# ---- divider_sequencer ----
Fig. 1: divider_sequencer, local utilization
Drawn at 2 px/µm. 12 x 24 tiles, from black (low) to pale yellow (high), 0 to 100% covered.
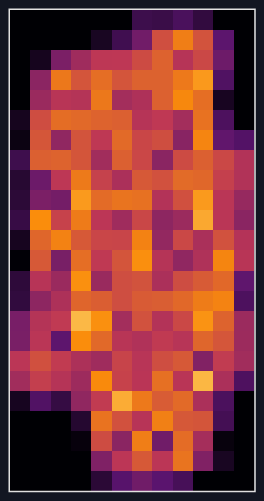
Fig. 2: divider_sequencer, signal wires on met3
Drawn at 2 px/µm.
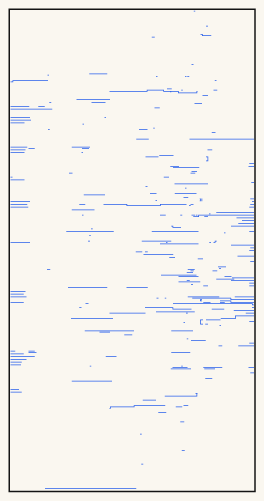
==> src/rtl/divider_sequencer.sv <==
// divider_sequencer: RV32M DIV/DIVU/REM/REMU restoring divider, 1 bit per cycle.
// Define DIV_EARLY_OUT_EN to skip CALC for divide-by-zero and signed overflow.
module divider_sequencer #(
    parameter int XLEN  = 32,
    parameter int CNT_W = 6
) (
    input  logic            clk_i,
    input  logic            rst_ni,
    input  logic            start_i,
    input  logic [4:0]      select_i,
    input  logic [XLEN-1:0] data1_i,
    input  logic [XLEN-1:0] data2_i,
    input  logic            flush_i,
    output logic            busy_o,
    output logic            done_o,
    output logic [XLEN-1:0] result_o
);

    localparam logic [4:0] OP_DIV  = 5'd16;
    localparam logic [4:0] OP_DIVU = 5'd17;
    localparam logic [4:0] OP_REM  = 5'd18;
    localparam logic [4:0] OP_REMU = 5'd19;

    localparam logic [XLEN-1:0] ONE     = XLEN'(1);
    localparam logic [XLEN-1:0] INT_MIN = {1'b1, {(XLEN-1){1'b0}}};

    typedef enum logic [1:0] {
        S_IDLE,
        S_CALC,
        S_FIN
    } state_e;

    state_e           state_q;
    logic [XLEN-1:0]  quo_q;
    logic [XLEN-1:0]  rem_q;
    logic [XLEN-1:0]  dvs_q;
    logic [XLEN-1:0]  orig_q;
    logic [CNT_W-1:0] cnt_q;
    logic             neg_quo_q;
    logic             neg_rem_q;
    logic             is_rem_q;
    logic             div0_q;
    logic             ovf_q;
    logic             done_q;
    logic [XLEN-1:0]  result_q;

    logic             op_div;
    logic             op_signed;
    logic             op_rem;
    logic             a_neg;
    logic             b_neg;
    logic [XLEN-1:0]  a_mag;
    logic [XLEN-1:0]  b_mag;
    logic             div0;
    logic             ovf;
    logic             accept;
    state_e           start_state;

    logic [XLEN:0]    rem_sh;
    logic             ge;
    logic [XLEN-1:0]  rem_d;
    logic [XLEN-1:0]  quo_d;
    logic [XLEN-1:0]  quo_fix;
    logic [XLEN-1:0]  rem_fix;
    logic [XLEN-1:0]  result_d;

    // Decode the op code into divide kind, signedness and result select.
    always_comb begin
        op_div    = 1'b0;
        op_signed = 1'b0;
        op_rem    = 1'b0;
        unique case (select_i)
            OP_DIV: begin
                op_div    = 1'b1;
                op_signed = 1'b1;
            end
            OP_DIVU: begin
                op_div    = 1'b1;
            end
            OP_REM: begin
                op_div    = 1'b1;
                op_signed = 1'b1;
                op_rem    = 1'b1;
            end
            OP_REMU: begin
                op_div    = 1'b1;
                op_rem    = 1'b1;
            end
            default: begin
                op_div    = 1'b0;
            end
        endcase
    end

    assign a_neg  = op_signed & data1_i[XLEN-1];
    assign b_neg  = op_signed & data2_i[XLEN-1];
    assign a_mag  = a_neg ? (~data1_i + ONE) : data1_i;
    assign b_mag  = b_neg ? (~data2_i + ONE) : data2_i;
    assign div0   = (data2_i == '0);
    assign ovf    = op_signed & (data1_i == INT_MIN) & (data2_i == '1);
    assign accept = start_i & op_div & ~flush_i;

`ifdef DIV_EARLY_OUT_EN
    assign start_state = (div0 | ovf) ? S_FIN : S_CALC;
`else
    assign start_state = S_CALC;
`endif

    // One restoring step: shift {rem,quo} left, subtract divisor if it fits.
    always_comb begin
        rem_sh = {rem_q, quo_q[XLEN-1]};
        ge     = (rem_sh >= {1'b0, dvs_q});
        rem_d  = ge ? (rem_sh[XLEN-1:0] - dvs_q) : rem_sh[XLEN-1:0];
        quo_d  = {quo_q[XLEN-2:0], ge};
    end

    // Sign correction and RISC-V special cases applied in FIN.
    always_comb begin
        quo_fix = neg_quo_q ? (~quo_q + ONE) : quo_q;
        rem_fix = neg_rem_q ? (~rem_q + ONE) : rem_q;
        if (div0_q) begin
            result_d = is_rem_q ? orig_q : '1;
        end else if (ovf_q) begin
            result_d = is_rem_q ? '0 : INT_MIN;
        end else begin
            result_d = is_rem_q ? rem_fix : quo_fix;
        end
    end

    // Sequencer FSM with latched operands, iteration counter and outputs.
    always_ff @(posedge clk_i or negedge rst_ni) begin
        if (!rst_ni) begin
            state_q   <= S_IDLE;
            quo_q     <= '0;
            rem_q     <= '0;
            dvs_q     <= '0;
            orig_q    <= '0;
            cnt_q     <= '0;
            neg_quo_q <= 1'b0;
            neg_rem_q <= 1'b0;
            is_rem_q  <= 1'b0;
            div0_q    <= 1'b0;
            ovf_q     <= 1'b0;
            done_q    <= 1'b0;
            result_q  <= '0;
        end else begin
            done_q <= 1'b0;
            unique case (state_q)
                S_IDLE: begin
                    if (accept) begin
                        quo_q     <= a_mag;
                        dvs_q     <= b_mag;
                        orig_q    <= data1_i;
                        rem_q     <= '0;
                        cnt_q     <= CNT_W'(XLEN);
                        neg_quo_q <= a_neg ^ b_neg;
                        neg_rem_q <= a_neg;
                        is_rem_q  <= op_rem;
                        div0_q    <= div0;
                        ovf_q     <= ovf;
                        state_q   <= start_state;
                    end
                end
                S_CALC: begin
                    if (flush_i) begin
                        state_q <= S_IDLE;
                    end else begin
                        rem_q <= rem_d;
                        quo_q <= quo_d;
                        cnt_q <= cnt_q - CNT_W'(1);
                        if (cnt_q == CNT_W'(1)) begin
                            state_q <= S_FIN;
                        end
                    end
                end
                S_FIN: begin
                    state_q <= S_IDLE;
                    if (!flush_i) begin
                        result_q <= result_d;
                        done_q   <= 1'b1;
                    end
                end
                default: begin
                    state_q <= S_IDLE;
                end
            endcase
        end
    end

    assign busy_o   = (state_q != S_IDLE);
    assign done_o   = done_q;
    assign result_o = result_q;

endmodule

==> config.mk <==
export PLATFORM = sky130hd
export DESIGN_NAME = divider_sequencer
export DESIGN_NICKNAME = d
export VERILOG_FILES = /design/src/rtl/divider_sequencer.sv
export SDC_FILE = /design/constraint.sdc
export NUM_CORES = 1
export LEC_CHECK = 0
export ABC_AREA = 0
export CORE_ASPECT_RATIO = 2
export CORE_MARGIN = 2
export CORE_UTILIZATION = 42
export DETAILED_ROUTE_END_ITERATION = 16
export DONT_BUFFER_PORTS = 1
export SETUP_SLACK_MARGIN = 0.2
export SLEW_MARGIN = 20
export SYNTH_ARGS = -nofsm -noshare
export SYNTH_HDL_FRONTEND = slang
export SYNTH_SLANG_ARGS = --single-unit
==> constraint.sdc <==
create_clock -name clk_i -period 4.6 [get_ports clk_i]
set_input_delay 1.38 -clock clk_i [delete_from_list [all_inputs] [get_ports clk_i]]
set_output_delay 1.38 -clock clk_i [all_outputs]
set_load 0.02 [all_outputs]
==> flow_summary.ini <==
; flow metrics
[route]
wirelength_mm = 36.28
dr.pass1.iters = 5
route.detailed.drc = 0
num_vias = 10270
drtIter0Drc = 726
wire_per_inst_um = 20.76

[worst_setup_path]
worstPathBufferInverterCount = 1
r2r-start = quo_q[31]$_DFFE_PN0P_
startpoint_type = input pin
end_kind = register
max_stage_delay_ns = 0.60
reg2reg_depth = 13

[pwr]
peakVddDrop_uv = 316.5
p_seq_mw = 2.40
powerComb_mw = 2.92

[floorplanning]
ioPinCount = 107
core-area_um2 = 27550

[worst_hold_path]
holdPathEnd = orig_q[29]$_DFFE_PN0P_

[clock_tree]
clk_latency_ns = 0.45
clock-sinks = 174

[placed_design]
dp.final_hpwl_mm = 27.54

[final_layout]
layout-drive-gt1-share_pct = 5.305
nonClkBufAreaFrac_pct = 1.171
dominant_cells = multi-input combinational cells
fillers = 2806
nClkBuffers = 23

[logic_synthesis]
simple_gate_area_share_pct = 17.75
yosysWarnings = 0
mux_area_share_pct = 2.294
yosys.area.top_type = dfrtp_1

[global_route]
grt_max_degree = 175

[sta]
post-route-worst-setup-slack_ns = 0.8300
maxSlewHeadroom_pct = 29.10
slew_violations = 0

[run_status]
status = finished, final reports clean
About Fig. 1:
mean over tiles	42%
emptiest ninth of the die	south-west
fullest tile	85%

About Fig. 2:
longest straight run	45.3 µm
main direction	horizontal


# ---- tone_frame_sched ----
## config.mk

```make
export PLATFORM = sky130hd
export DESIGN_NAME = tone_frame_sched
export DESIGN_NICKNAME = d
export VERILOG_FILES = /design/src/rtl/tone_frame_sched.sv
export SDC_FILE = /design/constraint.sdc
export NUM_CORES = 1
export LEC_CHECK = 0
export ABC_CLOCK_PERIOD_IN_PS = 2200
export CORE_ASPECT_RATIO = 2
export CORE_MARGIN = 5
export CORE_UTILIZATION = 53
export DETAILED_ROUTE_END_ITERATION = 12
export GPL_ROUTABILITY_DRIVEN = 0
export PLACE_DENSITY = 0.79
export REMOVE_ABC_BUFFERS = 1
export SETUP_SLACK_MARGIN = 0.05
export SLEW_MARGIN = 20
export SYNTH_ARGS = -nofsm -noshare
export SYNTH_HDL_FRONTEND = slang
export SYNTH_SLANG_ARGS = --single-unit
```

## constraint.sdc

```tcl
create_clock -name process_clk -period 2.2 [get_ports process_clk]
set_input_delay 0.44 -clock process_clk [delete_from_list [all_inputs] [get_ports process_clk]]
set_output_delay 0.44 -clock process_clk [all_outputs]
set_load 0.02 [all_outputs]
```

## src/rtl/tone_frame_sched.sv

```systemverilog
// tone_frame_sched
//   Frame scheduler for the voice-tone (pitch-shift) path. Owns the ping-pong
//   pair of frame RAMs: the write side steers sample writes into one bank while
//   the read side replays the previously completed bank with a mode-dependent
//   address pattern (bypass / stretch / compress) into the output FIFO.
//
// Ports
//   process_clk      processing clock
//   rst_n            asynchronous active-low reset
//   sample_stb       one-cycle pulse per incoming sample (already synchronised)
//   enable           write-side enable; strobes ignored while low
//   mode             0/3 bypass, 1 stretch, 2 compress
//   fifo_almost_full output FIFO back-pressure, sampled in the issue cycle
//   overrun_clr      clears the sticky overrun flag
//   wr_bank/wr_addr  bank and address being written
//   wr_en_a/wr_en_b  per-bank write enables (combinational)
//   rd_bank/rd_addr  bank and address being read
//   rd_en            rd_addr is a valid issue this cycle
//   fifo_wr_en       rd_en delayed by the 1-cycle RAM read latency
//   busy             read FSM not idle
//   overrun          sticky: a frame completed while the reader was busy
module tone_frame_sched #(
  parameter int ADDR_WIDTH = 10,
  parameter int FRAME_LEN  = 1024
) (
  input  logic                  process_clk,
  input  logic                  rst_n,
  input  logic                  sample_stb,
  input  logic                  enable,
  input  logic [1:0]            mode,
  input  logic                  fifo_almost_full,
  input  logic                  overrun_clr,
  output logic                  wr_bank,
  output logic [ADDR_WIDTH-1:0] wr_addr,
  output logic                  wr_en_a,
  output logic                  wr_en_b,
  output logic                  rd_bank,
  output logic [ADDR_WIDTH-1:0] rd_addr,
  output logic                  rd_en,
  output logic                  fifo_wr_en,
  output logic                  busy,
  output logic                  overrun
);

  localparam logic [ADDR_WIDTH-1:0] LAST = ADDR_WIDTH'(FRAME_LEN - 1);
  localparam logic [ADDR_WIDTH-1:0] ONE  = ADDR_WIDTH'(1);
  localparam logic [ADDR_WIDTH-1:0] TWO  = ADDR_WIDTH'(2);

  typedef enum logic [1:0] {IDLE, READ, DRAIN} state_t;

  state_t                  state_reg, state_next;
  logic [ADDR_WIDTH-1:0]   wr_addr_reg;
  logic                    wr_bank_reg;
  logic [1:0]              rd_mode_reg;
  logic                    rd_bank_reg;
  logic [ADDR_WIDTH-1:0]   src_reg, src_next;
  logic [ADDR_WIDTH-1:0]   out_cnt_reg, out_cnt_next;
  logic                    dup_reg, dup_next;
  logic                    fifo_wr_en_reg;
  logic                    overrun_reg;
  logic                    accept;
  logic                    frame_done;
  logic                    issue;

  // ---------------- write side ----------------
  assign accept     = sample_stb & enable;
  assign frame_done = accept & (wr_addr_reg == LAST);
  assign wr_en_a    = accept & ~wr_bank_reg;
  assign wr_en_b    = accept &  wr_bank_reg;

  always_ff @(posedge process_clk or negedge rst_n) begin
    if (!rst_n) begin
      wr_addr_reg <= '0;
      wr_bank_reg <= 1'b0;
      rd_mode_reg <= 2'd0;
      rd_bank_reg <= 1'b0;
    end else begin
      if (accept) begin
        if (frame_done) begin
          wr_addr_reg <= '0;
          wr_bank_reg <= ~wr_bank_reg;
        end else begin
          wr_addr_reg <= wr_addr_reg + ONE;
        end
      end
      // Only capture read parameters for a frame that will actually be read,
      // so they stay stable for the whole read of the current frame.
      if (frame_done && (state_reg == IDLE)) begin
        rd_mode_reg <= mode;
        rd_bank_reg <= wr_bank_reg;
      end
    end
  end

  // ---------------- read FSM ----------------
  always_ff @(posedge process_clk or negedge rst_n) begin
    if (!rst_n) begin
      state_reg      <= IDLE;
      src_reg        <= '0;
      out_cnt_reg    <= '0;
      dup_reg        <= 1'b0;
      fifo_wr_en_reg <= 1'b0;
      overrun_reg    <= 1'b0;
    end else begin
      state_reg      <= state_next;
      src_reg        <= src_next;
      out_cnt_reg    <= out_cnt_next;
      dup_reg        <= dup_next;
      fifo_wr_en_reg <= issue;
      // A completion while busy drops that frame; set beats clear.
      if (frame_done && (state_reg != IDLE))
        overrun_reg <= 1'b1;
      else if (overrun_clr)
        overrun_reg <= 1'b0;
    end
  end

  always_comb begin
    state_next   = state_reg;
    src_next     = src_reg;
    out_cnt_next = out_cnt_reg;
    dup_next     = dup_reg;
    issue        = 1'b0;
    case (state_reg)
      IDLE: begin
        if (frame_done) begin
          state_next   = READ;
          src_next     = '0;
          out_cnt_next = '0;
          dup_next     = 1'b0;
        end
      end
      READ: begin
        if (!fifo_almost_full) begin
          issue        = 1'b1;
          out_cnt_next = out_cnt_reg + ONE;
          case (rd_mode_reg)
            2'd1: begin
              // Stretch: every 4th source word is emitted twice.
              if ((src_reg[1:0] == 2'd0) && !dup_reg) begin
                dup_next = 1'b1;
              end else begin
                src_next = src_reg + ONE;
                dup_next = 1'b0;
              end
            end
            2'd2: begin
              // Compress: skip the 4th word of every group of four.
              src_next = (src_reg[1:0] == 2'd2) ? src_reg + TWO : src_reg + ONE;
            end
            default: src_next = src_reg + ONE;
          endcase
          if (out_cnt_reg == LAST)
            state_next = DRAIN;
        end
      end
      DRAIN:   state_next = IDLE;
      default: state_next = IDLE;
    endcase
  end

  assign wr_addr    = wr_addr_reg;
  assign wr_bank    = wr_bank_reg;
  assign rd_bank    = rd_bank_reg;
  assign rd_addr    = src_reg;
  assign rd_en      = issue;
  assign fifo_wr_en = fifo_wr_en_reg;
  assign busy       = (state_reg != IDLE);
  assign overrun    = overrun_reg;

endmodule

```

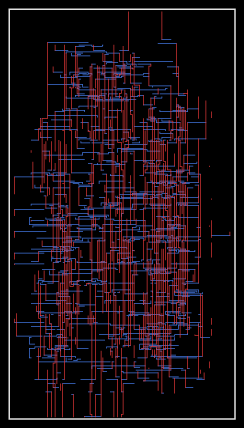
Fig. 3. Signal wires by layer (tone_frame_sched).
Drawn at 4 px/µm. Two of the layers only.
layer	colour	wire length
M2	red	2,990 µm
M1	blue	2,060 µm

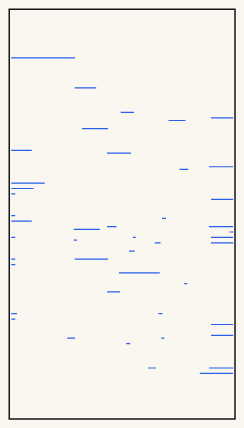
Fig. 4. Signal wires on met3 (tone_frame_sched).
Drawn at 4 px/µm.
main direction	horizontal
nets with wire on the layer	33

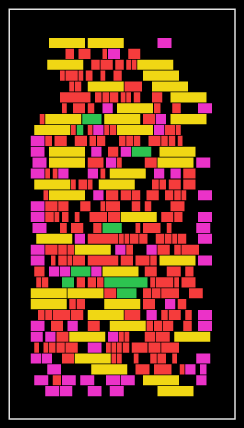
Fig. 5. Placement by cell class (tone_frame_sched).
Drawn at 4 px/µm.
class	colour	cells	share of their area
remaining buffers and delay cells	magenta	62	19%
registers	yellow	39	34%
clock drivers and dummy loads	green	8	3.9%
remaining logic cells	red	184	43%

==> flow_summary.ini <==
; flow metrics
[pwr]
p_seq_mw = 0.796
p_total_mw = 1.614
p_comb_share_pct = 13.6
power_leader = registers

[final_layout]
buffers = 62
final_common_cell = dfrtp_1
seq_share_pct = 33.39
nClkBuffers = 5

[route]
drtIter0Drc = 48
m1WireLength_mm = 2.058

[run_status]
status = finished, final reports clean

[logic_synthesis]
ys_seq_share_pct = 43.43
syn_inst = 230
synth_cell_types = 54
yosysWarnings = 0
synth-edff-count = 0
compound_area_share_pct = 13.42
yosysChipArea_um2 = 2247

[floorplanning]
die_w_um = 56.04

[sta]
maxSlewHeadroom_pct = 64.71
min_period_over_period_pct = 95.25
rsz0062_at_grt = no

[worst_setup_path]
max_stage_delay_ns = 0.43
timing.rr.end = rd_addr[2]$_DFFE_PN0P_

[run]
warning_count = 29

[global_route]
grtUsageMet2_pct = 39.40
grt_use_total_pct = 20.54

# ---- apb_mem_slave ----
Fig. 6: apb_mem_slave, register map, names as in the netlist
Drawn at 1 px/µm.
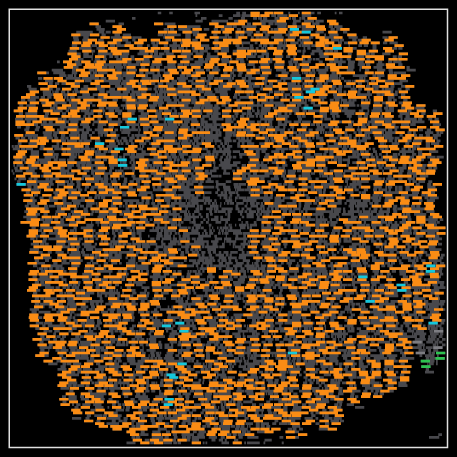
Fig. 7: apb_mem_slave, cell outlines without signal wires
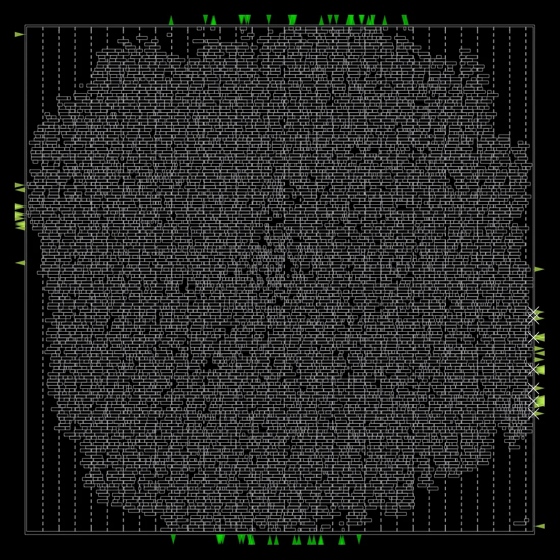
Fig. 8: apb_mem_slave, signal wires on met3
Drawn at 1 px/µm.
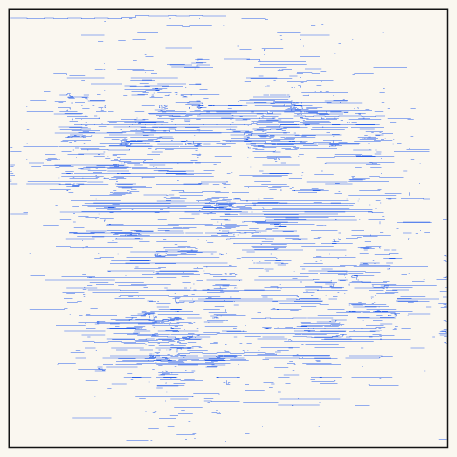
==> src/rtl/apb_pkg.sv <==
// rtl/apb_pkg.sv - shared types and width helpers for the APB memory slave
package apb_pkg;

  typedef enum logic [1:0] {
    IDLE,
    SETUP,
    ACCESS
  } apb_state_e;

  typedef enum logic [1:0] {
    ERR_NONE,
    ERR_RANGE,
    ERR_ALIGN,
    ERR_PROTO
  } apb_err_e;

  localparam int CNT_W = 4;
  localparam logic [CNT_W-1:0] CNT_MAX = '1;

  function automatic int strb_w(input int data_w);
    return data_w / 8;
  endfunction

  function automatic int align_w(input int data_w);
    return $clog2(data_w / 8);
  endfunction

endpackage

==> src/rtl/apb_mem_bank.sv <==
// rtl/apb_mem_bank.sv - DEPTH x DATA_W byte-enabled register array, async clear
module apb_mem_bank
  import apb_pkg::*;
#(
  parameter int DATA_W = 32,
  parameter int DEPTH  = 64,
  parameter int IDX_W  = 6
) (
  input  logic                  clk,
  input  logic                  rst_n,
  input  logic                  wr_en,
  input  logic [IDX_W-1:0]      wr_idx,
  input  logic [DATA_W-1:0]     wr_data,
  input  logic [DATA_W/8-1:0]   wr_strb,
  input  logic [IDX_W-1:0]      rd_idx,
  output logic [DATA_W-1:0]     rd_data
);

  localparam int STRB_W = strb_w(DATA_W);
  localparam logic [IDX_W:0] DEPTH_L = (IDX_W+1)'(DEPTH);

  logic [DATA_W-1:0] mem [DEPTH];

  always_ff @(posedge clk or negedge rst_n) begin
    if (!rst_n) begin
      for (int i = 0; i < DEPTH; i++) mem[i] <= '0;
    end else if (wr_en) begin
      for (int b = 0; b < STRB_W; b++) begin
        if (wr_strb[b]) mem[wr_idx][b*8 +: 8] <= wr_data[b*8 +: 8];
      end
    end
  end

  // Non-power-of-two depths leave index codes with no backing word.
  assign rd_data = ({1'b0, rd_idx} < DEPTH_L) ? mem[rd_idx] : '0;

endmodule

==> src/rtl/apb_mem_slave.sv <==
// rtl/apb_mem_slave.sv - APB4 memory slave: FSM, wait counter, error decode, output registers
module apb_mem_slave
  import apb_pkg::*;
#(
  parameter int ADDR_W      = 8,
  parameter int DATA_W      = 32,
  parameter int DEPTH       = 64,
  parameter int WAIT_CYCLES = 0
) (
  input  logic                  pclk,
  input  logic                  presetn,
  input  logic                  psel,
  input  logic                  penable,
  input  logic                  pwrite,
  input  logic [ADDR_W-1:0]     paddr,
  input  logic [DATA_W-1:0]     pwdata,
  input  logic [DATA_W/8-1:0]   pstrb,
  output logic [DATA_W-1:0]     prdata,
  output logic                  pready,
  output logic                  pslverr
);

  localparam int STRB_W  = strb_w(DATA_W);
  localparam int ALIGN_W = align_w(DATA_W);
  localparam int IDX_W   = (DEPTH > 1) ? $clog2(DEPTH) : 1;
  localparam logic [ADDR_W-1:0] ALIGN_MASK = ADDR_W'(STRB_W - 1);
  localparam logic [ADDR_W:0]   DEPTH_L    = (ADDR_W+1)'(DEPTH);
  localparam logic [CNT_W-1:0]  WAIT_L     = CNT_W'(WAIT_CYCLES);

  apb_state_e        state_q, state_d;
  logic [CNT_W-1:0]  cnt_q, cnt_d;
  logic [DATA_W-1:0] prdata_q;
  logic              pready_q, pslverr_q;

  logic [ADDR_W-1:0] word_full;
  logic [IDX_W-1:0]  word_idx;
  logic [DATA_W-1:0] rd_data;
  apb_err_e          err_cause;
  logic              err_hit;
  logic              fire;
  logic              proto;
  logic              wr_en;

  assign word_full = paddr >> ALIGN_W;
  assign word_idx  = word_full[IDX_W-1:0];

  always_comb begin
    err_cause = ERR_NONE;
    if ((paddr & ALIGN_MASK) != '0)            err_cause = ERR_ALIGN;
    else if ({1'b0, word_full} >= DEPTH_L)     err_cause = ERR_RANGE;
  end

  assign err_hit = (err_cause != ERR_NONE);

  apb_mem_bank #(
    .DATA_W (DATA_W),
    .DEPTH  (DEPTH),
    .IDX_W  (IDX_W)
  ) u_bank (
    .clk     (pclk),
    .rst_n   (presetn),
    .wr_en   (wr_en),
    .wr_idx  (word_idx),
    .wr_data (pwdata),
    .wr_strb (pstrb),
    .rd_idx  (word_idx),
    .rd_data (rd_data)
  );

  // Outputs are registered, so the response is decided one edge ahead:
  // fire means the coming cycle is the completion cycle. SETUP is the
  // first access-phase cycle and cnt_q counts access cycles already spent.
  always_comb begin
    state_d = state_q;
    cnt_d   = cnt_q;
    fire    = 1'b0;
    proto   = 1'b0;
    wr_en   = 1'b0;
    case (state_q)
      IDLE: begin
        if (psel && !penable) begin
          state_d = SETUP;
          cnt_d   = '0;
          fire    = (WAIT_L == '0);
        end else if (psel && penable) begin
          proto = 1'b1;
        end
      end
      SETUP, ACCESS: begin
        if (!psel) begin
          state_d = IDLE;
        end else if (pready_q) begin
          if (penable) begin
            state_d = IDLE;
            wr_en   = pwrite && !err_hit;
          end else begin
            state_d = SETUP;
            cnt_d   = '0;
            fire    = (WAIT_L == '0);
          end
        end else begin
          state_d = ACCESS;
          cnt_d   = (cnt_q == CNT_MAX) ? cnt_q : cnt_q + 1'b1;
          fire    = (cnt_d == WAIT_L);
        end
      end
      default: state_d = IDLE;
    endcase
  end

  always_ff @(posedge pclk or negedge presetn) begin
    if (!presetn) begin
      state_q   <= IDLE;
      cnt_q     <= '0;
      pready_q  <= 1'b0;
      pslverr_q <= 1'b0;
      prdata_q  <= '0;
    end else begin
      state_q   <= state_d;
      cnt_q     <= cnt_d;
      pready_q  <= fire || proto;
      pslverr_q <= proto || (fire && err_hit);
      prdata_q  <= (fire && !pwrite && !err_hit) ? rd_data : '0;
    end
  end

  assign pready  = pready_q;
  assign pslverr = pslverr_q;
  assign prdata  = prdata_q;

endmodule
==> config.mk <==
export PLATFORM = sky130hd
export DESIGN_NAME = apb_mem_slave
export DESIGN_NICKNAME = d
export VERILOG_FILES = /design/src/rtl/apb_pkg.sv /design/src/rtl/apb_mem_bank.sv /design/src/rtl/apb_mem_slave.sv
export SDC_FILE = /design/constraint.sdc
export NUM_CORES = 2
export LEC_CHECK = 0
export CAP_MARGIN = 20
export CORE_MARGIN = 1
export CORE_UTILIZATION = 50
export DETAILED_ROUTE_END_ITERATION = 7
export PLACE_DENSITY = 0.67
export SYNTH_ARGS = -nofsm -noshare
export SYNTH_HDL_FRONTEND = slang
export SYNTH_SLANG_ARGS = --single-unit
export TNS_END_PERCENT = 50
==> constraint.sdc <==
create_clock -name pclk -period 2.5 [get_ports pclk]
set_clock_uncertainty 0.05 [all_clocks]
set_input_delay 0.5 -clock pclk [delete_from_list [all_inputs] [get_ports pclk]]
set_output_delay 0.5 -clock pclk [all_outputs]
set_load 0.005 [all_outputs]
==> flow_summary.ini <==
; flow metrics
[run_status]
status = finished with violations
violations = design-rule violations, negative setup slack

[route]
route.detailed.drc = 28
wl_met2_mm = 147.9

[floorplanning]
ioPinCount = 83

[clock_tree]
clock-sinks = 2088
postCtsHoldBufs = 2
cts_tree = yes

[worst_setup_path]
r2r-start = state_q[0]$_DFFE_PN0N_
timing.rr.end = u_bank.mem[1883]$_DFFE_PN0P_

[global_route]
top_usage_layer = met2
grtUsageMet2_pct = 51.31

[logic_synthesis]
yosysChipArea_um2 = 94550
synth-edff-count = 0

[sta]
setup_viol = 2055
post-route-worst-setup-slack_ns = -0.2242
maxSlewHeadroom_pct = 23.64

[placed_design]
gp_congestion = 0.9586
## Picture notes: Fig. 6
netlist name	colour	sequential cells	where
cnt_q	green	4	south-east
prdata	cyan	32	spread over the die
u_bank.mem	orange	2,048	spread over the die

## Picture notes: Fig. 7
# fillers: 14,080
flop share of the area: 44.44%
tap cells: 2,495

## Picture notes: Fig. 8
share of all routed wire	8.4%
main direction	horizontal
wire length on this layer	27.3 mm
longest straight run	171 µm
nets with wire on the layer	957


# ---- regfile_wb_arbiter ----
## src/rtl/regfile_wb_arbiter_pkg.sv

```systemverilog
// Shared register-file constants and the writeback queue entry layout
// used by the writeback arbiter and its per-requester FIFOs.
package regfile_wb_arbiter_pkg;

    localparam int REG_ADDR_W = 5;
    localparam int REG_DATA_W = 32;
    localparam int REG_NUM    = 32;

    localparam int WB_REQ_ALU = 0;
    localparam int WB_REQ_LSU = 1;
    localparam int WB_REQ_MDU = 2;

    localparam int ENTRY_W = REG_ADDR_W + REG_DATA_W;

    typedef struct packed {
        logic [REG_ADDR_W-1:0] addr;
        logic [REG_DATA_W-1:0] data;
    } wb_entry_t;

    function automatic int rr_index(input int base, input int offset, input int n);
        return (base + offset) % n;
    endfunction

endpackage

```

## src/rtl/regfile_wb_arbiter_wb_fifo.sv

```systemverilog
// Small circular FIFO for one writeback requester; also exposes every slot's
// destination address and occupancy so the top can build the busy bitmap.
module wb_fifo
    import regfile_wb_arbiter_pkg::*;
#(
    parameter int DEPTH = 2,
    parameter int W     = ENTRY_W
) (
    input  logic                        clk,
    input  logic                        rst,
    input  logic                        push,
    input  logic                        pop,
    input  logic [W-1:0]                din,
    output logic [W-1:0]                dout,
    output logic                        full,
    output logic                        empty,
    output logic [DEPTH*REG_ADDR_W-1:0] entry_addr,
    output logic [DEPTH-1:0]            entry_valid
);

    localparam int PTR_W = $clog2(DEPTH);

    logic [W-1:0]     mem [DEPTH];
    logic [PTR_W-1:0] rd_ptr;
    logic [PTR_W-1:0] wr_ptr;
    logic [PTR_W:0]   count;
    logic             do_push;
    logic             do_pop;

    assign full    = (count == (PTR_W+1)'(DEPTH));
    assign empty   = (count == '0);
    assign do_push = push && !full;
    assign do_pop  = pop && !empty;
    assign dout    = mem[rd_ptr];

    always_ff @(posedge clk) begin
        if (rst) begin
            rd_ptr <= '0;
            wr_ptr <= '0;
            count  <= '0;
        end else begin
            if (do_push) wr_ptr <= wr_ptr + PTR_W'(1);
            if (do_pop)  rd_ptr <= rd_ptr + PTR_W'(1);
            count <= count + (PTR_W+1)'(do_push) - (PTR_W+1)'(do_pop);
        end
    end

    // Storage needs no reset: occupancy alone decides which slots are meaningful.
    always_ff @(posedge clk) begin
        if (do_push) mem[wr_ptr] <= din;
    end

    for (genvar k = 0; k < DEPTH; k++) begin : g_slot
        logic [PTR_W-1:0] rel;
        assign rel            = PTR_W'(k) - rd_ptr;
        assign entry_valid[k] = ({1'b0, rel} < count);
        assign entry_addr[k*REG_ADDR_W +: REG_ADDR_W] = mem[k][W-1 -: REG_ADDR_W];
    end

endmodule

```

## src/rtl/regfile_wb_arbiter.sv

```systemverilog
// Round-robin arbiter sharing the single register-file write port between
// NREQ queued writeback sources, plus the pending-write bitmap for hazards.
module regfile_wb_arbiter
    import regfile_wb_arbiter_pkg::*;
#(
    parameter int NREQ  = 3,
    parameter int DEPTH = 2
) (
    input  logic                       clk,
    input  logic                       rst,
    input  logic [NREQ-1:0]            req_valid,
    output logic [NREQ-1:0]            req_ready,
    input  logic [NREQ*REG_ADDR_W-1:0] req_addr,
    input  logic [NREQ*REG_DATA_W-1:0] req_data,
    output logic                       w_ena,
    output logic [REG_ADDR_W-1:0]      w_addr,
    output logic [REG_DATA_W-1:0]      w_data,
    output logic [REG_NUM-1:0]         busy,
    output logic                       idle
);

    localparam int IDX_W = $clog2(NREQ);
    localparam int AW    = DEPTH * REG_ADDR_W;

    logic [NREQ-1:0]  full;
    logic [NREQ-1:0]  empty;
    logic [NREQ-1:0]  push;
    logic [NREQ-1:0]  pop;
    wb_entry_t        head       [NREQ];
    logic [AW-1:0]    fifo_addr  [NREQ];
    logic [DEPTH-1:0] fifo_valid [NREQ];

    logic [IDX_W-1:0] rr_ptr;
    logic [IDX_W-1:0] grant_idx;
    logic [IDX_W-1:0] cand;
    logic             grant_valid;

    assign req_ready = ~full;

    // Writes to r0 are handshaken but dropped here, so they never queue or set busy.
    for (genvar i = 0; i < NREQ; i++) begin : g_req
        assign push[i] = req_valid[i] && !full[i] &&
                         (req_addr[i*REG_ADDR_W +: REG_ADDR_W] != '0);
        assign pop[i]  = grant_valid && (grant_idx == IDX_W'(i));

        wb_fifo #(
            .DEPTH (DEPTH),
            .W     (ENTRY_W)
        ) u_fifo (
            .clk         (clk),
            .rst         (rst),
            .push        (push[i]),
            .pop         (pop[i]),
            .din         ({req_addr[i*REG_ADDR_W +: REG_ADDR_W],
                           req_data[i*REG_DATA_W +: REG_DATA_W]}),
            .dout        (head[i]),
            .full        (full[i]),
            .empty       (empty[i]),
            .entry_addr  (fifo_addr[i]),
            .entry_valid (fifo_valid[i])
        );
    end

    // Scan starts one past the last grantee so every requester gets its turn.
    always_comb begin
        grant_valid = 1'b0;
        grant_idx   = '0;
        cand        = '0;
        for (int k = 1; k <= NREQ; k++) begin
            cand = IDX_W'(rr_index(int'(rr_ptr), k, NREQ));
            if (!grant_valid && !empty[cand]) begin
                grant_valid = 1'b1;
                grant_idx   = cand;
            end
        end
    end

    always_ff @(posedge clk) begin
        if (rst) begin
            w_ena  <= 1'b0;
            w_addr <= '0;
            w_data <= '0;
            rr_ptr <= IDX_W'(NREQ - 1);
        end else begin
            w_ena <= grant_valid;
            if (grant_valid) begin
                rr_ptr <= grant_idx;
                w_addr <= head[grant_idx].addr;
                w_data <= head[grant_idx].data;
            end
        end
    end

    // The output stage is excluded; the register file bypass covers that cycle.
    always_comb begin
        busy = '0;
        for (int i = 0; i < NREQ; i++) begin
            for (int k = 0; k < DEPTH; k++) begin
                if (fifo_valid[i][k]) busy[fifo_addr[i][k*REG_ADDR_W +: REG_ADDR_W]] = 1'b1;
            end
        end
        busy[0] = 1'b0;
    end

    assign idle = (&empty) && !w_ena;

endmodule

```

## config.mk

```make
export PLATFORM = sky130hd
export DESIGN_NAME = regfile_wb_arbiter
export DESIGN_NICKNAME = d
export VERILOG_FILES = /design/src/rtl/regfile_wb_arbiter_pkg.sv /design/src/rtl/regfile_wb_arbiter_wb_fifo.sv /design/src/rtl/regfile_wb_arbiter.sv
export SDC_FILE = /design/constraint.sdc
export NUM_CORES = 1
export LEC_CHECK = 0
export CELL_PAD_IN_SITES_DETAIL_PLACEMENT = 0
export CELL_PAD_IN_SITES_GLOBAL_PLACEMENT = 1
export CORE_AREA = 8 8 165 206
export CTS_BUF_LIST = sky130_fd_sc_hd__clkbuf_4
export DETAILED_ROUTE_END_ITERATION = 7
export DIE_AREA = 0 0 173 214
export PLACE_DENSITY = 0.82
export SLEW_MARGIN = 10
export SYNTH_ARGS = -nofsm -noshare
export SYNTH_HDL_FRONTEND = slang
export SYNTH_SLANG_ARGS = --single-unit
```

## constraint.sdc

```tcl
create_clock -name clk -period 3.9 [get_ports clk]
set_input_delay 1.17 -clock clk [delete_from_list [all_inputs] [get_ports clk]]
set_output_delay 1.17 -clock clk [all_outputs]
set_load 0.01 [all_outputs]
```

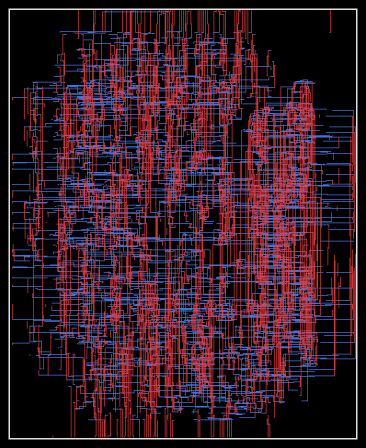
Fig. 9. Signal wires by layer (regfile_wb_arbiter).
Drawn at 2 px/µm. Two of the layers only.
layer	colour	wire length
M1	blue	16,500 µm
M2	red	22.9 mm

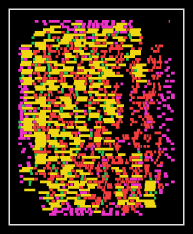
Fig. 10. Placement by cell class (regfile_wb_arbiter).
Drawn at 1 px/µm.
class	colour	cells	share of their area
registers	yellow	277	48%
clock drivers and dummy loads	green	125	5.3%
remaining buffers and delay cells	magenta	245	15%
remaining logic cells	red	713	32%

==> flow_summary.ini <==
; flow metrics
[run_status]
status = finished, final reports clean

[logic_synthesis]
ys_cells = 1078
common_cells = edfxtp_1, mux2i_1, o22ai_1
yosysWarnings = 0
syn-mean-instance-area_um2 = 12.34
ys_sh_xor_pct = 0.7241
synth-edff-count = 222
compound_area_share_pct = 17.51
synth_nets = 1204
synth_cell_types = 55
synthTopCellsByArea = edfxtp_1, dfxtp_1, mux2i_1, o22ai_1, a32o_1

[final_layout]
reg_top3 = g_req.u_fifo.mem x222, w_data x32, g_req.u_fifo.count x6
clock_cell_area_share_pct = 5.124
logic_area_um2 = 5233
buffers = 245
fillers = 2712

[worst_setup_path]
crit_path_start = g_req[2].u_fifo.mem[0][34]$_DFFE_PP_
worstSetupEndpoint = busy[29]

[global_route]
grtUsageMet2_pct = 41.56
overflow = 0
antenna_found_initial = 1

[route]
wire_per_inst_um = 25.47
vias_per_cell = 5.964
met3_length_mm = 3.247

[pwr]
p_seq_mw = 4.29
p_leak_nw = 5.930

[sta]
hold_viol = 0
finalSetupTns_ns = 0

[clock_tree]
cts_buffer_depth = 3
cts.clk_slew.worst_paths_ns = 0.07

[floorplanning]
fp.dieArea_um2 = 37020

[worst_hold_path]
holdPathEnd = w_data[21]$_SDFFE_PP0N_

[placed_design]
port_buffers = 188
dp.cells = 1611

# ---- sa_core_arbiter_flat ----
Fig. 11: sa_core_arbiter_flat, signal wires on met3
Drawn at 1 px/µm.
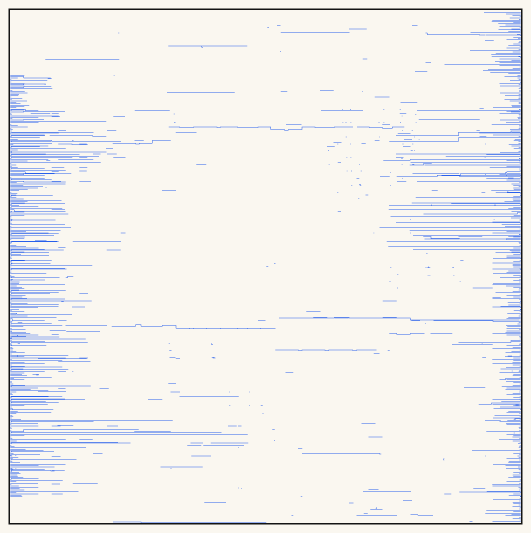
Fig. 12: sa_core_arbiter_flat, placement by cell class
Drawn at 1 px/µm.
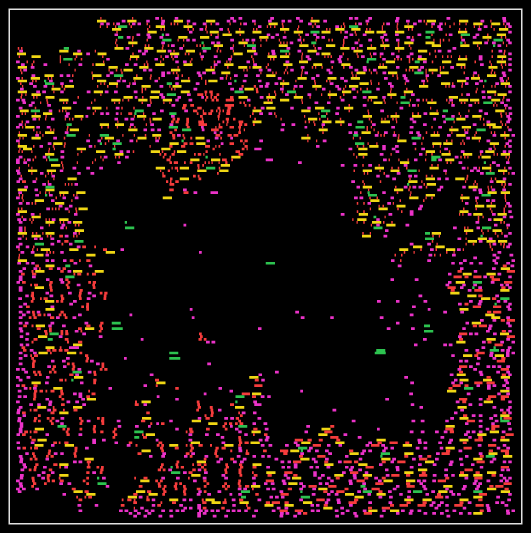
Fig. 13: sa_core_arbiter_flat, register map, names as in the netlist
Drawn at 1 px/µm.
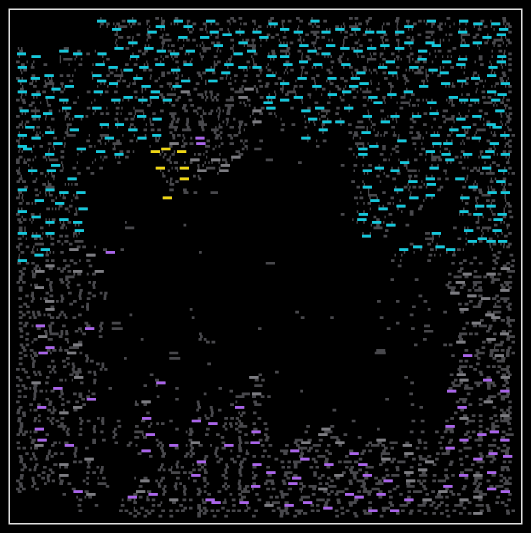
### src/rtl/sa_core_arbiter_pkg.sv
// Shared types and defaults for the SA_core arbiter slice.
// Optional feature macro: SA_ARB_TIMEOUT_EN (WAIT watchdog).
package sa_pkg;
  localparam int NUM_REQ     = 4;
  localparam int N           = 3;
  localparam int WIDTH       = 8;
  localparam int ACC         = 32;
  localparam int TIMEOUT_CYC = 64;

  typedef enum logic [2:0] {
    ST_IDLE   = 3'd0,
    ST_LAUNCH = 3'd1,
    ST_WAIT   = 3'd2,
    ST_DRAIN  = 3'd3,
    ST_RESP   = 3'd4
  } state_e;

  typedef logic signed [WIDTH-1:0] opnd_t;
  typedef opnd_t [N-1:0][N-1:0]    opnd_mat_t;
  typedef logic signed [ACC-1:0]   acc_t;
  typedef acc_t [N-1:0][N-1:0]     acc_mat_t;
endpackage

### src/rtl/sa_core_arbiter_if.sv
// Requester-side and SA_core-side signals of the arbiter, bundled.
// slave = arbiter view, master = environment (requesters + SA_core) view.
interface sa_core_arbiter_if #(
  parameter int NUM_REQ = 4,
  parameter int N       = 3,
  parameter int WIDTH   = 8,
  parameter int ACC     = 32
);
  logic [NUM_REQ-1:0]                          req;
  logic [NUM_REQ-1:0][N-1:0][N-1:0][WIDTH-1:0] a_in;
  logic [NUM_REQ-1:0][N-1:0][N-1:0][WIDTH-1:0] b_in;
  logic [NUM_REQ-1:0]                          gnt;
  logic [N-1:0][N-1:0][WIDTH-1:0]              sa_a;
  logic [N-1:0][N-1:0][WIDTH-1:0]              sa_b;
  logic                                        sa_start;
  logic                                        sa_done;
  logic [N-1:0][N-1:0][ACC-1:0]                sa_c;
  logic [N-1:0][N-1:0][ACC-1:0]                c_out;
  logic [NUM_REQ-1:0]                          rsp_valid;
  logic                                        err;
  logic                                        busy;

  modport slave (
    input  req, a_in, b_in, sa_done, sa_c,
    output gnt, sa_a, sa_b, sa_start, c_out, rsp_valid, err, busy
  );

  modport master (
    output req, a_in, b_in, sa_done, sa_c,
    input  gnt, sa_a, sa_b, sa_start, c_out, rsp_valid, err, busy
  );
endinterface

### src/rtl/sa_core_arbiter_rr_arbiter.sv
// Combinational round-robin pick: first request at or after ptr_i, wrapping.
module rr_arbiter #(
  parameter int NUM_REQ = 4,
  parameter int IDX_W   = 2
) (
  input  logic [NUM_REQ-1:0] req_i,
  input  logic [IDX_W-1:0]   ptr_i,
  output logic [NUM_REQ-1:0] gnt_o,
  output logic [IDX_W-1:0]   idx_o,
  output logic               valid_o
);
  logic [IDX_W-1:0] cand;

  // Scan requesters starting at the pointer; the first hit wins.
  always_comb begin
    gnt_o   = '0;
    idx_o   = '0;
    valid_o = 1'b0;
    cand    = '0;
    for (int i = 0; i < NUM_REQ; i++) begin
      cand = IDX_W'((int'(ptr_i) + i) % NUM_REQ);
      if (!valid_o && req_i[cand]) begin
        valid_o     = 1'b1;
        idx_o       = cand;
        gnt_o[cand] = 1'b1;
      end
    end
  end
endmodule

### src/rtl/sa_core_arbiter.sv
// Shares one SA_core between NUM_REQ requesters, one job at a time.
// Optional: define SA_ARB_TIMEOUT_EN to enable the WAIT watchdog (err on expiry).
//
// state  | meaning
// IDLE   | no job; winner picked and operands latched on any req
// LAUNCH | sa_start pulse to SA_core
// WAIT   | waiting for sa_done (watchdog runs when enabled)
// DRAIN  | DRAIN_CYC cycles for the array to flush, then capture sa_c
// RESP   | rsp_valid to winner for one cycle, grant released
module sa_core_arbiter #(
  parameter int NUM_REQ     = sa_pkg::NUM_REQ,
  parameter int N           = sa_pkg::N,
  parameter int WIDTH       = sa_pkg::WIDTH,
  parameter int ACC         = sa_pkg::ACC,
  parameter int DRAIN_CYC   = 2 * N,
  parameter int TIMEOUT_CYC = sa_pkg::TIMEOUT_CYC
) (
  input  logic               clk,
  input  logic               rst,
  sa_core_arbiter_if.slave   bus
);
  import sa_pkg::*;

  localparam int IDX_W   = (NUM_REQ > 1) ? $clog2(NUM_REQ) : 1;
  localparam int CNT_MAX = (TIMEOUT_CYC > DRAIN_CYC) ? TIMEOUT_CYC : DRAIN_CYC;
  localparam int CNT_W   = $clog2(CNT_MAX + 1);

  state_e                         state_q, state_d;
  logic [NUM_REQ-1:0]             gnt_q;
  logic [IDX_W-1:0]               idx_q;
  logic [IDX_W-1:0]               ptr_q;
  logic [CNT_W-1:0]               cnt_q;
  logic [N-1:0][N-1:0][WIDTH-1:0] sa_a_q, sa_b_q;
  logic [N-1:0][N-1:0][ACC-1:0]   c_out_q;

  logic [NUM_REQ-1:0] arb_gnt;
  logic [IDX_W-1:0]   arb_idx;
  logic               arb_valid;
  logic               drain_last;
  logic               enter_resp;

  rr_arbiter #(.NUM_REQ(NUM_REQ), .IDX_W(IDX_W)) u_rr (
    .req_i   (bus.req),
    .ptr_i   (ptr_q),
    .gnt_o   (arb_gnt),
    .idx_o   (arb_idx),
    .valid_o (arb_valid)
  );

  assign drain_last = (cnt_q == CNT_W'(DRAIN_CYC - 1));
  assign enter_resp = (state_d == ST_RESP) && (state_q != ST_RESP);

`ifdef SA_ARB_TIMEOUT_EN
  logic err_q;
  logic wait_expired;
  assign wait_expired = (cnt_q == CNT_W'(TIMEOUT_CYC - 1));
`endif

  // State register.
  always_ff @(posedge clk or posedge rst) begin
    if (rst) state_q <= ST_IDLE;
    else     state_q <= state_d;
  end

  // Next-state decode.
  always_comb begin
    state_d = state_q;
    case (state_q)
      ST_IDLE:   if (arb_valid) state_d = ST_LAUNCH;
      ST_LAUNCH: state_d = ST_WAIT;
      ST_WAIT: begin
        if (bus.sa_done) state_d = ST_DRAIN;
`ifdef SA_ARB_TIMEOUT_EN
        else if (wait_expired) state_d = ST_RESP;
`endif
      end
      ST_DRAIN:  if (drain_last) state_d = ST_RESP;
      ST_RESP:   state_d = ST_IDLE;
      default:   state_d = ST_IDLE;
    endcase
  end

  // Job datapath: grant, operand latch, counters, result capture, RR pointer.
  always_ff @(posedge clk or posedge rst) begin
    if (rst) begin
      gnt_q   <= '0;
      idx_q   <= '0;
      ptr_q   <= '0;
      cnt_q   <= '0;
      sa_a_q  <= '0;
      sa_b_q  <= '0;
      c_out_q <= '0;
`ifdef SA_ARB_TIMEOUT_EN
      err_q   <= 1'b0;
`endif
    end else begin
      case (state_q)
        ST_IDLE: begin
          if (arb_valid) begin
            gnt_q  <= arb_gnt;
            idx_q  <= arb_idx;
            sa_a_q <= bus.a_in[arb_idx];
            sa_b_q <= bus.b_in[arb_idx];
            cnt_q  <= '0;
`ifdef SA_ARB_TIMEOUT_EN
            err_q  <= 1'b0;
`endif
          end
        end
        ST_WAIT: begin
          if (bus.sa_done) cnt_q <= '0;
`ifdef SA_ARB_TIMEOUT_EN
          else if (wait_expired) begin
            err_q   <= 1'b1;
            c_out_q <= '0;
          end else cnt_q <= cnt_q + 1'b1;
`endif
        end
        ST_DRAIN: begin
          cnt_q <= cnt_q + 1'b1;
          if (drain_last) c_out_q <= bus.sa_c;
        end
        ST_RESP: gnt_q <= '0;
        default: ;
      endcase
      if (enter_resp) ptr_q <= (idx_q == IDX_W'(NUM_REQ - 1)) ? '0 : idx_q + 1'b1;
    end
  end

  // State-decoded outputs.
  always_comb begin
    bus.sa_start  = 1'b0;
    bus.rsp_valid = '0;
    bus.err       = 1'b0;
    bus.busy      = (state_q != ST_IDLE);
    case (state_q)
      ST_LAUNCH: bus.sa_start = 1'b1;
      ST_RESP: begin
        bus.rsp_valid = gnt_q;
`ifdef SA_ARB_TIMEOUT_EN
        bus.err       = err_q;
`endif
      end
      default: ;
    endcase
  end

  assign bus.gnt   = gnt_q;
  assign bus.sa_a  = sa_a_q;
  assign bus.sa_b  = sa_b_q;
  assign bus.c_out = c_out_q;
endmodule

### src/flat_wrapper.sv
// flat-port wrapper written by rule: the top's interface ports become plain ports
module sa_core_arbiter_flat import sa_pkg::*;
#(
  parameter int NUM_REQ     = sa_pkg::NUM_REQ,
  parameter int N           = sa_pkg::N,
  parameter int WIDTH       = sa_pkg::WIDTH,
  parameter int ACC         = sa_pkg::ACC,
  parameter int DRAIN_CYC   = 2 * N,
  parameter int TIMEOUT_CYC = sa_pkg::TIMEOUT_CYC
)
  (clk, rst, bus_req, bus_a_in, bus_b_in, bus_sa_done, bus_sa_c, bus_gnt, bus_sa_a, bus_sa_b, bus_sa_start, bus_c_out, bus_rsp_valid, bus_err, bus_busy);
  sa_core_arbiter_if #(.NUM_REQ(NUM_REQ), .N(N), .WIDTH(WIDTH), .ACC(ACC)) bus_i ();
  input  logic clk;
  input  logic rst;
  input wire logic [$bits(bus_i.req)-1:0] bus_req;
  input wire logic [$bits(bus_i.a_in)-1:0] bus_a_in;
  input wire logic [$bits(bus_i.b_in)-1:0] bus_b_in;
  input wire logic [$bits(bus_i.sa_done)-1:0] bus_sa_done;
  input wire logic [$bits(bus_i.sa_c)-1:0] bus_sa_c;
  output wire logic [$bits(bus_i.gnt)-1:0] bus_gnt;
  output wire logic [$bits(bus_i.sa_a)-1:0] bus_sa_a;
  output wire logic [$bits(bus_i.sa_b)-1:0] bus_sa_b;
  output wire logic [$bits(bus_i.sa_start)-1:0] bus_sa_start;
  output wire logic [$bits(bus_i.c_out)-1:0] bus_c_out;
  output wire logic [$bits(bus_i.rsp_valid)-1:0] bus_rsp_valid;
  output wire logic [$bits(bus_i.err)-1:0] bus_err;
  output wire logic [$bits(bus_i.busy)-1:0] bus_busy;
  assign bus_i.req = bus_req;
  assign bus_i.a_in = bus_a_in;
  assign bus_i.b_in = bus_b_in;
  assign bus_i.sa_done = bus_sa_done;
  assign bus_i.sa_c = bus_sa_c;
  assign bus_gnt = bus_i.gnt;
  assign bus_sa_a = bus_i.sa_a;
  assign bus_sa_b = bus_i.sa_b;
  assign bus_sa_start = bus_i.sa_start;
  assign bus_c_out = bus_i.c_out;
  assign bus_rsp_valid = bus_i.rsp_valid;
  assign bus_err = bus_i.err;
  assign bus_busy = bus_i.busy;
  sa_core_arbiter #(.NUM_REQ(NUM_REQ), .N(N), .WIDTH(WIDTH), .ACC(ACC), .DRAIN_CYC(DRAIN_CYC), .TIMEOUT_CYC(TIMEOUT_CYC)) u_core (.clk(clk), .rst(rst), .bus(bus_i));
endmodule
### config.mk
export PLATFORM = sky130hd
export DESIGN_NAME = sa_core_arbiter_flat
export DESIGN_NICKNAME = d
export VERILOG_FILES = /design/src/rtl/sa_core_arbiter_pkg.sv /design/src/rtl/sa_core_arbiter_if.sv /design/src/rtl/sa_core_arbiter_rr_arbiter.sv /design/src/rtl/sa_core_arbiter.sv /design/src/flat_wrapper.sv
export SDC_FILE = /design/constraint.sdc
export NUM_CORES = 1
export LEC_CHECK = 0
export CAP_MARGIN = 20
export CELL_PAD_IN_SITES_DETAIL_PLACEMENT = 2
export CELL_PAD_IN_SITES_GLOBAL_PLACEMENT = 2
export CORE_AREA = 5 5 506 508
export DETAILED_ROUTE_END_ITERATION = 16
export DIE_AREA = 0 0 511 513
export PLACE_DENSITY = 0.38
export SETUP_SLACK_MARGIN = 0.05
export SLEW_MARGIN = 20
export SYNTH_ARGS = -nofsm -noshare
export SYNTH_HDL_FRONTEND = slang
export SYNTH_SLANG_ARGS = --single-unit
### constraint.sdc
create_clock -name clk -period 22.3 [get_ports clk]
set_clock_uncertainty 0.2 [all_clocks]
set_input_delay 4.46 -clock clk [delete_from_list [all_inputs] [get_ports clk]]
set_output_delay 4.46 -clock clk [all_outputs]
set_load 0.005 [all_outputs]
==> flow_summary.ini <==
; flow metrics
[clock_tree]
cts_buffer_depth = 3
cts.clk_slew.worst_paths_ns = 0.06
post-cts-setup-buffer-count = 0
cts_made_buffers = 75

[final_layout]
nClkBuffers = 120
final_area_um2 = 41920
largest_reg_flops = 288
buffers = 1347
sh_comb_area_pct = 25.09
areaGrowthSynthToFinish_pct = 85.10
nNonClkInverters = 7

[pwr]
p_total_mw = 5.715
p_comb_share_pct = 51.9

[logic_synthesis]
synth_nets = 3108
adder_share_pct = 0.5525
top_cell = nand2_1
synthTopCellsByArea = dfrtp_1, nand2_1, mux4_2, a22oi_1, mux2_2
ys_sh_xor_pct = 0.1547
ys_cells = 2227

[worst_setup_path]
path_max_fanout = 86
arrival_ns = 9.31
critPathTopFamily = buffers and inverters

[sta]
min_period_over_period_pct = 40.03
slew_violations = 0

[run_status]
status = finished, final reports clean

[worst_hold_path]
hp-class = register to register

[global_route]
grt_pass1_wl_mm = 257.7
grt_use_total_pct = 14.27
overflow = 0
grtUsageMet2_pct = 24.42

[route]
m1WireLength_mm = 77.99
top_layer_used = met5
vias_per_cell = 3.470
## Picture notes: Fig. 11
share of all routed wire	9.9%
main direction	horizontal
wire length on this layer	19,200 µm
nets with wire on the layer	762

## Picture notes: Fig. 12
class	colour	cells	share of their area
remaining logic cells	red	1,590	28%
clock drivers and dummy loads	green	131	6.4%
registers	yellow	450	30%
remaining buffers and delay cells	magenta	1,347	36%

## Picture notes: Fig. 13
netlist name	colour	sequential cells
u_core.bus.c_out	cyan	288
u_core.bus.sa_a	purple	72
u_core.cnt_q	yellow	7
not coloured	83


# ---- writeback_arbiter ----
<file path="src/rtl/regfile_pkg.sv">
// Shared register-file definitions used by the register file and its write-port arbiter.
package regfile_pkg;

    localparam int unsigned XLEN           = 32;
    localparam int unsigned REG_ADDR_WIDTH = 5;
    localparam int unsigned NUM_REGS       = 32;

    typedef logic [REG_ADDR_WIDTH-1:0] reg_addr_t;
    typedef logic [XLEN-1:0]           word_t;

endpackage

</file>
<file path="src/rtl/rr_arbiter.sv">
// Round-robin arbiter: searches requests upward from a rotating pointer.
// Ports:
//   clk, rst_n     - clock, asynchronous active-low reset
//   i_req          - request vector
//   i_xfer         - a transfer to the granted requester happens this cycle
//   o_grant_c      - one-hot grant (zero when no request), combinational
//   o_grant_idx_c  - index of the granted requester, combinational
module rr_arbiter #(
    parameter  int unsigned NUM_SOURCES = 3,
    localparam int unsigned IDX_W       = $clog2(NUM_SOURCES)
) (
    input  logic                   clk,
    input  logic                   rst_n,
    input  logic [NUM_SOURCES-1:0] i_req,
    input  logic                   i_xfer,
    output logic [NUM_SOURCES-1:0] o_grant_c,
    output logic [IDX_W-1:0]       o_grant_idx_c
);

    logic [IDX_W-1:0] r_ptr;
    logic [IDX_W-1:0] w_ptr_nxt;
    logic             w_found;
    int unsigned      w_idx;

    // First requester at or above the pointer, wrapping around.
    always_comb begin
        o_grant_c     = '0;
        o_grant_idx_c = '0;
        w_found       = 1'b0;
        w_idx         = 0;
        for (int unsigned k = 0; k < NUM_SOURCES; k++) begin
            w_idx = 32'(r_ptr) + k;
            if (w_idx >= NUM_SOURCES) begin
                w_idx = w_idx - NUM_SOURCES;
            end
            if (!w_found && i_req[IDX_W'(w_idx)]) begin
                w_found                     = 1'b1;
                o_grant_c[IDX_W'(w_idx)]    = 1'b1;
                o_grant_idx_c               = IDX_W'(w_idx);
            end
        end
    end

    // Pointer moves just past the winner so it becomes lowest priority.
    always_comb begin
        w_ptr_nxt = o_grant_idx_c + IDX_W'(1);
        if (o_grant_idx_c == IDX_W'(NUM_SOURCES - 1)) begin
            w_ptr_nxt = '0;
        end
    end

    always_ff @(posedge clk or negedge rst_n) begin
        if (!rst_n) begin
            r_ptr <= '0;
        end else if (i_xfer) begin
            r_ptr <= w_ptr_nxt;
        end
    end

endmodule

</file>
<file path="src/rtl/writeback_arbiter.sv">
// Shares the register-file write port among several writeback sources and
// tracks registers with an outstanding producer in a busy scoreboard.
// Ports:
//   clock, reset             - clock, asynchronous active-low reset
//   srcValid/srcReady        - per-source request / one-hot grant
//   srcAddress/srcData       - packed per-source destination and data
//   issueValid/issueAddress  - mark a register busy at issue
//   rs1Address/rs2Address    - scoreboard lookups -> rs1Busy/rs2Busy
//   rdAddress/rd/writeEnable - registered register-file write port
module writeback_arbiter
    import regfile_pkg::*;
#(
    parameter int unsigned NUM_SOURCES = 3,
    parameter int unsigned XLEN        = 32
) (
    input  logic                            clock,
    input  logic                            reset,
    input  logic [NUM_SOURCES-1:0]          srcValid,
    output logic [NUM_SOURCES-1:0]          srcReady,
    input  logic [NUM_SOURCES*REG_ADDR_WIDTH-1:0] srcAddress,
    input  logic [NUM_SOURCES*XLEN-1:0]     srcData,
    input  logic                            issueValid,
    input  reg_addr_t                       issueAddress,
    input  reg_addr_t                       rs1Address,
    input  reg_addr_t                       rs2Address,
    output logic                            rs1Busy,
    output logic                            rs2Busy,
    output reg_addr_t                       rdAddress,
    output logic [XLEN-1:0]                 rd,
    output logic                            writeEnable
);

    localparam int unsigned IDX_W = $clog2(NUM_SOURCES);

    logic [NUM_SOURCES-1:0] w_grant;
    logic [IDX_W-1:0]       w_grant_idx;
    logic                   w_xfer;
    logic                   w_commit;
    reg_addr_t              w_sel_addr;
    logic [XLEN-1:0]        w_sel_data;

    logic                   r_we;
    reg_addr_t              r_rd_addr;
    logic [XLEN-1:0]        r_rd_data;
    logic [NUM_REGS-1:0]    r_busy;
    logic [NUM_REGS-1:0]    w_busy_nxt;

    rr_arbiter #(
        .NUM_SOURCES (NUM_SOURCES)
    ) u_rr_arbiter (
        .clk           (clock),
        .rst_n         (reset),
        .i_req         (srcValid),
        .i_xfer        (w_xfer),
        .o_grant_c     (w_grant),
        .o_grant_idx_c (w_grant_idx)
    );

    // Grants are suppressed while reset is held so nothing is accepted then.
    always_comb begin
        srcReady   = reset ? w_grant : '0;
        w_xfer     = |(srcValid & srcReady);
        w_sel_addr = srcAddress[32'(w_grant_idx)*REG_ADDR_WIDTH +: REG_ADDR_WIDTH];
        w_sel_data = srcData[32'(w_grant_idx)*XLEN +: XLEN];
        // Writes to x0 are accepted but never reach the register file.
        w_commit   = w_xfer && (w_sel_addr != '0);
    end

    // Write-port register; address and data hold when nothing is committed.
    always_ff @(posedge clock or negedge reset) begin
        if (!reset) begin
            r_we      <= 1'b0;
            r_rd_addr <= '0;
            r_rd_data <= '0;
        end else begin
            r_we <= w_commit;
            if (w_commit) begin
                r_rd_addr <= w_sel_addr;
                r_rd_data <= w_sel_data;
            end
        end
    end

    // Clear on commit, then set on issue so a newer producer wins a tie.
    always_comb begin
        w_busy_nxt = r_busy;
        if (r_we) begin
            w_busy_nxt[r_rd_addr] = 1'b0;
        end
        if (issueValid && (issueAddress != '0)) begin
            w_busy_nxt[issueAddress] = 1'b1;
        end
        w_busy_nxt[0] = 1'b0;
    end

    always_ff @(posedge clock or negedge reset) begin
        if (!reset) begin
            r_busy <= '0;
        end else begin
            r_busy <= w_busy_nxt;
        end
    end

    always_comb begin
        rs1Busy     = r_busy[rs1Address];
        rs2Busy     = r_busy[rs2Address];
        rdAddress   = r_rd_addr;
        rd          = r_rd_data;
        writeEnable = r_we;
    end

endmodule
</file>
<file path="config.mk">
export PLATFORM = sky130hd
export DESIGN_NAME = writeback_arbiter
export DESIGN_NICKNAME = d
export VERILOG_FILES = /design/src/rtl/regfile_pkg.sv /design/src/rtl/rr_arbiter.sv /design/src/rtl/writeback_arbiter.sv
export SDC_FILE = /design/constraint.sdc
export NUM_CORES = 1
export LEC_CHECK = 0
export ABC_AREA = 1
export CAP_MARGIN = 20
export CORE_UTILIZATION = 27
export CTS_CLUSTER_DIAMETER = 120
export DETAILED_ROUTE_END_ITERATION = 16
export PLACE_DENSITY = 0.51
export SLEW_MARGIN = 20
export SYNTH_ARGS = -nofsm -noshare
export SYNTH_HDL_FRONTEND = slang
export SYNTH_SLANG_ARGS = --single-unit
</file>
<file path="constraint.sdc">
create_clock -name clock -period 7.1 [get_ports clock]
set_input_delay 1.775 -clock clock [delete_from_list [all_inputs] [get_ports clock]]
set_output_delay 1.775 -clock clock [all_outputs]
set_load 0.005 [all_outputs]
</file>
==> flow_summary.ini <==
; flow metrics
[clock_tree]
cts_resized = 0
cts.clk_slew.worst_paths_ns = 0.05
cts_buffer_depth = 2

[logic_synthesis]
mux_area_share_pct = 0
synth-edff-count = 0

[route]
dr.pass1.iters = 5
ant_nets = 0
vias_per_cell = 4.927

[sta]
hold_viol = 0

[worst_setup_path]
startpoint_type = input pin
critPathKind = input pin to output pin

[final_layout]
seq_cells = 71
final_common_cell = clkdlybuf4s50_1
areaGrowthSynthToFinish_pct = 48.67

[pwr]
p_leak_nw = 2.794
powerComb_mw = 1.62

[run_status]
status = finished, final reports clean

[placed_design]
dp.final_hpwl_mm = 13.49

[floorplanning]
initCoreUtil_pct = 28.05
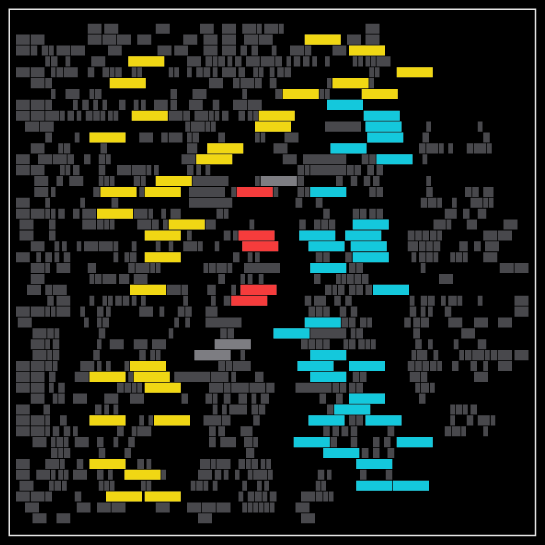
Fig. 14. Register map, names as in the netlist (writeback_arbiter).
Drawn at 4 px/µm.
netlist name	colour	sequential cells
rdAddress	red	5
r_busy	cyan	31
rd	yellow	32
not coloured	3

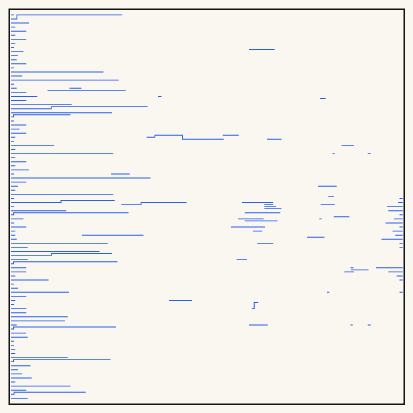
Fig. 15. Signal wires on met3 (writeback_arbiter).
Drawn at 3 px/µm.
main direction	horizontal
wire length on this layer	1,280 µm
nets with wire on the layer	141
share of all routed wire	7.3%


# ---- ee354_gcd ----
Fig. 16: ee354_gcd, signal wires on met3
Drawn at 4 px/µm.
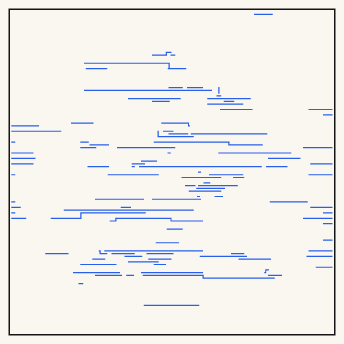
$ cat config.mk
export PLATFORM = sky130hd
export DESIGN_NAME = ee354_gcd
export DESIGN_NICKNAME = d
export VERILOG_FILES = /design/src/rtl/ee354_gcd.sv
export SDC_FILE = /design/constraint.sdc
export NUM_CORES = 1
export LEC_CHECK = 0
export ABC_AREA = 1
export CAP_MARGIN = 20
export CORE_MARGIN = 2
export CORE_UTILIZATION = 54
export DETAILED_ROUTE_END_ITERATION = 8
export PLACE_DENSITY = 0.92
export SLEW_MARGIN = 20
export SYNTH_ARGS = -nofsm -noshare
export SYNTH_HDL_FRONTEND = slang
export SYNTH_SLANG_ARGS = --single-unit
$ cat constraint.sdc
create_clock -name Clk -period 2.4 [get_ports Clk]
set_input_delay 0.36 -clock Clk [delete_from_list [all_inputs] [get_ports Clk]]
set_output_delay 0.36 -clock Clk [all_outputs]
set_load 0.05 [all_outputs]
$ cat src/rtl/ee354_gcd.sv
// Binary (Stein) GCD engine, 8-bit, Start/Ack handshake, clock enable.
// In: Clk Reset(n) CEN Start Ack Ain Bin. Out: A B AB_GCD i_count q_*.
module ee354_gcd (
    input  logic       Clk,
    input  logic       Reset,
    input  logic       CEN,
    input  logic       Start,
    input  logic       Ack,
    input  logic [7:0] Ain,
    input  logic [7:0] Bin,
    output logic [7:0] A,
    output logic [7:0] B,
    output logic [7:0] AB_GCD,
    output logic [7:0] i_count,
    output logic       q_I,
    output logic       q_Sub,
    output logic       q_Mult,
    output logic       q_Done
);

    typedef enum logic [3:0] {
        QI    = 4'b0001,
        QSUB  = 4'b0010,
        QMULT = 4'b0100,
        QDONE = 4'b1000
    } state_t;

    state_t state;

    assign q_I    = state[0];
    assign q_Sub  = state[1];
    assign q_Mult = state[2];
    assign q_Done = state[3];

    // Where to go once the odd core of the GCD is known.
    state_t fin;
    assign fin = (i_count == 8'd0) ? QDONE : QMULT;

    always_ff @(posedge Clk or negedge Reset) begin
        if (!Reset) begin
            state   <= QI;
            A       <= 8'd0;
            B       <= 8'd0;
            AB_GCD  <= 8'd0;
            i_count <= 8'd0;
        end else if (CEN) begin
            case (state)
                QI: begin
                    A       <= Ain;
                    B       <= Bin;
                    i_count <= 8'd0;
                    AB_GCD  <= 8'd0;
                    if (Start)
                        state <= QSUB;
                end
                QSUB: begin
                    if (A == B) begin
                        AB_GCD <= A;
                        state  <= fin;
                    end else if (A == 8'd0) begin
                        AB_GCD <= B;
                        state  <= fin;
                    end else if (B == 8'd0) begin
                        AB_GCD <= A;
                        state  <= fin;
                    end else if (!A[0] && !B[0]) begin
                        A       <= A >> 1;
                        B       <= B >> 1;
                        i_count <= i_count + 8'd1;
                    end else if (!A[0]) begin
                        A <= A >> 1;
                    end else if (!B[0]) begin
                        B <= B >> 1;
                    end else if (A > B) begin
                        A <= A - B;
                    end else begin
                        B <= B - A;
                    end
                end
                QMULT: begin
                    // Restore the common factors of two.
                    AB_GCD  <= AB_GCD << 1;
                    i_count <= i_count - 8'd1;
                    if (i_count == 8'd1)
                        state <= QDONE;
                end
                QDONE: begin
                    if (Ack)
                        state <= QI;
                end
                default: state <= QI;
            endcase
        end
    end

endmodule

==> flow_summary.ini <==
; flow metrics
[sta]
max_freq_mhz = 444.9
min_period_over_period_pct = 93.66
setup_viol = 0
hold_viol = 0

[run_status]
status = finished, final reports clean

[logic_synthesis]
synthFlopType = dfrtp_1
simple_gate_area_share_pct = 34.06
synth-async-reset-ratio_pct = 100.0
synthTopCellsByArea = dfrtp_1, nand2_1, ha_1, inv_1, o21ai_0
synth-edff-count = 0
ys_sh_xor_pct = 1.916

[clock_tree]
clock-sinks = 36
cts.clk_slew.worst_paths_ns = 0.08
cts_tree = yes

[final_layout]
ff_latch_area_um2 = 903.4
buffers = 62
clock_cell_area_share_pct = 2.801
nonClkBufAreaFrac_pct = 15.23
sh_comb_area_pct = 50.96
nNonClkInverters = 62
logic_area_um2 = 2026
nClkBuffers = 5

[route]
drtIter0Drc = 416
top_layer_used = met4
dr.pass1.iters = 6

[global_route]
overflow = 0
antenna_found_initial = 0
grt_pass1_vias = 3238
grt_use_total_pct = 30.19

[worst_setup_path]
arrival_ns = 2.44
timing.rr.end = B[1]$_DFFE_PN0P_
critPathTopFamily = simple AND/OR/NAND/NOR gates

[floorplanning]
std_cell_rows = 28

[placed_design]
pre_cts_slack_ns = 0.1963
About Fig. 16:
longest straight run	32.2 µm
main direction	horizontal
share of all routed wire	8.5%
wire length on this layer	783 µm


# ---- serial_subtractor_flat ----
Fig. 17: serial_subtractor_flat, signal wires by layer
Drawn at 6 px/µm. Two of the layers only.
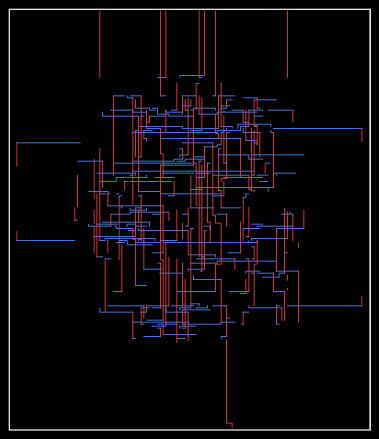
Fig. 18: serial_subtractor_flat, placement by cell class
Drawn at 4 px/µm.
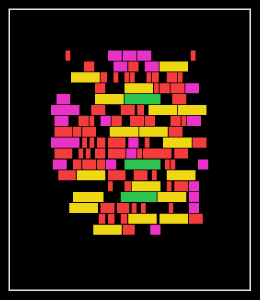
Fig. 19: serial_subtractor_flat, cell outlines without signal wires
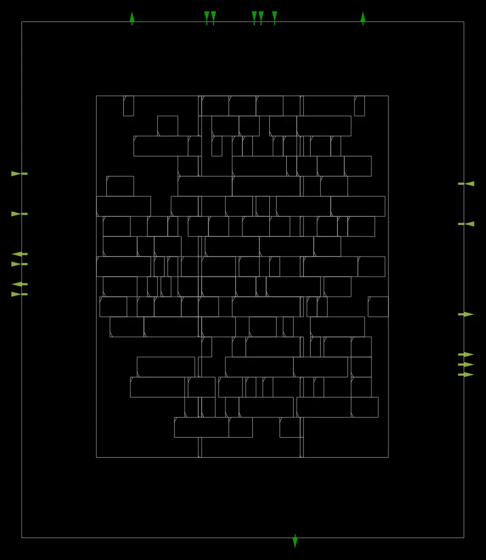
--- src/rtl/serial_subtractor_pkg.sv ---
// Shared definitions for the bit-serial subtractor: FSM state encoding and the
// counter width helper.
package serial_sub_pkg;

    // FSM state encoding; 2'd3 is unused and recovers to IDLE
    localparam logic [1:0] S_IDLE = 2'd0;
    localparam logic [1:0] S_RUN  = 2'd1;
    localparam logic [1:0] S_DONE = 2'd2;

    // Bit-index counter width: $clog2(width), never less than one bit
    function automatic int cnt_w(input int width);
        return (width > 2) ? $clog2(width) : 1;
    endfunction

endpackage

--- src/rtl/serial_subtractor_if.sv ---
// Start/done handshake and data bundle for serial_subtractor.
// master = controller side, slave = subtractor side.
interface serial_subtractor_if #(
    parameter int WIDTH = 4
);
    logic             start;
    logic [WIDTH-1:0] a;
    logic [WIDTH-1:0] b;
    logic             busy;
    logic             done;
    logic [WIDTH-1:0] diff;
    logic             borrow_out;
    logic             zero_flag;
    logic             ovf_flag;

    modport master (
        output start, a, b,
        input  busy, done, diff, borrow_out, zero_flag, ovf_flag
    );

    modport slave (
        input  start, a, b,
        output busy, done, diff, borrow_out, zero_flag, ovf_flag
    );
endinterface

--- src/rtl/serial_subtractor_bit_cell.sv ---
// Combinational one-bit full subtractor: d = x - y - bin, with borrow out.
module sub_bit_cell (
    input  logic x,
    input  logic y,
    input  logic bin,
    output logic d,
    output logic bout
);

    assign d    = x ^ y ^ bin;
    assign bout = (~x & y) | (~(x ^ y) & bin);

endmodule

--- src/rtl/serial_subtractor.sv ---
// Bit-serial two's-complement subtractor (diff = a - b), one bit per clock,
// LSB first, using a single full-subtractor cell and a borrow flip-flop.
// Sequence: IDLE -> RUN (WIDTH cycles) -> DONE (one cycle, done pulse) -> IDLE.
// Optional feature macro: SERIAL_SUBTRACTOR_FLAGS_EN enables the registered
// zero and signed-overflow flags; without it both flags are tied low.
module serial_subtractor
    import serial_sub_pkg::*;
#(
    parameter int WIDTH = 4
) (
    input  logic                 clk,
    input  logic                 rst,
    serial_subtractor_if.slave   bus
);

    localparam int             CW       = cnt_w(WIDTH);
    localparam logic [CW-1:0]  CNT_LAST = CW'(WIDTH - 1);

    logic [1:0]       r_state;
    logic [CW-1:0]    r_cnt;
    logic [WIDTH-1:0] r_a_sh;
    logic [WIDTH-1:0] r_b_sh;
    logic [WIDTH-1:0] r_diff;
    logic             r_br;
    logic             r_borrow_out;

    logic             w_accept;
    logic             w_run;
    logic             w_last;
    logic             w_d;
    logic             w_bout;
    logic [WIDTH-1:0] w_diff_next;

    assign w_accept    = (r_state == S_IDLE) && bus.start;
    assign w_run       = (r_state == S_RUN);
    assign w_last      = w_run && (r_cnt == CNT_LAST);
    // New result bits enter at the MSB so the LSB lands at bit 0 after WIDTH shifts
    assign w_diff_next = {w_d, r_diff[WIDTH-1:1]};

    sub_bit_cell u_cell (
        .x    (r_a_sh[0]),
        .y    (r_b_sh[0]),
        .bin  (r_br),
        .d    (w_d),
        .bout (w_bout)
    );

    // Control FSM: accept in IDLE, WIDTH bit cycles in RUN, one DONE cycle
    always_ff @(posedge clk) begin
        if (rst) begin
            r_state <= S_IDLE;
        end else begin
            case (r_state)
                S_IDLE:  if (bus.start) r_state <= S_RUN;
                S_RUN:   if (r_cnt == CNT_LAST) r_state <= S_DONE;
                S_DONE:  r_state <= S_IDLE;
                default: r_state <= S_IDLE;
            endcase
        end
    end

    // Operand/result shift registers, bit counter and borrow flip-flop
    always_ff @(posedge clk) begin
        if (rst) begin
            r_cnt        <= '0;
            r_a_sh       <= '0;
            r_b_sh       <= '0;
            r_diff       <= '0;
            r_br         <= 1'b0;
            r_borrow_out <= 1'b0;
        end else if (w_accept) begin
            r_cnt  <= '0;
            r_a_sh <= bus.a;
            r_b_sh <= bus.b;
            r_br   <= 1'b0;
        end else if (w_run) begin
            r_a_sh <= r_a_sh >> 1;
            r_b_sh <= r_b_sh >> 1;
            r_br   <= w_bout;
            r_diff <= w_diff_next;
            // Counter parks on the last index rather than wrapping
            if (!w_last) begin
                r_cnt <= r_cnt + 1'b1;
            end else begin
                r_borrow_out <= w_bout;
            end
        end
    end

`ifdef SERIAL_SUBTRACTOR_FLAGS_EN
    logic r_a_msb;
    logic r_b_msb;
    logic r_zero;
    logic r_ovf;

    // Operand MSB capture and flag update on the final bit, visible in DONE
    always_ff @(posedge clk) begin
        if (rst) begin
            r_a_msb <= 1'b0;
            r_b_msb <= 1'b0;
            r_zero  <= 1'b0;
            r_ovf   <= 1'b0;
        end else if (w_accept) begin
            r_a_msb <= bus.a[WIDTH-1];
            r_b_msb <= bus.b[WIDTH-1];
        end else if (w_last) begin
            r_zero <= (w_diff_next == '0);
            // Overflow only possible when operand signs differ; w_d is the result MSB
            r_ovf  <= (r_a_msb != r_b_msb) && (w_d != r_a_msb);
        end
    end

    assign bus.zero_flag = r_zero;
    assign bus.ovf_flag  = r_ovf;
`else
    assign bus.zero_flag = 1'b0;
    assign bus.ovf_flag  = 1'b0;
`endif

    assign bus.busy       = (r_state == S_RUN) || (r_state == S_DONE);
    assign bus.done       = (r_state == S_DONE);
    assign bus.diff       = r_diff;
    assign bus.borrow_out = r_borrow_out;

endmodule

--- src/flat_wrapper.sv ---
// flat-port wrapper written by rule: the top's interface ports become plain ports
module serial_subtractor_flat import serial_sub_pkg::*;
#(
    parameter int WIDTH = 4
)
  (clk, rst, bus_start, bus_a, bus_b, bus_busy, bus_done, bus_diff, bus_borrow_out, bus_zero_flag, bus_ovf_flag);
  serial_subtractor_if #(.WIDTH(WIDTH)) bus_i ();
  input  logic clk;
  input  logic rst;
  input wire logic [$bits(bus_i.start)-1:0] bus_start;
  input wire logic [$bits(bus_i.a)-1:0] bus_a;
  input wire logic [$bits(bus_i.b)-1:0] bus_b;
  output wire logic [$bits(bus_i.busy)-1:0] bus_busy;
  output wire logic [$bits(bus_i.done)-1:0] bus_done;
  output wire logic [$bits(bus_i.diff)-1:0] bus_diff;
  output wire logic [$bits(bus_i.borrow_out)-1:0] bus_borrow_out;
  output wire logic [$bits(bus_i.zero_flag)-1:0] bus_zero_flag;
  output wire logic [$bits(bus_i.ovf_flag)-1:0] bus_ovf_flag;
  assign bus_i.start = bus_start;
  assign bus_i.a = bus_a;
  assign bus_i.b = bus_b;
  assign bus_busy = bus_i.busy;
  assign bus_done = bus_i.done;
  assign bus_diff = bus_i.diff;
  assign bus_borrow_out = bus_i.borrow_out;
  assign bus_zero_flag = bus_i.zero_flag;
  assign bus_ovf_flag = bus_i.ovf_flag;
  serial_subtractor #(.WIDTH(WIDTH)) u_core (.clk(clk), .rst(rst), .bus(bus_i));
endmodule
--- config.mk ---
export PLATFORM = sky130hd
export DESIGN_NAME = serial_subtractor_flat
export DESIGN_NICKNAME = d
export VERILOG_FILES = /design/src/rtl/serial_subtractor_pkg.sv /design/src/rtl/serial_subtractor_if.sv /design/src/rtl/serial_subtractor_bit_cell.sv /design/src/rtl/serial_subtractor.sv /design/src/flat_wrapper.sv
export SDC_FILE = /design/constraint.sdc
export NUM_CORES = 1
export LEC_CHECK = 0
export ABC_CLOCK_PERIOD_IN_PS = 1700
export CAP_MARGIN = 20
export CORE_ASPECT_RATIO = 1.25
export CORE_MARGIN = 10
export CORE_UTILIZATION = 45
export CTS_BUF_LIST = sky130_fd_sc_hd__clkbuf_16
export DETAILED_ROUTE_END_ITERATION = 12
export GPL_ROUTABILITY_DRIVEN = 0
export HOLD_SLACK_MARGIN = 0.12
export PLACE_DENSITY = 0.73
export SKIP_CTS_REPAIR_TIMING = 1
export SLEW_MARGIN = 20
export SYNTH_ARGS = -nofsm -noshare
export SYNTH_HDL_FRONTEND = slang
export SYNTH_HIERARCHICAL = 1
export SYNTH_SLANG_ARGS = --single-unit
--- constraint.sdc ---
create_clock -name clk -period 1.7 [get_ports clk]
set_input_delay 0.425 -clock clk [delete_from_list [all_inputs] [get_ports clk]]
set_output_delay 0.425 -clock clk [all_outputs]
set_load 0.05 [all_outputs]
==> flow_summary.ini <==
; flow metrics
[route]
dr.pass1.iters = 2
ant_nets = 0
route.detailed.drc = 0
drtIter0Drc = 10

[pwr]
pwr-share-seq_pct = 31.5
power_leader = combinational cells
p_seq_mw = 0.570

[logic_synthesis]
synth_cell_types = 23
synth-async-reset-ratio_pct = 0
synth_top_area_share_pct = 40.22
yosysWarnings = 6
syn-cell-area_um2 = 895.9
ys_seq_share_pct = 40.22
yosys.area.top_type = dfxtp_1

[global_route]
overflow = 0
grt_pass1_wl_mm = 2.946
antenna_found_initial = 0
use_met3_pct = 4.340
grt_pass1_vias = 700
grt_max_degree = 15

[sta]
post-route-worst-setup-slack_ns = 0.09547
finalSetupTns_ns = 0
setup_viol = 0
min_period_ns = 1.605
rsz0062_at_grt = no
min_period_over_period_pct = 94.38

[placed_design]
port_buffers = 17
dp.cells = 127

[final_layout]
buffers = 21
final_area_um2 = 1147
fin_nets = 130
ff_latch_area_um2 = 361.6
layout-drive-gt1-share_pct = 14.55
nNonClkInverters = 7
lay_top_cells = dfxtp_1, mux2i_1, clkdlybuf4s50_1, nor2_1, buf_4

[run]
maxCapViolations = 0

[worst_hold_path]
hold_start = u_core/bus.borrow_out$_SDFFE_PP0P_

[worst_setup_path]
critPathKind = register to output pin
path_max_fanout = 4
worstSetupEndpoint = bus_busy

[floorplanning]
std_cell_rows = 18
core-area_um2 = 1937

[clock_tree]
cts_tree = yes

[run_status]
status = finished, final reports clean
## Picture notes: Fig. 17
layer	colour	wire length
M1	blue	711 µm
M2	red	810 µm

## Picture notes: Fig. 18
class	colour	cells	share of their area
remaining logic cells	red	68	43%
remaining buffers and delay cells	magenta	21	19%
registers	yellow	18	32%
clock-net drivers	green	3	6.7%

## Picture notes: Fig. 19
flip-flops: 18
Final Instance Count excl. Fillers: 130
flop share of the area: 31.52%
tap cells: 20


# ---- solver_core_scheduler_flat ----
Fig. 20: solver_core_scheduler_flat, placement by cell class
Drawn at 4 px/µm.
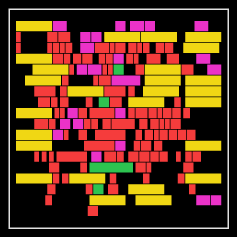
Fig. 21: solver_core_scheduler_flat, signal wires by layer
Drawn at 6 px/µm. Two of the layers only.
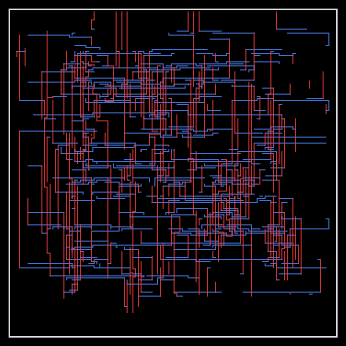
Fig. 22: solver_core_scheduler_flat, cell outlines without signal wires
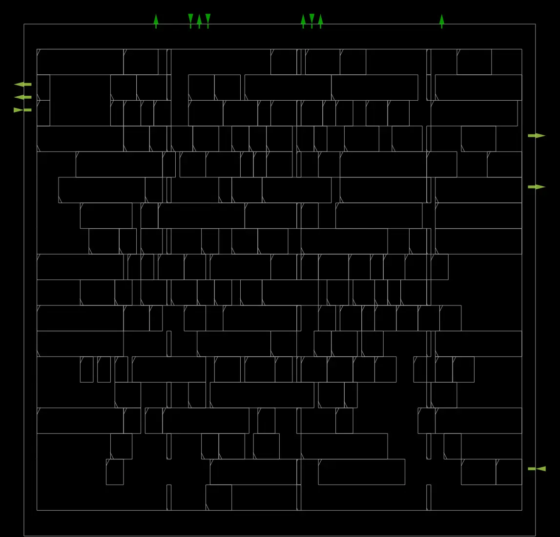
[src/rtl/solver_core_scheduler_if.sv]
// Requester/core control bundle for solver_core_scheduler.
// master = scheduler side, slave = requesters plus solver core.
interface solver_core_scheduler_if #(
    parameter int N_REQ = 2
) ();
    localparam int OWNER_W = (N_REQ > 1) ? $clog2(N_REQ) : 1;

    logic [N_REQ-1:0]   req_i;
    logic [N_REQ-1:0]   gnt_o;
    logic [OWNER_W-1:0] owner_o;
    logic               busy_o;
    logic               core_start_o;
    logic               core_done_i;
    logic               core_abort_o;
    logic [N_REQ-1:0]   done_o;
    logic               timeout_o;

    modport master (
        input  req_i, core_done_i,
        output gnt_o, owner_o, busy_o, core_start_o, core_abort_o, done_o, timeout_o
    );

    modport slave (
        output req_i, core_done_i,
        input  gnt_o, owner_o, busy_o, core_start_o, core_abort_o, done_o, timeout_o
    );
endinterface

[src/rtl/solver_core_scheduler.sv]
// Round-robin time-sharing of one solver core: grant, config window, start, wait done, release.
// Optional run watchdog enabled by defining SOLVER_TIMEOUT_EN.
`ifndef M_COUNT
`define M_COUNT 2
`endif

module solver_core_scheduler #(
    parameter int N_REQ       = `M_COUNT,
    parameter int SETUP_CYC   = 4,
    parameter int TIMEOUT_CYC = 4096,
    parameter int CNT_W       = 16
) (
    input  logic                   clk,
    input  logic                   resetb,
    solver_core_scheduler_if.master bus
);
    localparam int OWNER_W = (N_REQ > 1) ? $clog2(N_REQ) : 1;
    localparam logic [CNT_W-1:0] SETUP_LAST = CNT_W'(SETUP_CYC - 1);
    localparam logic [CNT_W-1:0] CNT_MAX    = {CNT_W{1'b1}};
    localparam logic [N_REQ-1:0] ONE_HOT0   = N_REQ'(1);
`ifdef SOLVER_TIMEOUT_EN
    // Abort is registered one cycle ahead so it is visible while cnt == TIMEOUT_CYC-1.
    localparam logic [CNT_W-1:0] TMO_ARM    = CNT_W'(TIMEOUT_CYC - 2);
`endif

    typedef enum logic [1:0] {
        ST_IDLE    = 2'd0,
        ST_SETUP   = 2'd1,
        ST_RUN     = 2'd2,
        ST_RELEASE = 2'd3
    } state_t;

    state_t             state_r, state_s;
    logic [CNT_W-1:0]   cnt_r, cnt_s;
    logic [OWNER_W-1:0] rr_r, rr_s;
    logic [OWNER_W-1:0] owner_r, owner_s;
    logic [N_REQ-1:0]   gnt_r, gnt_s;
    logic [N_REQ-1:0]   done_r, done_s;
    logic               busy_r, busy_s;
    logic               start_r, start_s;
    logic               abort_r, abort_s;
    logic               timeout_r, timeout_s;
    logic [OWNER_W-1:0] rr_after_s;

    // First pending requester at or after ptr, wrapping; lowest offset wins.
    function automatic logic [OWNER_W-1:0] rr_pick(input logic [N_REQ-1:0] req,
                                                   input logic [OWNER_W-1:0] ptr);
        logic [OWNER_W-1:0] idx;
        rr_pick = ptr;
        for (int i = N_REQ - 1; i >= 0; i--) begin
            idx = OWNER_W'((int'(ptr) + i) % N_REQ);
            if (req[idx]) begin
                rr_pick = idx;
            end else begin
                rr_pick = rr_pick;
            end
        end
    endfunction

    function automatic logic [CNT_W-1:0] sat_inc(input logic [CNT_W-1:0] c);
        sat_inc = (c == CNT_MAX) ? c : c + CNT_W'(1);
    endfunction

    assign rr_after_s = (owner_r == OWNER_W'(N_REQ - 1)) ? OWNER_W'(0) : owner_r + OWNER_W'(1);

    // Next-state and next-output decode for the job FSM.
    always_comb begin
        state_s   = state_r;
        cnt_s     = cnt_r;
        rr_s      = rr_r;
        owner_s   = owner_r;
        gnt_s     = gnt_r;
        start_s   = 1'b0;
        done_s    = {N_REQ{1'b0}};
        abort_s   = 1'b0;
        timeout_s = 1'b0;
        case (state_r)
            ST_IDLE: begin
                cnt_s = {CNT_W{1'b0}};
                if (|bus.req_i) begin
                    state_s = ST_SETUP;
                    owner_s = rr_pick(bus.req_i, rr_r);
                    gnt_s   = ONE_HOT0 << owner_s;
                end else begin
                    gnt_s   = {N_REQ{1'b0}};
                end
            end
            ST_SETUP: begin
                if (!bus.req_i[owner_r]) begin
                    state_s = ST_IDLE;
                    gnt_s   = {N_REQ{1'b0}};
                    cnt_s   = {CNT_W{1'b0}};
                end else if (cnt_r == SETUP_LAST) begin
                    state_s = ST_RUN;
                    start_s = 1'b1;
                    cnt_s   = {CNT_W{1'b0}};
                end else begin
                    cnt_s   = sat_inc(cnt_r);
                end
            end
            ST_RUN: begin
                cnt_s = sat_inc(cnt_r);
                if (bus.core_done_i) begin
                    state_s = ST_RELEASE;
                    done_s  = gnt_r;
                    rr_s    = rr_after_s;
`ifdef SOLVER_TIMEOUT_EN
                end else if (timeout_r) begin
                    state_s = ST_RELEASE;
                    done_s  = gnt_r;
                    rr_s    = rr_after_s;
                end else if (cnt_r == TMO_ARM) begin
                    abort_s   = 1'b1;
                    timeout_s = 1'b1;
`endif
                end else begin
                    state_s = ST_RUN;
                end
            end
            ST_RELEASE: begin
                state_s = ST_IDLE;
                gnt_s   = {N_REQ{1'b0}};
                cnt_s   = {CNT_W{1'b0}};
            end
            default: begin
                state_s = ST_IDLE;
                gnt_s   = {N_REQ{1'b0}};
                cnt_s   = {CNT_W{1'b0}};
            end
        endcase
        busy_s = (state_s != ST_IDLE);
    end

    // State, counter, pointer and all output registers.
    always_ff @(posedge clk or negedge resetb) begin
        if (!resetb) begin
            state_r   <= ST_IDLE;
            cnt_r     <= {CNT_W{1'b0}};
            rr_r      <= {OWNER_W{1'b0}};
            owner_r   <= {OWNER_W{1'b0}};
            gnt_r     <= {N_REQ{1'b0}};
            done_r    <= {N_REQ{1'b0}};
            busy_r    <= 1'b0;
            start_r   <= 1'b0;
            abort_r   <= 1'b0;
            timeout_r <= 1'b0;
        end else begin
            state_r   <= state_s;
            cnt_r     <= cnt_s;
            rr_r      <= rr_s;
            owner_r   <= owner_s;
            gnt_r     <= gnt_s;
            done_r    <= done_s;
            busy_r    <= busy_s;
            start_r   <= start_s;
            abort_r   <= abort_s;
            timeout_r <= timeout_s;
        end
    end

    assign bus.gnt_o        = gnt_r;
    assign bus.owner_o      = owner_r;
    assign bus.busy_o       = busy_r;
    assign bus.core_start_o = start_r;
    assign bus.done_o       = done_r;
    assign bus.core_abort_o = abort_r;
    assign bus.timeout_o    = timeout_r;
endmodule

[src/flat_wrapper.sv]
// flat-port wrapper written by rule: the top's interface ports become plain ports
module solver_core_scheduler_flat 
#(
    parameter int N_REQ       = `M_COUNT,
    parameter int SETUP_CYC   = 4,
    parameter int TIMEOUT_CYC = 4096,
    parameter int CNT_W       = 16
)
  (clk, resetb, bus_req_i, bus_core_done_i, bus_gnt_o, bus_owner_o, bus_busy_o, bus_core_start_o, bus_core_abort_o, bus_done_o, bus_timeout_o);
  solver_core_scheduler_if #(.N_REQ(N_REQ)) bus_i ();
  input  logic clk;
  input  logic resetb;
  input wire logic [$bits(bus_i.req_i)-1:0] bus_req_i;
  input wire logic [$bits(bus_i.core_done_i)-1:0] bus_core_done_i;
  output wire logic [$bits(bus_i.gnt_o)-1:0] bus_gnt_o;
  output wire logic [$bits(bus_i.owner_o)-1:0] bus_owner_o;
  output wire logic [$bits(bus_i.busy_o)-1:0] bus_busy_o;
  output wire logic [$bits(bus_i.core_start_o)-1:0] bus_core_start_o;
  output wire logic [$bits(bus_i.core_abort_o)-1:0] bus_core_abort_o;
  output wire logic [$bits(bus_i.done_o)-1:0] bus_done_o;
  output wire logic [$bits(bus_i.timeout_o)-1:0] bus_timeout_o;
  assign bus_i.req_i = bus_req_i;
  assign bus_i.core_done_i = bus_core_done_i;
  assign bus_gnt_o = bus_i.gnt_o;
  assign bus_owner_o = bus_i.owner_o;
  assign bus_busy_o = bus_i.busy_o;
  assign bus_core_start_o = bus_i.core_start_o;
  assign bus_core_abort_o = bus_i.core_abort_o;
  assign bus_done_o = bus_i.done_o;
  assign bus_timeout_o = bus_i.timeout_o;
  solver_core_scheduler #(.N_REQ(N_REQ), .SETUP_CYC(SETUP_CYC), .TIMEOUT_CYC(TIMEOUT_CYC), .CNT_W(CNT_W)) u_core (.clk(clk), .resetb(resetb), .bus(bus_i));
endmodule
[config.mk]
export PLATFORM = sky130hd
export DESIGN_NAME = solver_core_scheduler_flat
export DESIGN_NICKNAME = d
export VERILOG_FILES = /design/src/rtl/solver_core_scheduler_if.sv /design/src/rtl/solver_core_scheduler.sv /design/src/flat_wrapper.sv
export SDC_FILE = /design/constraint.sdc
export NUM_CORES = 1
export LEC_CHECK = 0
export CAP_MARGIN = 20
export CORE_UTILIZATION = 50
export CTS_CLUSTER_DIAMETER = 120
export DETAILED_ROUTE_END_ITERATION = 12
export GPL_ROUTABILITY_DRIVEN = 0
export PLACE_DENSITY = 0.78
export SYNTH_ARGS = -nofsm -noshare
export SYNTH_HDL_FRONTEND = slang
export SYNTH_SLANG_ARGS = --single-unit
export TNS_END_PERCENT = 1
[constraint.sdc]
create_clock -name clk -period 1.8 [get_ports clk]
set_input_delay 0.27 -clock clk [delete_from_list [all_inputs] [get_ports clk]]
set_output_delay 0.27 -clock clk [all_outputs]
set_load 0.05 [all_outputs]
==> flow_summary.ini <==
; flow metrics
[global_route]
grt_max_degree = 27
met1_usage_pct = 30.21

[run_status]
status = finished, final reports clean

[worst_setup_path]
path_cells = clkdlybuf4s50_1
crit_required_ns = 1.53
end_kind = output pin
reg2reg_depth = 5

[clock_tree]
cts_resized = 0
cts_tree = yes

[sta]
slew_violations = 0
rsz0062_at_grt = no
finalSetupTns_ns = 0

[floorplanning]
ioPinCount = 14

[route]
route.detailed.drc = 0

[logic_synthesis]
synth_top_area_share_pct = 47.49
ys_sh_xor_pct = 2.557

[final_layout]
n_antenna_cell = 0

[pwr]
internal_power_mw = 1.121
Notes on Fig. 20 above:
class	colour	cells	share of their area
remaining buffers and delay cells	magenta	23	13%
remaining logic cells	red	109	44%
registers	yellow	26	40%
clock drivers and dummy loads	green	4	3.2%

Notes on Fig. 21 above:
layer	colour	wire length
M1	blue	1,390 µm
M2	red	1,420 µm

Notes on Fig. 22 above:
# fillers: 194
tap cells: 30
Final Instance Count excl. Fillers: 192
fin util: 65.92%
# rows: 18


# ---- eviction_write_buffer ----
Fig. 23: eviction_write_buffer, signal wires by layer
Drawn at 1.5 px/µm. Two of the layers only.
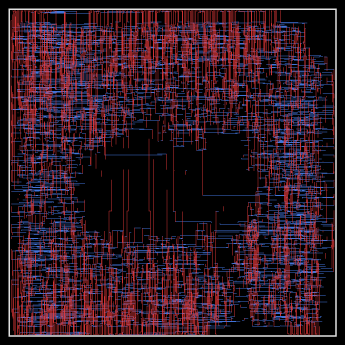
Fig. 24: eviction_write_buffer, cell outlines without signal wires
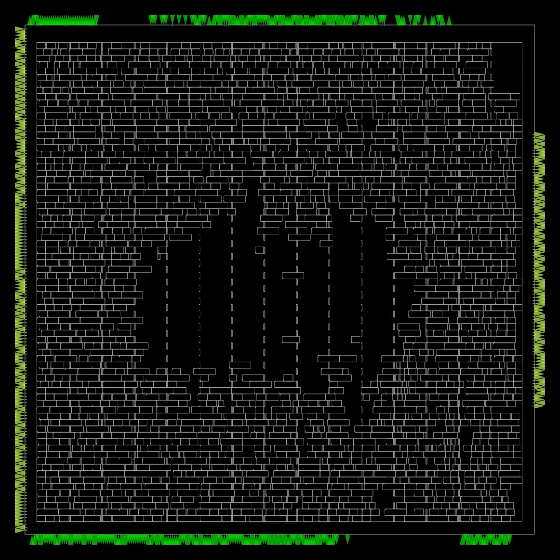
Fig. 25: eviction_write_buffer, placement by cell class
Drawn at 1 px/µm.
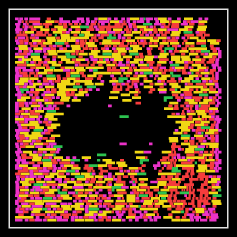
**config.mk**
```make
export PLATFORM = sky130hd
export DESIGN_NAME = eviction_write_buffer
export DESIGN_NICKNAME = d
export VERILOG_FILES = /design/src/rtl/lc3b_types.sv /design/src/rtl/ewb_entry_array.sv /design/src/rtl/eviction_write_buffer.sv
export SDC_FILE = /design/constraint.sdc
export NUM_CORES = 1
export LEC_CHECK = 0
export CORE_MARGIN = 5
export CORE_UTILIZATION = 46
export CTS_CLUSTER_DIAMETER = 50
export DETAILED_ROUTE_END_ITERATION = 12
export PLACE_DENSITY = 0.8
export SLEW_MARGIN = 10
export SYNTH_ARGS = -nofsm -noshare
export SYNTH_HDL_FRONTEND = slang
export SYNTH_HIERARCHICAL = 1
export SYNTH_SLANG_ARGS = --single-unit
```
**constraint.sdc**
```tcl
create_clock -name clk -period 6.1 [get_ports clk]
set_input_delay 0.61 -clock clk [delete_from_list [all_inputs] [get_ports clk]]
set_output_delay 0.61 -clock clk [all_outputs]
set_load 0.005 [all_outputs]
```
**src/rtl/lc3b_types.sv**
```systemverilog
// Shared LC-3b line/word types and the eviction write buffer FSM state encoding.
package lc3b_types;

    typedef logic [127:0] lc3b_block;
    typedef logic [15:0]  lc3b_word;
    typedef logic [11:0]  lc3b_tag;

    typedef enum logic [1:0] {
        IDLE   = 2'd0,
        RD_MEM = 2'd1,
        DRAIN  = 2'd2,
        RESP   = 2'd3
    } ewb_state_t;

endpackage

```
**src/rtl/ewb_entry_array.sv**
```systemverilog
// FIFO of dirty lines (tag/data/valid) with tag lookup and in-place data update.
// The lookup reports the newest valid entry whose tag matches.
module ewb_entry_array
    import lc3b_types::*;
#(
    parameter int unsigned DEPTH = 2
) (
    input  logic      clk,
    input  logic      rst_n,
    input  logic      push,
    input  logic      update,
    input  logic      pop,
    input  lc3b_tag   wr_tag,
    input  lc3b_block wr_data,
    input  logic      sel_head,
    output logic      hit,
    output logic      full,
    output logic      empty,
    output lc3b_tag   head_tag,
    output lc3b_block entry_data
);
    localparam int unsigned IDX_W = (DEPTH > 1) ? $clog2(DEPTH) : 1;
    localparam int unsigned CNT_W = $clog2(DEPTH + 1);

    lc3b_tag            tag_q   [DEPTH];
    lc3b_block          data_q  [DEPTH];
    logic               valid_q [DEPTH];
    logic [IDX_W-1:0]   head_q, tail_q, hit_idx;
    logic [CNT_W-1:0]   count_q;

    function automatic logic [IDX_W-1:0] wrap_inc(input logic [IDX_W-1:0] p);
        return (p == IDX_W'(DEPTH - 1)) ? '0 : p + 1'b1;
    endfunction

    // Scan oldest to newest so the last match (newest) wins.
    always_comb begin
        int unsigned      k;
        logic [IDX_W-1:0] idx;
        k       = 0;
        idx     = '0;
        hit     = 1'b0;
        hit_idx = '0;
        for (int i = 0; i < int'(DEPTH); i++) begin
            k   = (int'(head_q) + i) % int'(DEPTH);
            idx = k[IDX_W-1:0];
            if (i < int'(count_q) && valid_q[idx] && tag_q[idx] == wr_tag) begin
                hit     = 1'b1;
                hit_idx = idx;
            end
        end
    end

    assign full       = (count_q == CNT_W'(DEPTH));
    assign empty      = (count_q == '0);
    assign head_tag   = tag_q[head_q];
    assign entry_data = sel_head ? data_q[head_q] : data_q[hit_idx];

    always_ff @(posedge clk or negedge rst_n) begin
        if (!rst_n) begin
            head_q  <= '0;
            tail_q  <= '0;
            count_q <= '0;
            for (int i = 0; i < int'(DEPTH); i++) begin
                tag_q[i]   <= '0;
                data_q[i]  <= '0;
                valid_q[i] <= 1'b0;
            end
        end else begin
            if (push) begin
                tag_q[tail_q]   <= wr_tag;
                data_q[tail_q]  <= wr_data;
                valid_q[tail_q] <= 1'b1;
                tail_q          <= wrap_inc(tail_q);
            end
            if (update) begin
                data_q[hit_idx] <= wr_data;
            end
            if (pop) begin
                valid_q[head_q] <= 1'b0;
                head_q          <= wrap_inc(head_q);
            end
            if (push && !pop) begin
                count_q <= count_q + CNT_W'(1);
            end else if (pop && !push) begin
                count_q <= count_q - CNT_W'(1);
            end
        end
    end

endmodule

```
**src/rtl/eviction_write_buffer.sv**
```systemverilog
// Eviction write buffer: queues dirty lines from L1, drains them to pmem when idle.
// Define EWB_FORWARD_EN to return read hits from the buffer instead of draining first.
module eviction_write_buffer
    import lc3b_types::*;
#(
    parameter int unsigned DEPTH = 2
) (
    input  logic      clk,
    input  logic      rst_n,
    input  logic      up_read,
    input  logic      up_write,
    input  lc3b_word  up_address,
    input  lc3b_block up_wdata,
    output lc3b_block up_rdata,
    output logic      up_resp,
    output logic      pmem_read,
    output logic      pmem_write,
    output lc3b_word  pmem_address,
    output lc3b_block pmem_wdata,
    input  lc3b_block pmem_rdata,
    input  logic      pmem_resp
);
    ewb_state_t state_q, state_d;
    lc3b_block  rdata_q, rdata_d;
    logic       push, update, pop, hit, full, empty;
    lc3b_tag    head_tag;
    lc3b_block  entry_data;

    ewb_entry_array #(
        .DEPTH(DEPTH)
    ) u_entries (
        .clk        (clk),
        .rst_n      (rst_n),
        .push       (push),
        .update     (update),
        .pop        (pop),
        .wr_tag     (up_address[15:4]),
        .wr_data    (up_wdata),
        .sel_head   (state_q == DRAIN),
        .hit        (hit),
        .full       (full),
        .empty      (empty),
        .head_tag   (head_tag),
        .entry_data (entry_data)
    );

    always_comb begin
        state_d = state_q;
        rdata_d = rdata_q;
        push    = 1'b0;
        update  = 1'b0;
        pop     = 1'b0;
        unique case (state_q)
            IDLE: begin
                if (up_read) begin
`ifdef EWB_FORWARD_EN
                    if (hit) begin
                        rdata_d = entry_data;
                        state_d = RESP;
                    end else begin
                        state_d = RD_MEM;
                    end
`else
                    // Flush older lines up to the hit so memory holds the latest copy.
                    state_d = hit ? DRAIN : RD_MEM;
`endif
                end else if (up_write) begin
                    if (hit) begin
                        update  = 1'b1;
                        state_d = RESP;
                    end else if (!full) begin
                        push    = 1'b1;
                        state_d = RESP;
                    end else begin
                        state_d = DRAIN;
                    end
                end else if (!empty) begin
                    state_d = DRAIN;
                end
            end
            RD_MEM: begin
                if (pmem_resp) begin
                    rdata_d = pmem_rdata;
                    state_d = RESP;
                end
            end
            DRAIN: begin
                if (pmem_resp) begin
                    pop     = 1'b1;
                    state_d = IDLE;
                end
            end
            RESP:    state_d = IDLE;
            default: state_d = IDLE;
        endcase
    end

    always_ff @(posedge clk or negedge rst_n) begin
        if (!rst_n) begin
            state_q <= IDLE;
            rdata_q <= '0;
        end else begin
            state_q <= state_d;
            rdata_q <= rdata_d;
        end
    end

    always_comb begin
        up_resp      = (state_q == RESP);
        up_rdata     = rdata_q;
        pmem_read    = (state_q == RD_MEM);
        pmem_write   = (state_q == DRAIN);
        pmem_address = '0;
        pmem_wdata   = '0;
        if (state_q == RD_MEM) begin
            pmem_address = up_address;
        end else if (state_q == DRAIN) begin
            pmem_address = {head_tag, 4'b0000};
            pmem_wdata   = entry_data;
        end
    end

endmodule

```
==> flow_summary.ini <==
; flow metrics
[run_status]
status = finished, final reports clean

[global_route]
grt_use_total_pct = 23.14
antenna_found_initial = 12
use_met3_pct = 6.240
grtUsageMet2_pct = 40.70

[clock_tree]
postCtsHoldBufs = 0
post-cts-setup-buffer-count = 0
cts_tree = yes

[final_layout]
areaGrowthSynthToFinish_pct = 37.63
clock_cell_area_share_pct = 5.532
seq_share_pct = 38.42
sh_comb_area_pct = 32.20
ff_latch_area_um2 = 10410
logic_gate_count = 790

[sta]
maxSlewHeadroom_pct = 35.10
slew_violations = 0
rsz0062_at_grt = no

[logic_synthesis]
syn_inst = 1294
synth_top_area_share_pct = 52.88
ys_seq_share_pct = 52.88

[floorplanning]
initCoreUtil_pct = 46.72
die_h_um = 216.9

[worst_setup_path]
worstSetupEndpoint = pmem_wdata[37]
critPathSlowestCell = dfrtp_1

[pwr]
p_total_mw = 14.27

[route]
met3_length_mm = 3.999
About Fig. 23:
layer	colour	wire length
M1	blue	21.1 mm
M2	red	28.4 mm

About Fig. 24:
tap cells: 539
fin util: 64.30%

About Fig. 25:
class	colour	cells	share of their area
remaining logic cells	red	797	33%
clock drivers and dummy loads	green	88	5.7%
registers	yellow	416	39%
remaining buffers and delay cells	magenta	571	22%


# ---- alu_issue_queue ----
Fig. 26: alu_issue_queue, placement by cell class
Drawn at 1 px/µm.
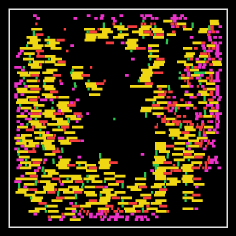
Fig. 27: alu_issue_queue, signal wires by layer
Drawn at 1.5 px/µm. Two of the layers only.
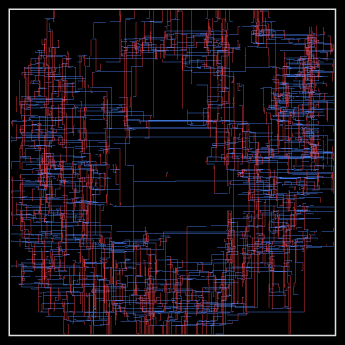
--- src/rtl/alu_issue_queue.sv ---
// Issue queue in front of a combinational 32-bit ALU: request FIFO, head presented
// to the ALU, result captured into a single valid/ready output slot.
module alu_issue_queue #(
  parameter int unsigned DATA_W = 32,
  parameter int unsigned SEL_W  = 4,
  parameter int unsigned DEPTH  = 4
) (
  input  logic                     clk,
  input  logic                     rst_n,
  input  logic                     in_valid,
  output logic                     in_ready,
  input  logic [DATA_W-1:0]        in_a,
  input  logic [DATA_W-1:0]        in_b,
  input  logic [SEL_W-1:0]         in_sel,
  output logic [DATA_W-1:0]        alu_a,
  output logic [DATA_W-1:0]        alu_b,
  output logic [SEL_W-1:0]         alu_sel,
  input  logic [DATA_W-1:0]        alu_result,
  input  logic                     alu_carryout,
  output logic                     out_valid,
  input  logic                     out_ready,
  output logic [DATA_W-1:0]        out_result,
  output logic                     out_carry,
  output logic                     out_zero,
  output logic                     out_err,
  output logic [$clog2(DEPTH):0]   count
);

  localparam int unsigned PTR_W  = $clog2(DEPTH);
  localparam int unsigned CNT_W  = PTR_W + 1;
  localparam int unsigned MAX_OP = 9;
  localparam int unsigned DIV_OP = 9;

  typedef struct packed {
    logic [SEL_W-1:0]  sel;
    logic [DATA_W-1:0] b;
    logic [DATA_W-1:0] a;
  } entry_t;

  typedef enum logic [1:0] {
    ST_IDLE,
    ST_FILL,
    ST_STALL
  } state_e;

  entry_t            mem_q [DEPTH];
  entry_t            head;
  logic [PTR_W-1:0]  wr_ptr_q, wr_ptr_d;
  logic [PTR_W-1:0]  rd_ptr_q, rd_ptr_d;
  logic [CNT_W-1:0]  count_q, count_d;
  logic              empty;
  logic              push;
  logic              pop;
  logic              illegal_op;
  logic              div_zero;

  logic              out_valid_q, out_valid_d;
  logic [DATA_W-1:0] out_result_q, out_result_d;
  logic              out_carry_q, out_carry_d;
  logic              out_zero_q, out_zero_d;
  logic              out_err_q, out_err_d;
  state_e            state_q, state_d;

  // Handshake qualifiers; in_ready looks at occupancy only so there is no path from out_ready
  assign empty    = (count_q == '0);
  assign in_ready = (count_q < CNT_W'(DEPTH));
  assign push     = in_valid && in_ready;
  assign pop      = !empty && (!out_valid_q || out_ready);

  assign head    = mem_q[rd_ptr_q];
  assign alu_a   = empty ? '0 : head.a;
  assign alu_b   = empty ? '0 : head.b;
  assign alu_sel = empty ? '0 : head.sel;

  assign illegal_op = (head.sel > SEL_W'(MAX_OP));
  assign div_zero   = (head.sel == SEL_W'(DIV_OP)) && (head.b == '0);

  // Pointer and occupancy update; power-of-two depth lets pointers wrap naturally
  always_comb begin
    wr_ptr_d = wr_ptr_q;
    rd_ptr_d = rd_ptr_q;
    count_d  = count_q + CNT_W'(push) - CNT_W'(pop);
    if (push) begin
      wr_ptr_d = wr_ptr_q + PTR_W'(1);
    end
    if (pop) begin
      rd_ptr_d = rd_ptr_q + PTR_W'(1);
    end
  end

  // Output slot: load on pop, clear on drain, otherwise hold
  always_comb begin
    out_valid_d  = out_valid_q;
    out_result_d = out_result_q;
    out_carry_d  = out_carry_q;
    out_zero_d   = out_zero_q;
    out_err_d    = out_err_q;
    if (pop) begin
      out_valid_d = 1'b1;
      if (illegal_op) begin
        out_result_d = '0;
        out_carry_d  = 1'b0;
        out_zero_d   = 1'b1;
        out_err_d    = 1'b1;
      end else if (div_zero) begin
        out_result_d = '1;
        out_carry_d  = 1'b1;
        out_zero_d   = 1'b0;
        out_err_d    = 1'b1;
      end else begin
        out_result_d = alu_result;
        out_carry_d  = alu_carryout;
        out_zero_d   = (alu_result == '0);
        out_err_d    = 1'b0;
      end
    end else if (out_ready) begin
      out_valid_d = 1'b0;
    end
  end

  // Flow-control state; tracks whether the queue is idle, flowing or held by the consumer
  always_comb begin
    state_d = state_q;
    unique case (state_q)
      ST_IDLE: begin
        if (push) begin
          state_d = ST_FILL;
        end
      end
      ST_FILL: begin
        if (out_valid_q && !out_ready) begin
          state_d = ST_STALL;
        end else if ((count_d == '0) && !out_valid_d) begin
          state_d = ST_IDLE;
        end
      end
      ST_STALL: begin
        if (out_ready) begin
          state_d = ST_FILL;
        end
      end
      default: state_d = ST_IDLE;
    endcase
  end

  always_ff @(posedge clk or negedge rst_n) begin
    if (!rst_n) begin
      wr_ptr_q     <= '0;
      rd_ptr_q     <= '0;
      count_q      <= '0;
      out_valid_q  <= 1'b0;
      out_result_q <= '0;
      out_carry_q  <= 1'b0;
      out_zero_q   <= 1'b0;
      out_err_q    <= 1'b0;
      state_q      <= ST_IDLE;
    end else begin
      wr_ptr_q     <= wr_ptr_d;
      rd_ptr_q     <= rd_ptr_d;
      count_q      <= count_d;
      out_valid_q  <= out_valid_d;
      out_result_q <= out_result_d;
      out_carry_q  <= out_carry_d;
      out_zero_q   <= out_zero_d;
      out_err_q    <= out_err_d;
      state_q      <= state_d;
    end
  end

  // Payload storage needs no reset: entries are only visible while counted
  always_ff @(posedge clk) begin
    if (push) begin
      mem_q[wr_ptr_q] <= entry_t'{sel: in_sel, b: in_b, a: in_a};
    end
  end

  assign out_valid  = out_valid_q;
  assign out_result = out_result_q;
  assign out_carry  = out_carry_q;
  assign out_zero   = out_zero_q;
  assign out_err    = out_err_q;
  assign count      = count_q;

endmodule

--- config.mk ---
export PLATFORM = sky130hd
export DESIGN_NAME = alu_issue_queue
export DESIGN_NICKNAME = d
export VERILOG_FILES = /design/src/rtl/alu_issue_queue.sv
export SDC_FILE = /design/constraint.sdc
export NUM_CORES = 1
export LEC_CHECK = 0
export ABC_CLOCK_PERIOD_IN_PS = 7050
export CORE_MARGIN = 4
export CORE_UTILIZATION = 28
export CTS_BUF_LIST = sky130_fd_sc_hd__clkbuf_2
export DETAILED_ROUTE_END_ITERATION = 16
export PLACE_DENSITY_LB_ADDON = 0.25
export SETUP_SLACK_MARGIN = 0.4
export SLEW_MARGIN = 0
export SYNTH_ARGS = -nofsm -noshare
export SYNTH_HDL_FRONTEND = slang
export SYNTH_SLANG_ARGS = --single-unit
export TNS_END_PERCENT = 5
--- constraint.sdc ---
create_clock -name clk -period 7.05 [get_ports clk]
set_clock_uncertainty 0.1 [all_clocks]
set_input_delay 1.41 -clock clk [delete_from_list [all_inputs] [get_ports clk]]
set_output_delay 1.41 -clock clk [all_outputs]
set_load 0.01 [all_outputs]
==> flow_summary.ini <==
; flow metrics
[logic_synthesis]
mux_area_share_pct = 12.68
yosysChipArea_um2 = 12170
synth-async-reset-ratio_pct = 13.65
synth-edff-count = 272
simple_gate_area_share_pct = 5.482
yosys.area.top_type = edfxtp_1

[placed_design]
dp.cells = 1356
place_area_um2 = 14960

[final_layout]
seq_share_pct = 58.95
layout-drive-gt1-share_pct = 23.68
largest_reg_flops = 272
lay_top_cells = edfxtp_1, clkdlybuf4s50_1, clkbuf_2
areaGrowthSynthToFinish_pct = 28.99

[route]
wirelength_mm = 29.25
dr.pass1.iters = 4
num_vias = 6679
wire_per_inst_um = 19.47

[pwr]
power_density_nw_per_um2 = 397.2
power_leader = registers
clkPwrFrac_pct = 19.6
power_switching_mw = 2.028
p_total_mw = 6.233

[floorplanning]
die_h_um = 216.4
die_w_um = 216.4

[global_route]
grtUsageMet2_pct = 19.18
grt_pass1_wl_mm = 44.83
use_met3_pct = 5.987

[clock_tree]
htree_levels = 3

[sta]
worstMarginPinSlew_ns = 1.019

[run_status]
status = finished, final reports clean

[worst_hold_path]
hold_start = out_valid$_DFFE_PN0P_

[worst_setup_path]
startpoint_type = register
Notes on Fig. 26 above:
class	colour	cells	share of their area
remaining logic cells	red	232	19%
registers	yellow	315	62%
clock drivers and dummy loads	green	141	4.8%
remaining buffers and delay cells	magenta	224	15%

Notes on Fig. 27 above:
layer	colour	wire length
M1	blue	12,700 µm
M2	red	13,100 µm


# ---- fifo_word_serializer ----
Fig. 28: fifo_word_serializer, register map, names as in the netlist
Drawn at 4 px/µm.
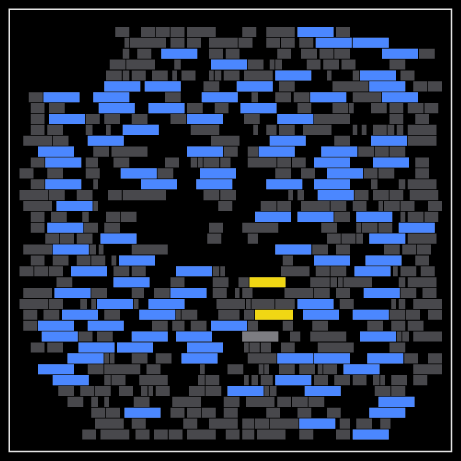
Fig. 29: fifo_word_serializer, placement by cell class
Drawn at 2 px/µm.
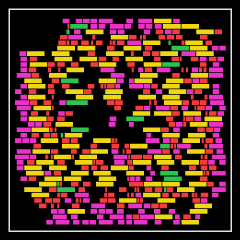
Fig. 30: fifo_word_serializer, signal wires on met3
Drawn at 3 px/µm.
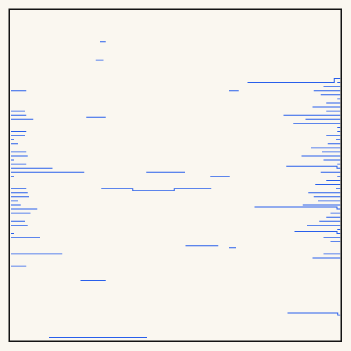
### config.mk
export PLATFORM = sky130hd
export DESIGN_NAME = fifo_word_serializer
export DESIGN_NICKNAME = d
export VERILOG_FILES = /design/src/rtl/fifo_ser_pkg.sv /design/src/rtl/fifo_ser_word_mux.sv /design/src/rtl/fifo_word_serializer.sv
export SDC_FILE = /design/constraint.sdc
export NUM_CORES = 1
export LEC_CHECK = 0
export CAP_MARGIN = 5
export CORE_MARGIN = 2
export CORE_UTILIZATION = 39
export CTS_CLUSTER_SIZE = 8
export DETAILED_ROUTE_END_ITERATION = 12
export PLACE_DENSITY = 0.68
export SLEW_MARGIN = 20
export SYNTH_ARGS = -nofsm -noshare
export SYNTH_HDL_FRONTEND = slang
export SYNTH_SLANG_ARGS = --single-unit
### constraint.sdc
create_clock -name CLK -period 2.45 [get_ports CLK]
set_clock_uncertainty 0.05 [all_clocks]
set_input_delay 0.735 -clock CLK [delete_from_list [all_inputs] [get_ports CLK]]
set_output_delay 0.735 -clock CLK [all_outputs]
set_load 0.05 [all_outputs]
### src/rtl/fifo_ser_pkg.sv
// fifo_ser_pkg: shared defaults and types for the FIFO word serializer.
//   WORD_WIDTH / WORDS : default word width and words per entry
//   ENTRY_WIDTH        : width of one upstream entry
//   IDX_WIDTH          : width of the word index for the defaults
//   word_t / entry_t   : word and entry types at the default sizes
//   idx_width()        : index width for an arbitrary word count
package fifo_ser_pkg;

  localparam int unsigned WORD_WIDTH  = 32;
  localparam int unsigned WORDS       = 3;
  localparam int unsigned ENTRY_WIDTH = WORD_WIDTH * WORDS;
  localparam int unsigned IDX_WIDTH   = $clog2(WORDS);

  typedef logic [WORD_WIDTH-1:0]  word_t;
  typedef logic [ENTRY_WIDTH-1:0] entry_t;

  function automatic int unsigned idx_width(input int unsigned words);
    return (words > 1) ? $clog2(words) : 1;
  endfunction

endpackage

### src/rtl/fifo_ser_word_mux.sv
// fifo_ser_word_mux: combinational select of one word out of an entry.
//   entry : WORD_WIDTH*WORDS-bit entry, word 0 in the low bits
//   idx   : word index, 0..WORDS-1
//   word  : selected word (zero for index codes beyond WORDS-1)
module fifo_ser_word_mux #(
  parameter int unsigned WORD_WIDTH = fifo_ser_pkg::WORD_WIDTH,
  parameter int unsigned WORDS      = fifo_ser_pkg::WORDS
) (
  input  logic [WORD_WIDTH*WORDS-1:0]                  entry,
  input  logic [fifo_ser_pkg::idx_width(WORDS)-1:0]    idx,
  output logic [WORD_WIDTH-1:0]                        word
);
  import fifo_ser_pkg::*;

  localparam int unsigned IDX_W = idx_width(WORDS);

  always_comb begin
    word = '0;
    for (int unsigned i = 0; i < WORDS; i++) begin
      if (idx == IDX_W'(i)) word = entry[i*WORD_WIDTH +: WORD_WIDTH];
    end
  end

endmodule

### src/rtl/fifo_word_serializer.sv
// fifo_word_serializer: drains WORD_WIDTH*WORDS-bit entries from a first/deq
// FIFO interface and emits them low word first on an enq-style interface.
//   CLK, nRST      : clock, asynchronous active-low reset
//   in_first       : head entry of the upstream FIFO
//   in_first__RDY  : head entry valid
//   in_deq__RDY    : upstream can dequeue
//   in_deq__ENA    : dequeue the head entry this cycle
//   out_enq__ENA   : a word is transferred this cycle
//   out_enq_v      : current word
//   out_enq__RDY   : downstream can accept a word
// Optional (FIFO_WORD_SERIALIZER_LAST_EN defined):
//   out_enq_last   : current word is the last of its entry
//   entry_count    : 16-bit wrapping count of fully sent entries
module fifo_word_serializer #(
  parameter int unsigned WORD_WIDTH = fifo_ser_pkg::WORD_WIDTH,
  parameter int unsigned WORDS      = fifo_ser_pkg::WORDS
) (
  input  logic                          CLK,
  input  logic                          nRST,
  input  logic [WORD_WIDTH*WORDS-1:0]   in_first,
  input  logic                          in_first__RDY,
  input  logic                          in_deq__RDY,
  output logic                          in_deq__ENA,
  output logic                          out_enq__ENA,
  output logic [WORD_WIDTH-1:0]         out_enq_v,
`ifdef FIFO_WORD_SERIALIZER_LAST_EN
  output logic                          out_enq_last,
  output logic [15:0]                   entry_count,
`endif
  input  logic                          out_enq__RDY
);
  import fifo_ser_pkg::*;

  localparam int unsigned IDX_W = idx_width(WORDS);
  localparam logic [IDX_W-1:0] LAST_IDX = IDX_W'(WORDS - 1);

  logic [WORD_WIDTH*WORDS-1:0] hold;
  logic                        valid;
  logic [IDX_W-1:0]            idx;

  logic enq_ena;
  logic at_last;
  logic last_xfer;
  logic load;

  always_comb begin
    enq_ena   = valid & out_enq__RDY;
    at_last   = (idx == LAST_IDX);
    last_xfer = enq_ena & at_last;
    // nRST gating keeps the deq strobe low while reset is held.
    load      = nRST & in_first__RDY & in_deq__RDY & (~valid | last_xfer);
  end

  assign in_deq__ENA  = load;
  assign out_enq__ENA = enq_ena;

  always_ff @(posedge CLK or negedge nRST) begin
    if (!nRST) begin
      hold  <= '0;
      valid <= 1'b0;
      idx   <= '0;
    end else if (load) begin
      // Also covers the final word going out in the same cycle: no bubble.
      hold  <= in_first;
      valid <= 1'b1;
      idx   <= '0;
    end else if (last_xfer) begin
      valid <= 1'b0;
      idx   <= '0;
    end else if (enq_ena) begin
      idx   <= idx + IDX_W'(1);
    end
  end

  fifo_ser_word_mux #(
    .WORD_WIDTH (WORD_WIDTH),
    .WORDS      (WORDS)
  ) u_word_mux (
    .entry (hold),
    .idx   (idx),
    .word  (out_enq_v)
  );

`ifdef FIFO_WORD_SERIALIZER_LAST_EN
  assign out_enq_last = valid & at_last;

  always_ff @(posedge CLK or negedge nRST) begin
    if (!nRST) begin
      entry_count <= '0;
    end else if (last_xfer) begin
      entry_count <= entry_count + 16'd1;
    end
  end
`endif

endmodule
==> flow_summary.ini <==
; flow metrics
[run_status]
status = finished, final reports clean

[worst_setup_path]
critPathTopFamily = flip-flops
crit_path_start = idx[1]$_DFFE_PN0P_
startpoint_type = register

[final_layout]
layout-drive-gt1-share_pct = 29.36
final_util_pct = 60.45
reg_top3 = hold x96, idx x2, valid x1
largest_register = hold
buffers = 150

[global_route]
grtUsageMet2_pct = 30.24
met1_usage_pct = 22.95

[logic_synthesis]
ys_cells = 326
synth_cell_types = 17
yosysChipArea_um2 = 4399
syn_inst = 326
mux_area_share_pct = 31.85
ys_sh_xor_pct = 0

[pwr]
p_seq_mw = 2.87
internal_power_mw = 6.253

[route]
drtIter0Drc = 109
wl_met2_mm = 5.060

[sta]
post-route-worst-setup-slack_ns = 0.06736
finalSetupTns_ns = 0
slew_violations = 0
setup_viol = 0

[worst_hold_path]
whs_path_depth = 1

[floorplanning]
std_cell_rows = 38
well_tap_count = 140

[clock_tree]
cts_tree = yes

[placed_design]
place_area_um2 = 6276
Notes on Fig. 28 above:
netlist name	colour	sequential cells
idx	yellow	2
hold	blue	96

Notes on Fig. 29 above:
class	colour	cells	share of their area
registers	yellow	99	39%
remaining logic cells	red	205	28%
remaining buffers and delay cells	magenta	150	29%
clock drivers and dummy loads	green	16	4.5%

Notes on Fig. 30 above:
longest straight run	32.4 µm
nets with wire on the layer	76
wire length on this layer	636 µm
main direction	horizontal
share of all routed wire	6.2%



## Gallery

Placement by cell class.
(a)
Drawn at 2 px/µm.
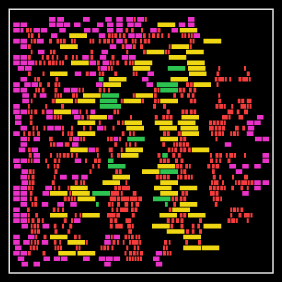
(b)
Drawn at 1.5 px/µm.
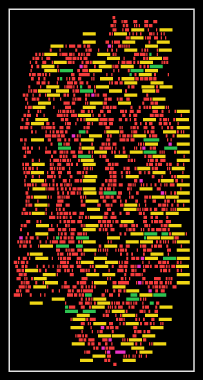
(c)
Drawn at 1 px/µm.
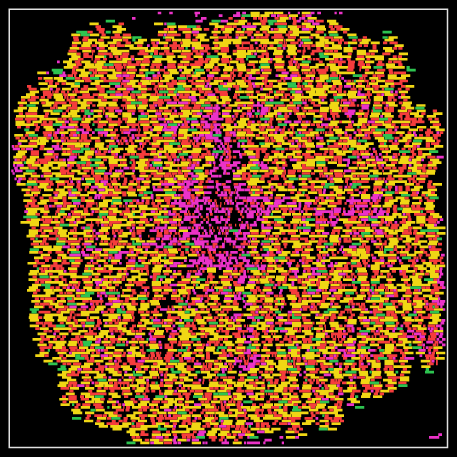
(d)
Drawn at 3 px/µm.
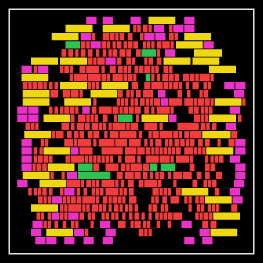
(d) comes from ee354_gcd.
(c) comes from apb_mem_slave.
(b) comes from divider_sequencer.
(a) comes from writeback_arbiter.
Of these, most sequential cells: (c)


==> notes/layouts.md <==
Pictures saved along the way, in no particular order.

Register map, names as in the netlist.
picture 1
Drawn at 8 px/µm.
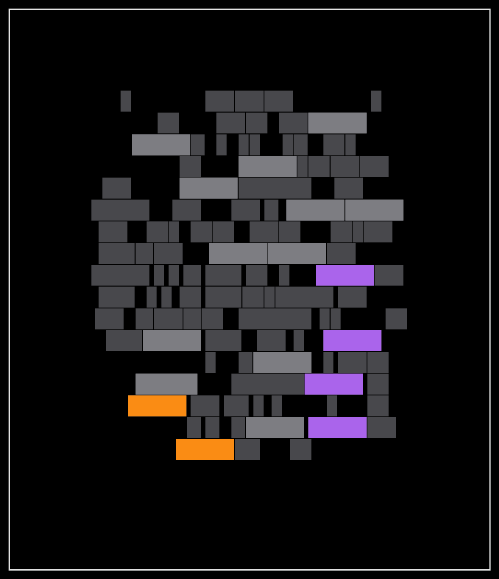
picture 2
Drawn at 3 px/µm.
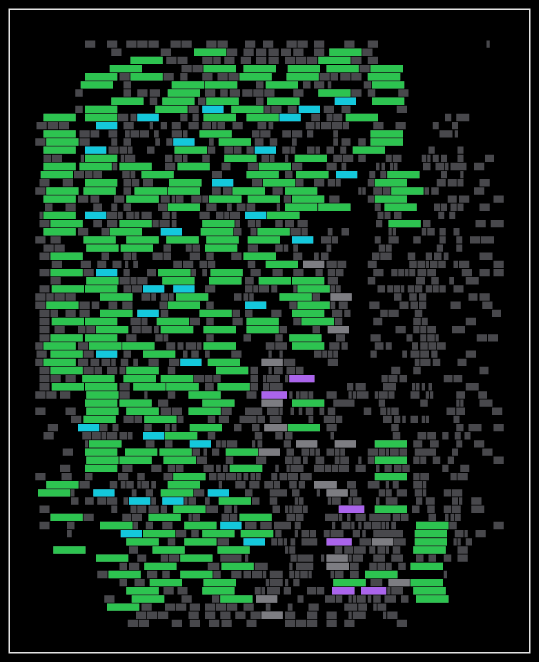
picture 3
Drawn at 8 px/µm.
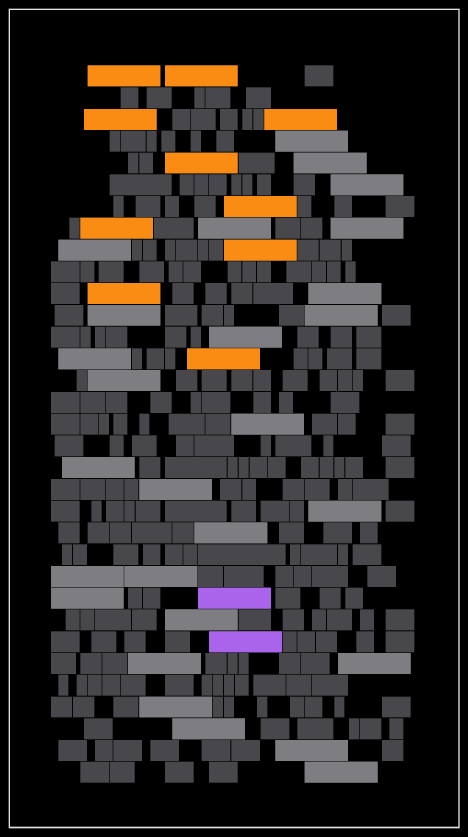
picture 4
Drawn at 3 px/µm.
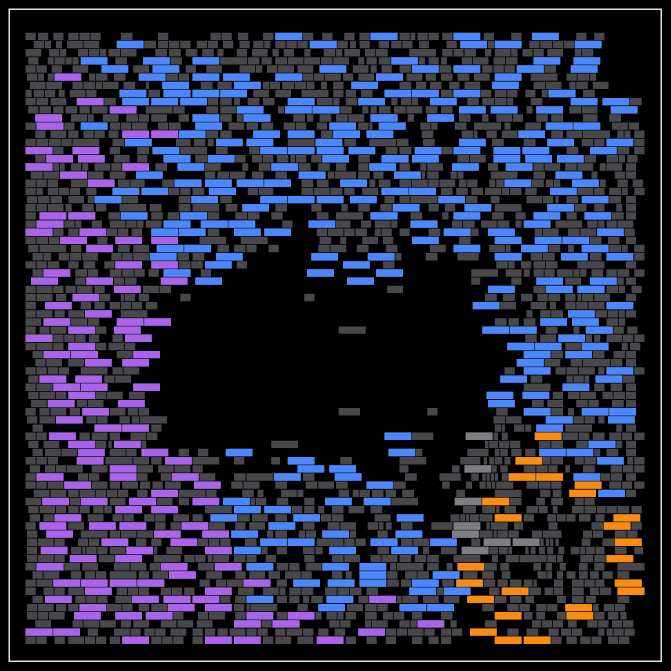
picture 5
Drawn at 3 px/µm.
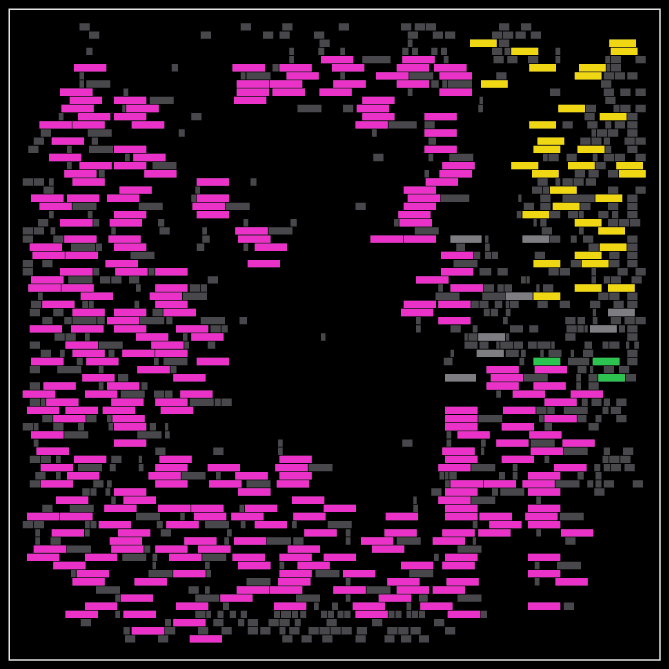
picture 6
Drawn at 10 px/µm.
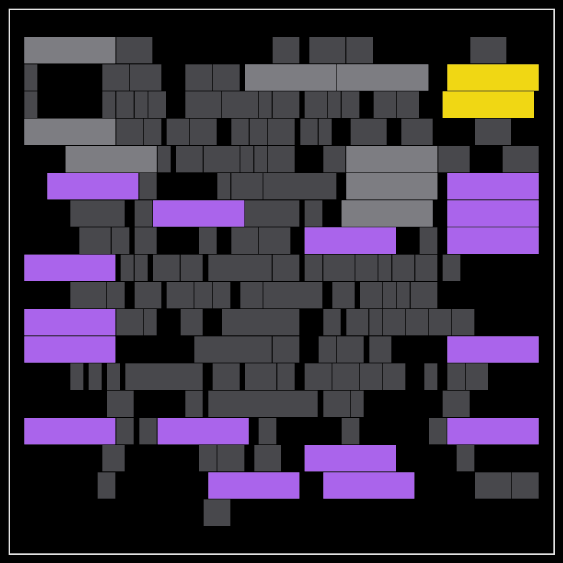
Picture 6 comes from solver_core_scheduler_flat.
Picture 3 comes from tone_frame_sched.
Picture 1 comes from serial_subtractor_flat.
Picture 4 comes from eviction_write_buffer.
Picture 2 comes from regfile_wb_arbiter.
Picture 5 comes from alu_issue_queue.
Of these, most cells: picture 4

Power and IR drop assume default switching activity.
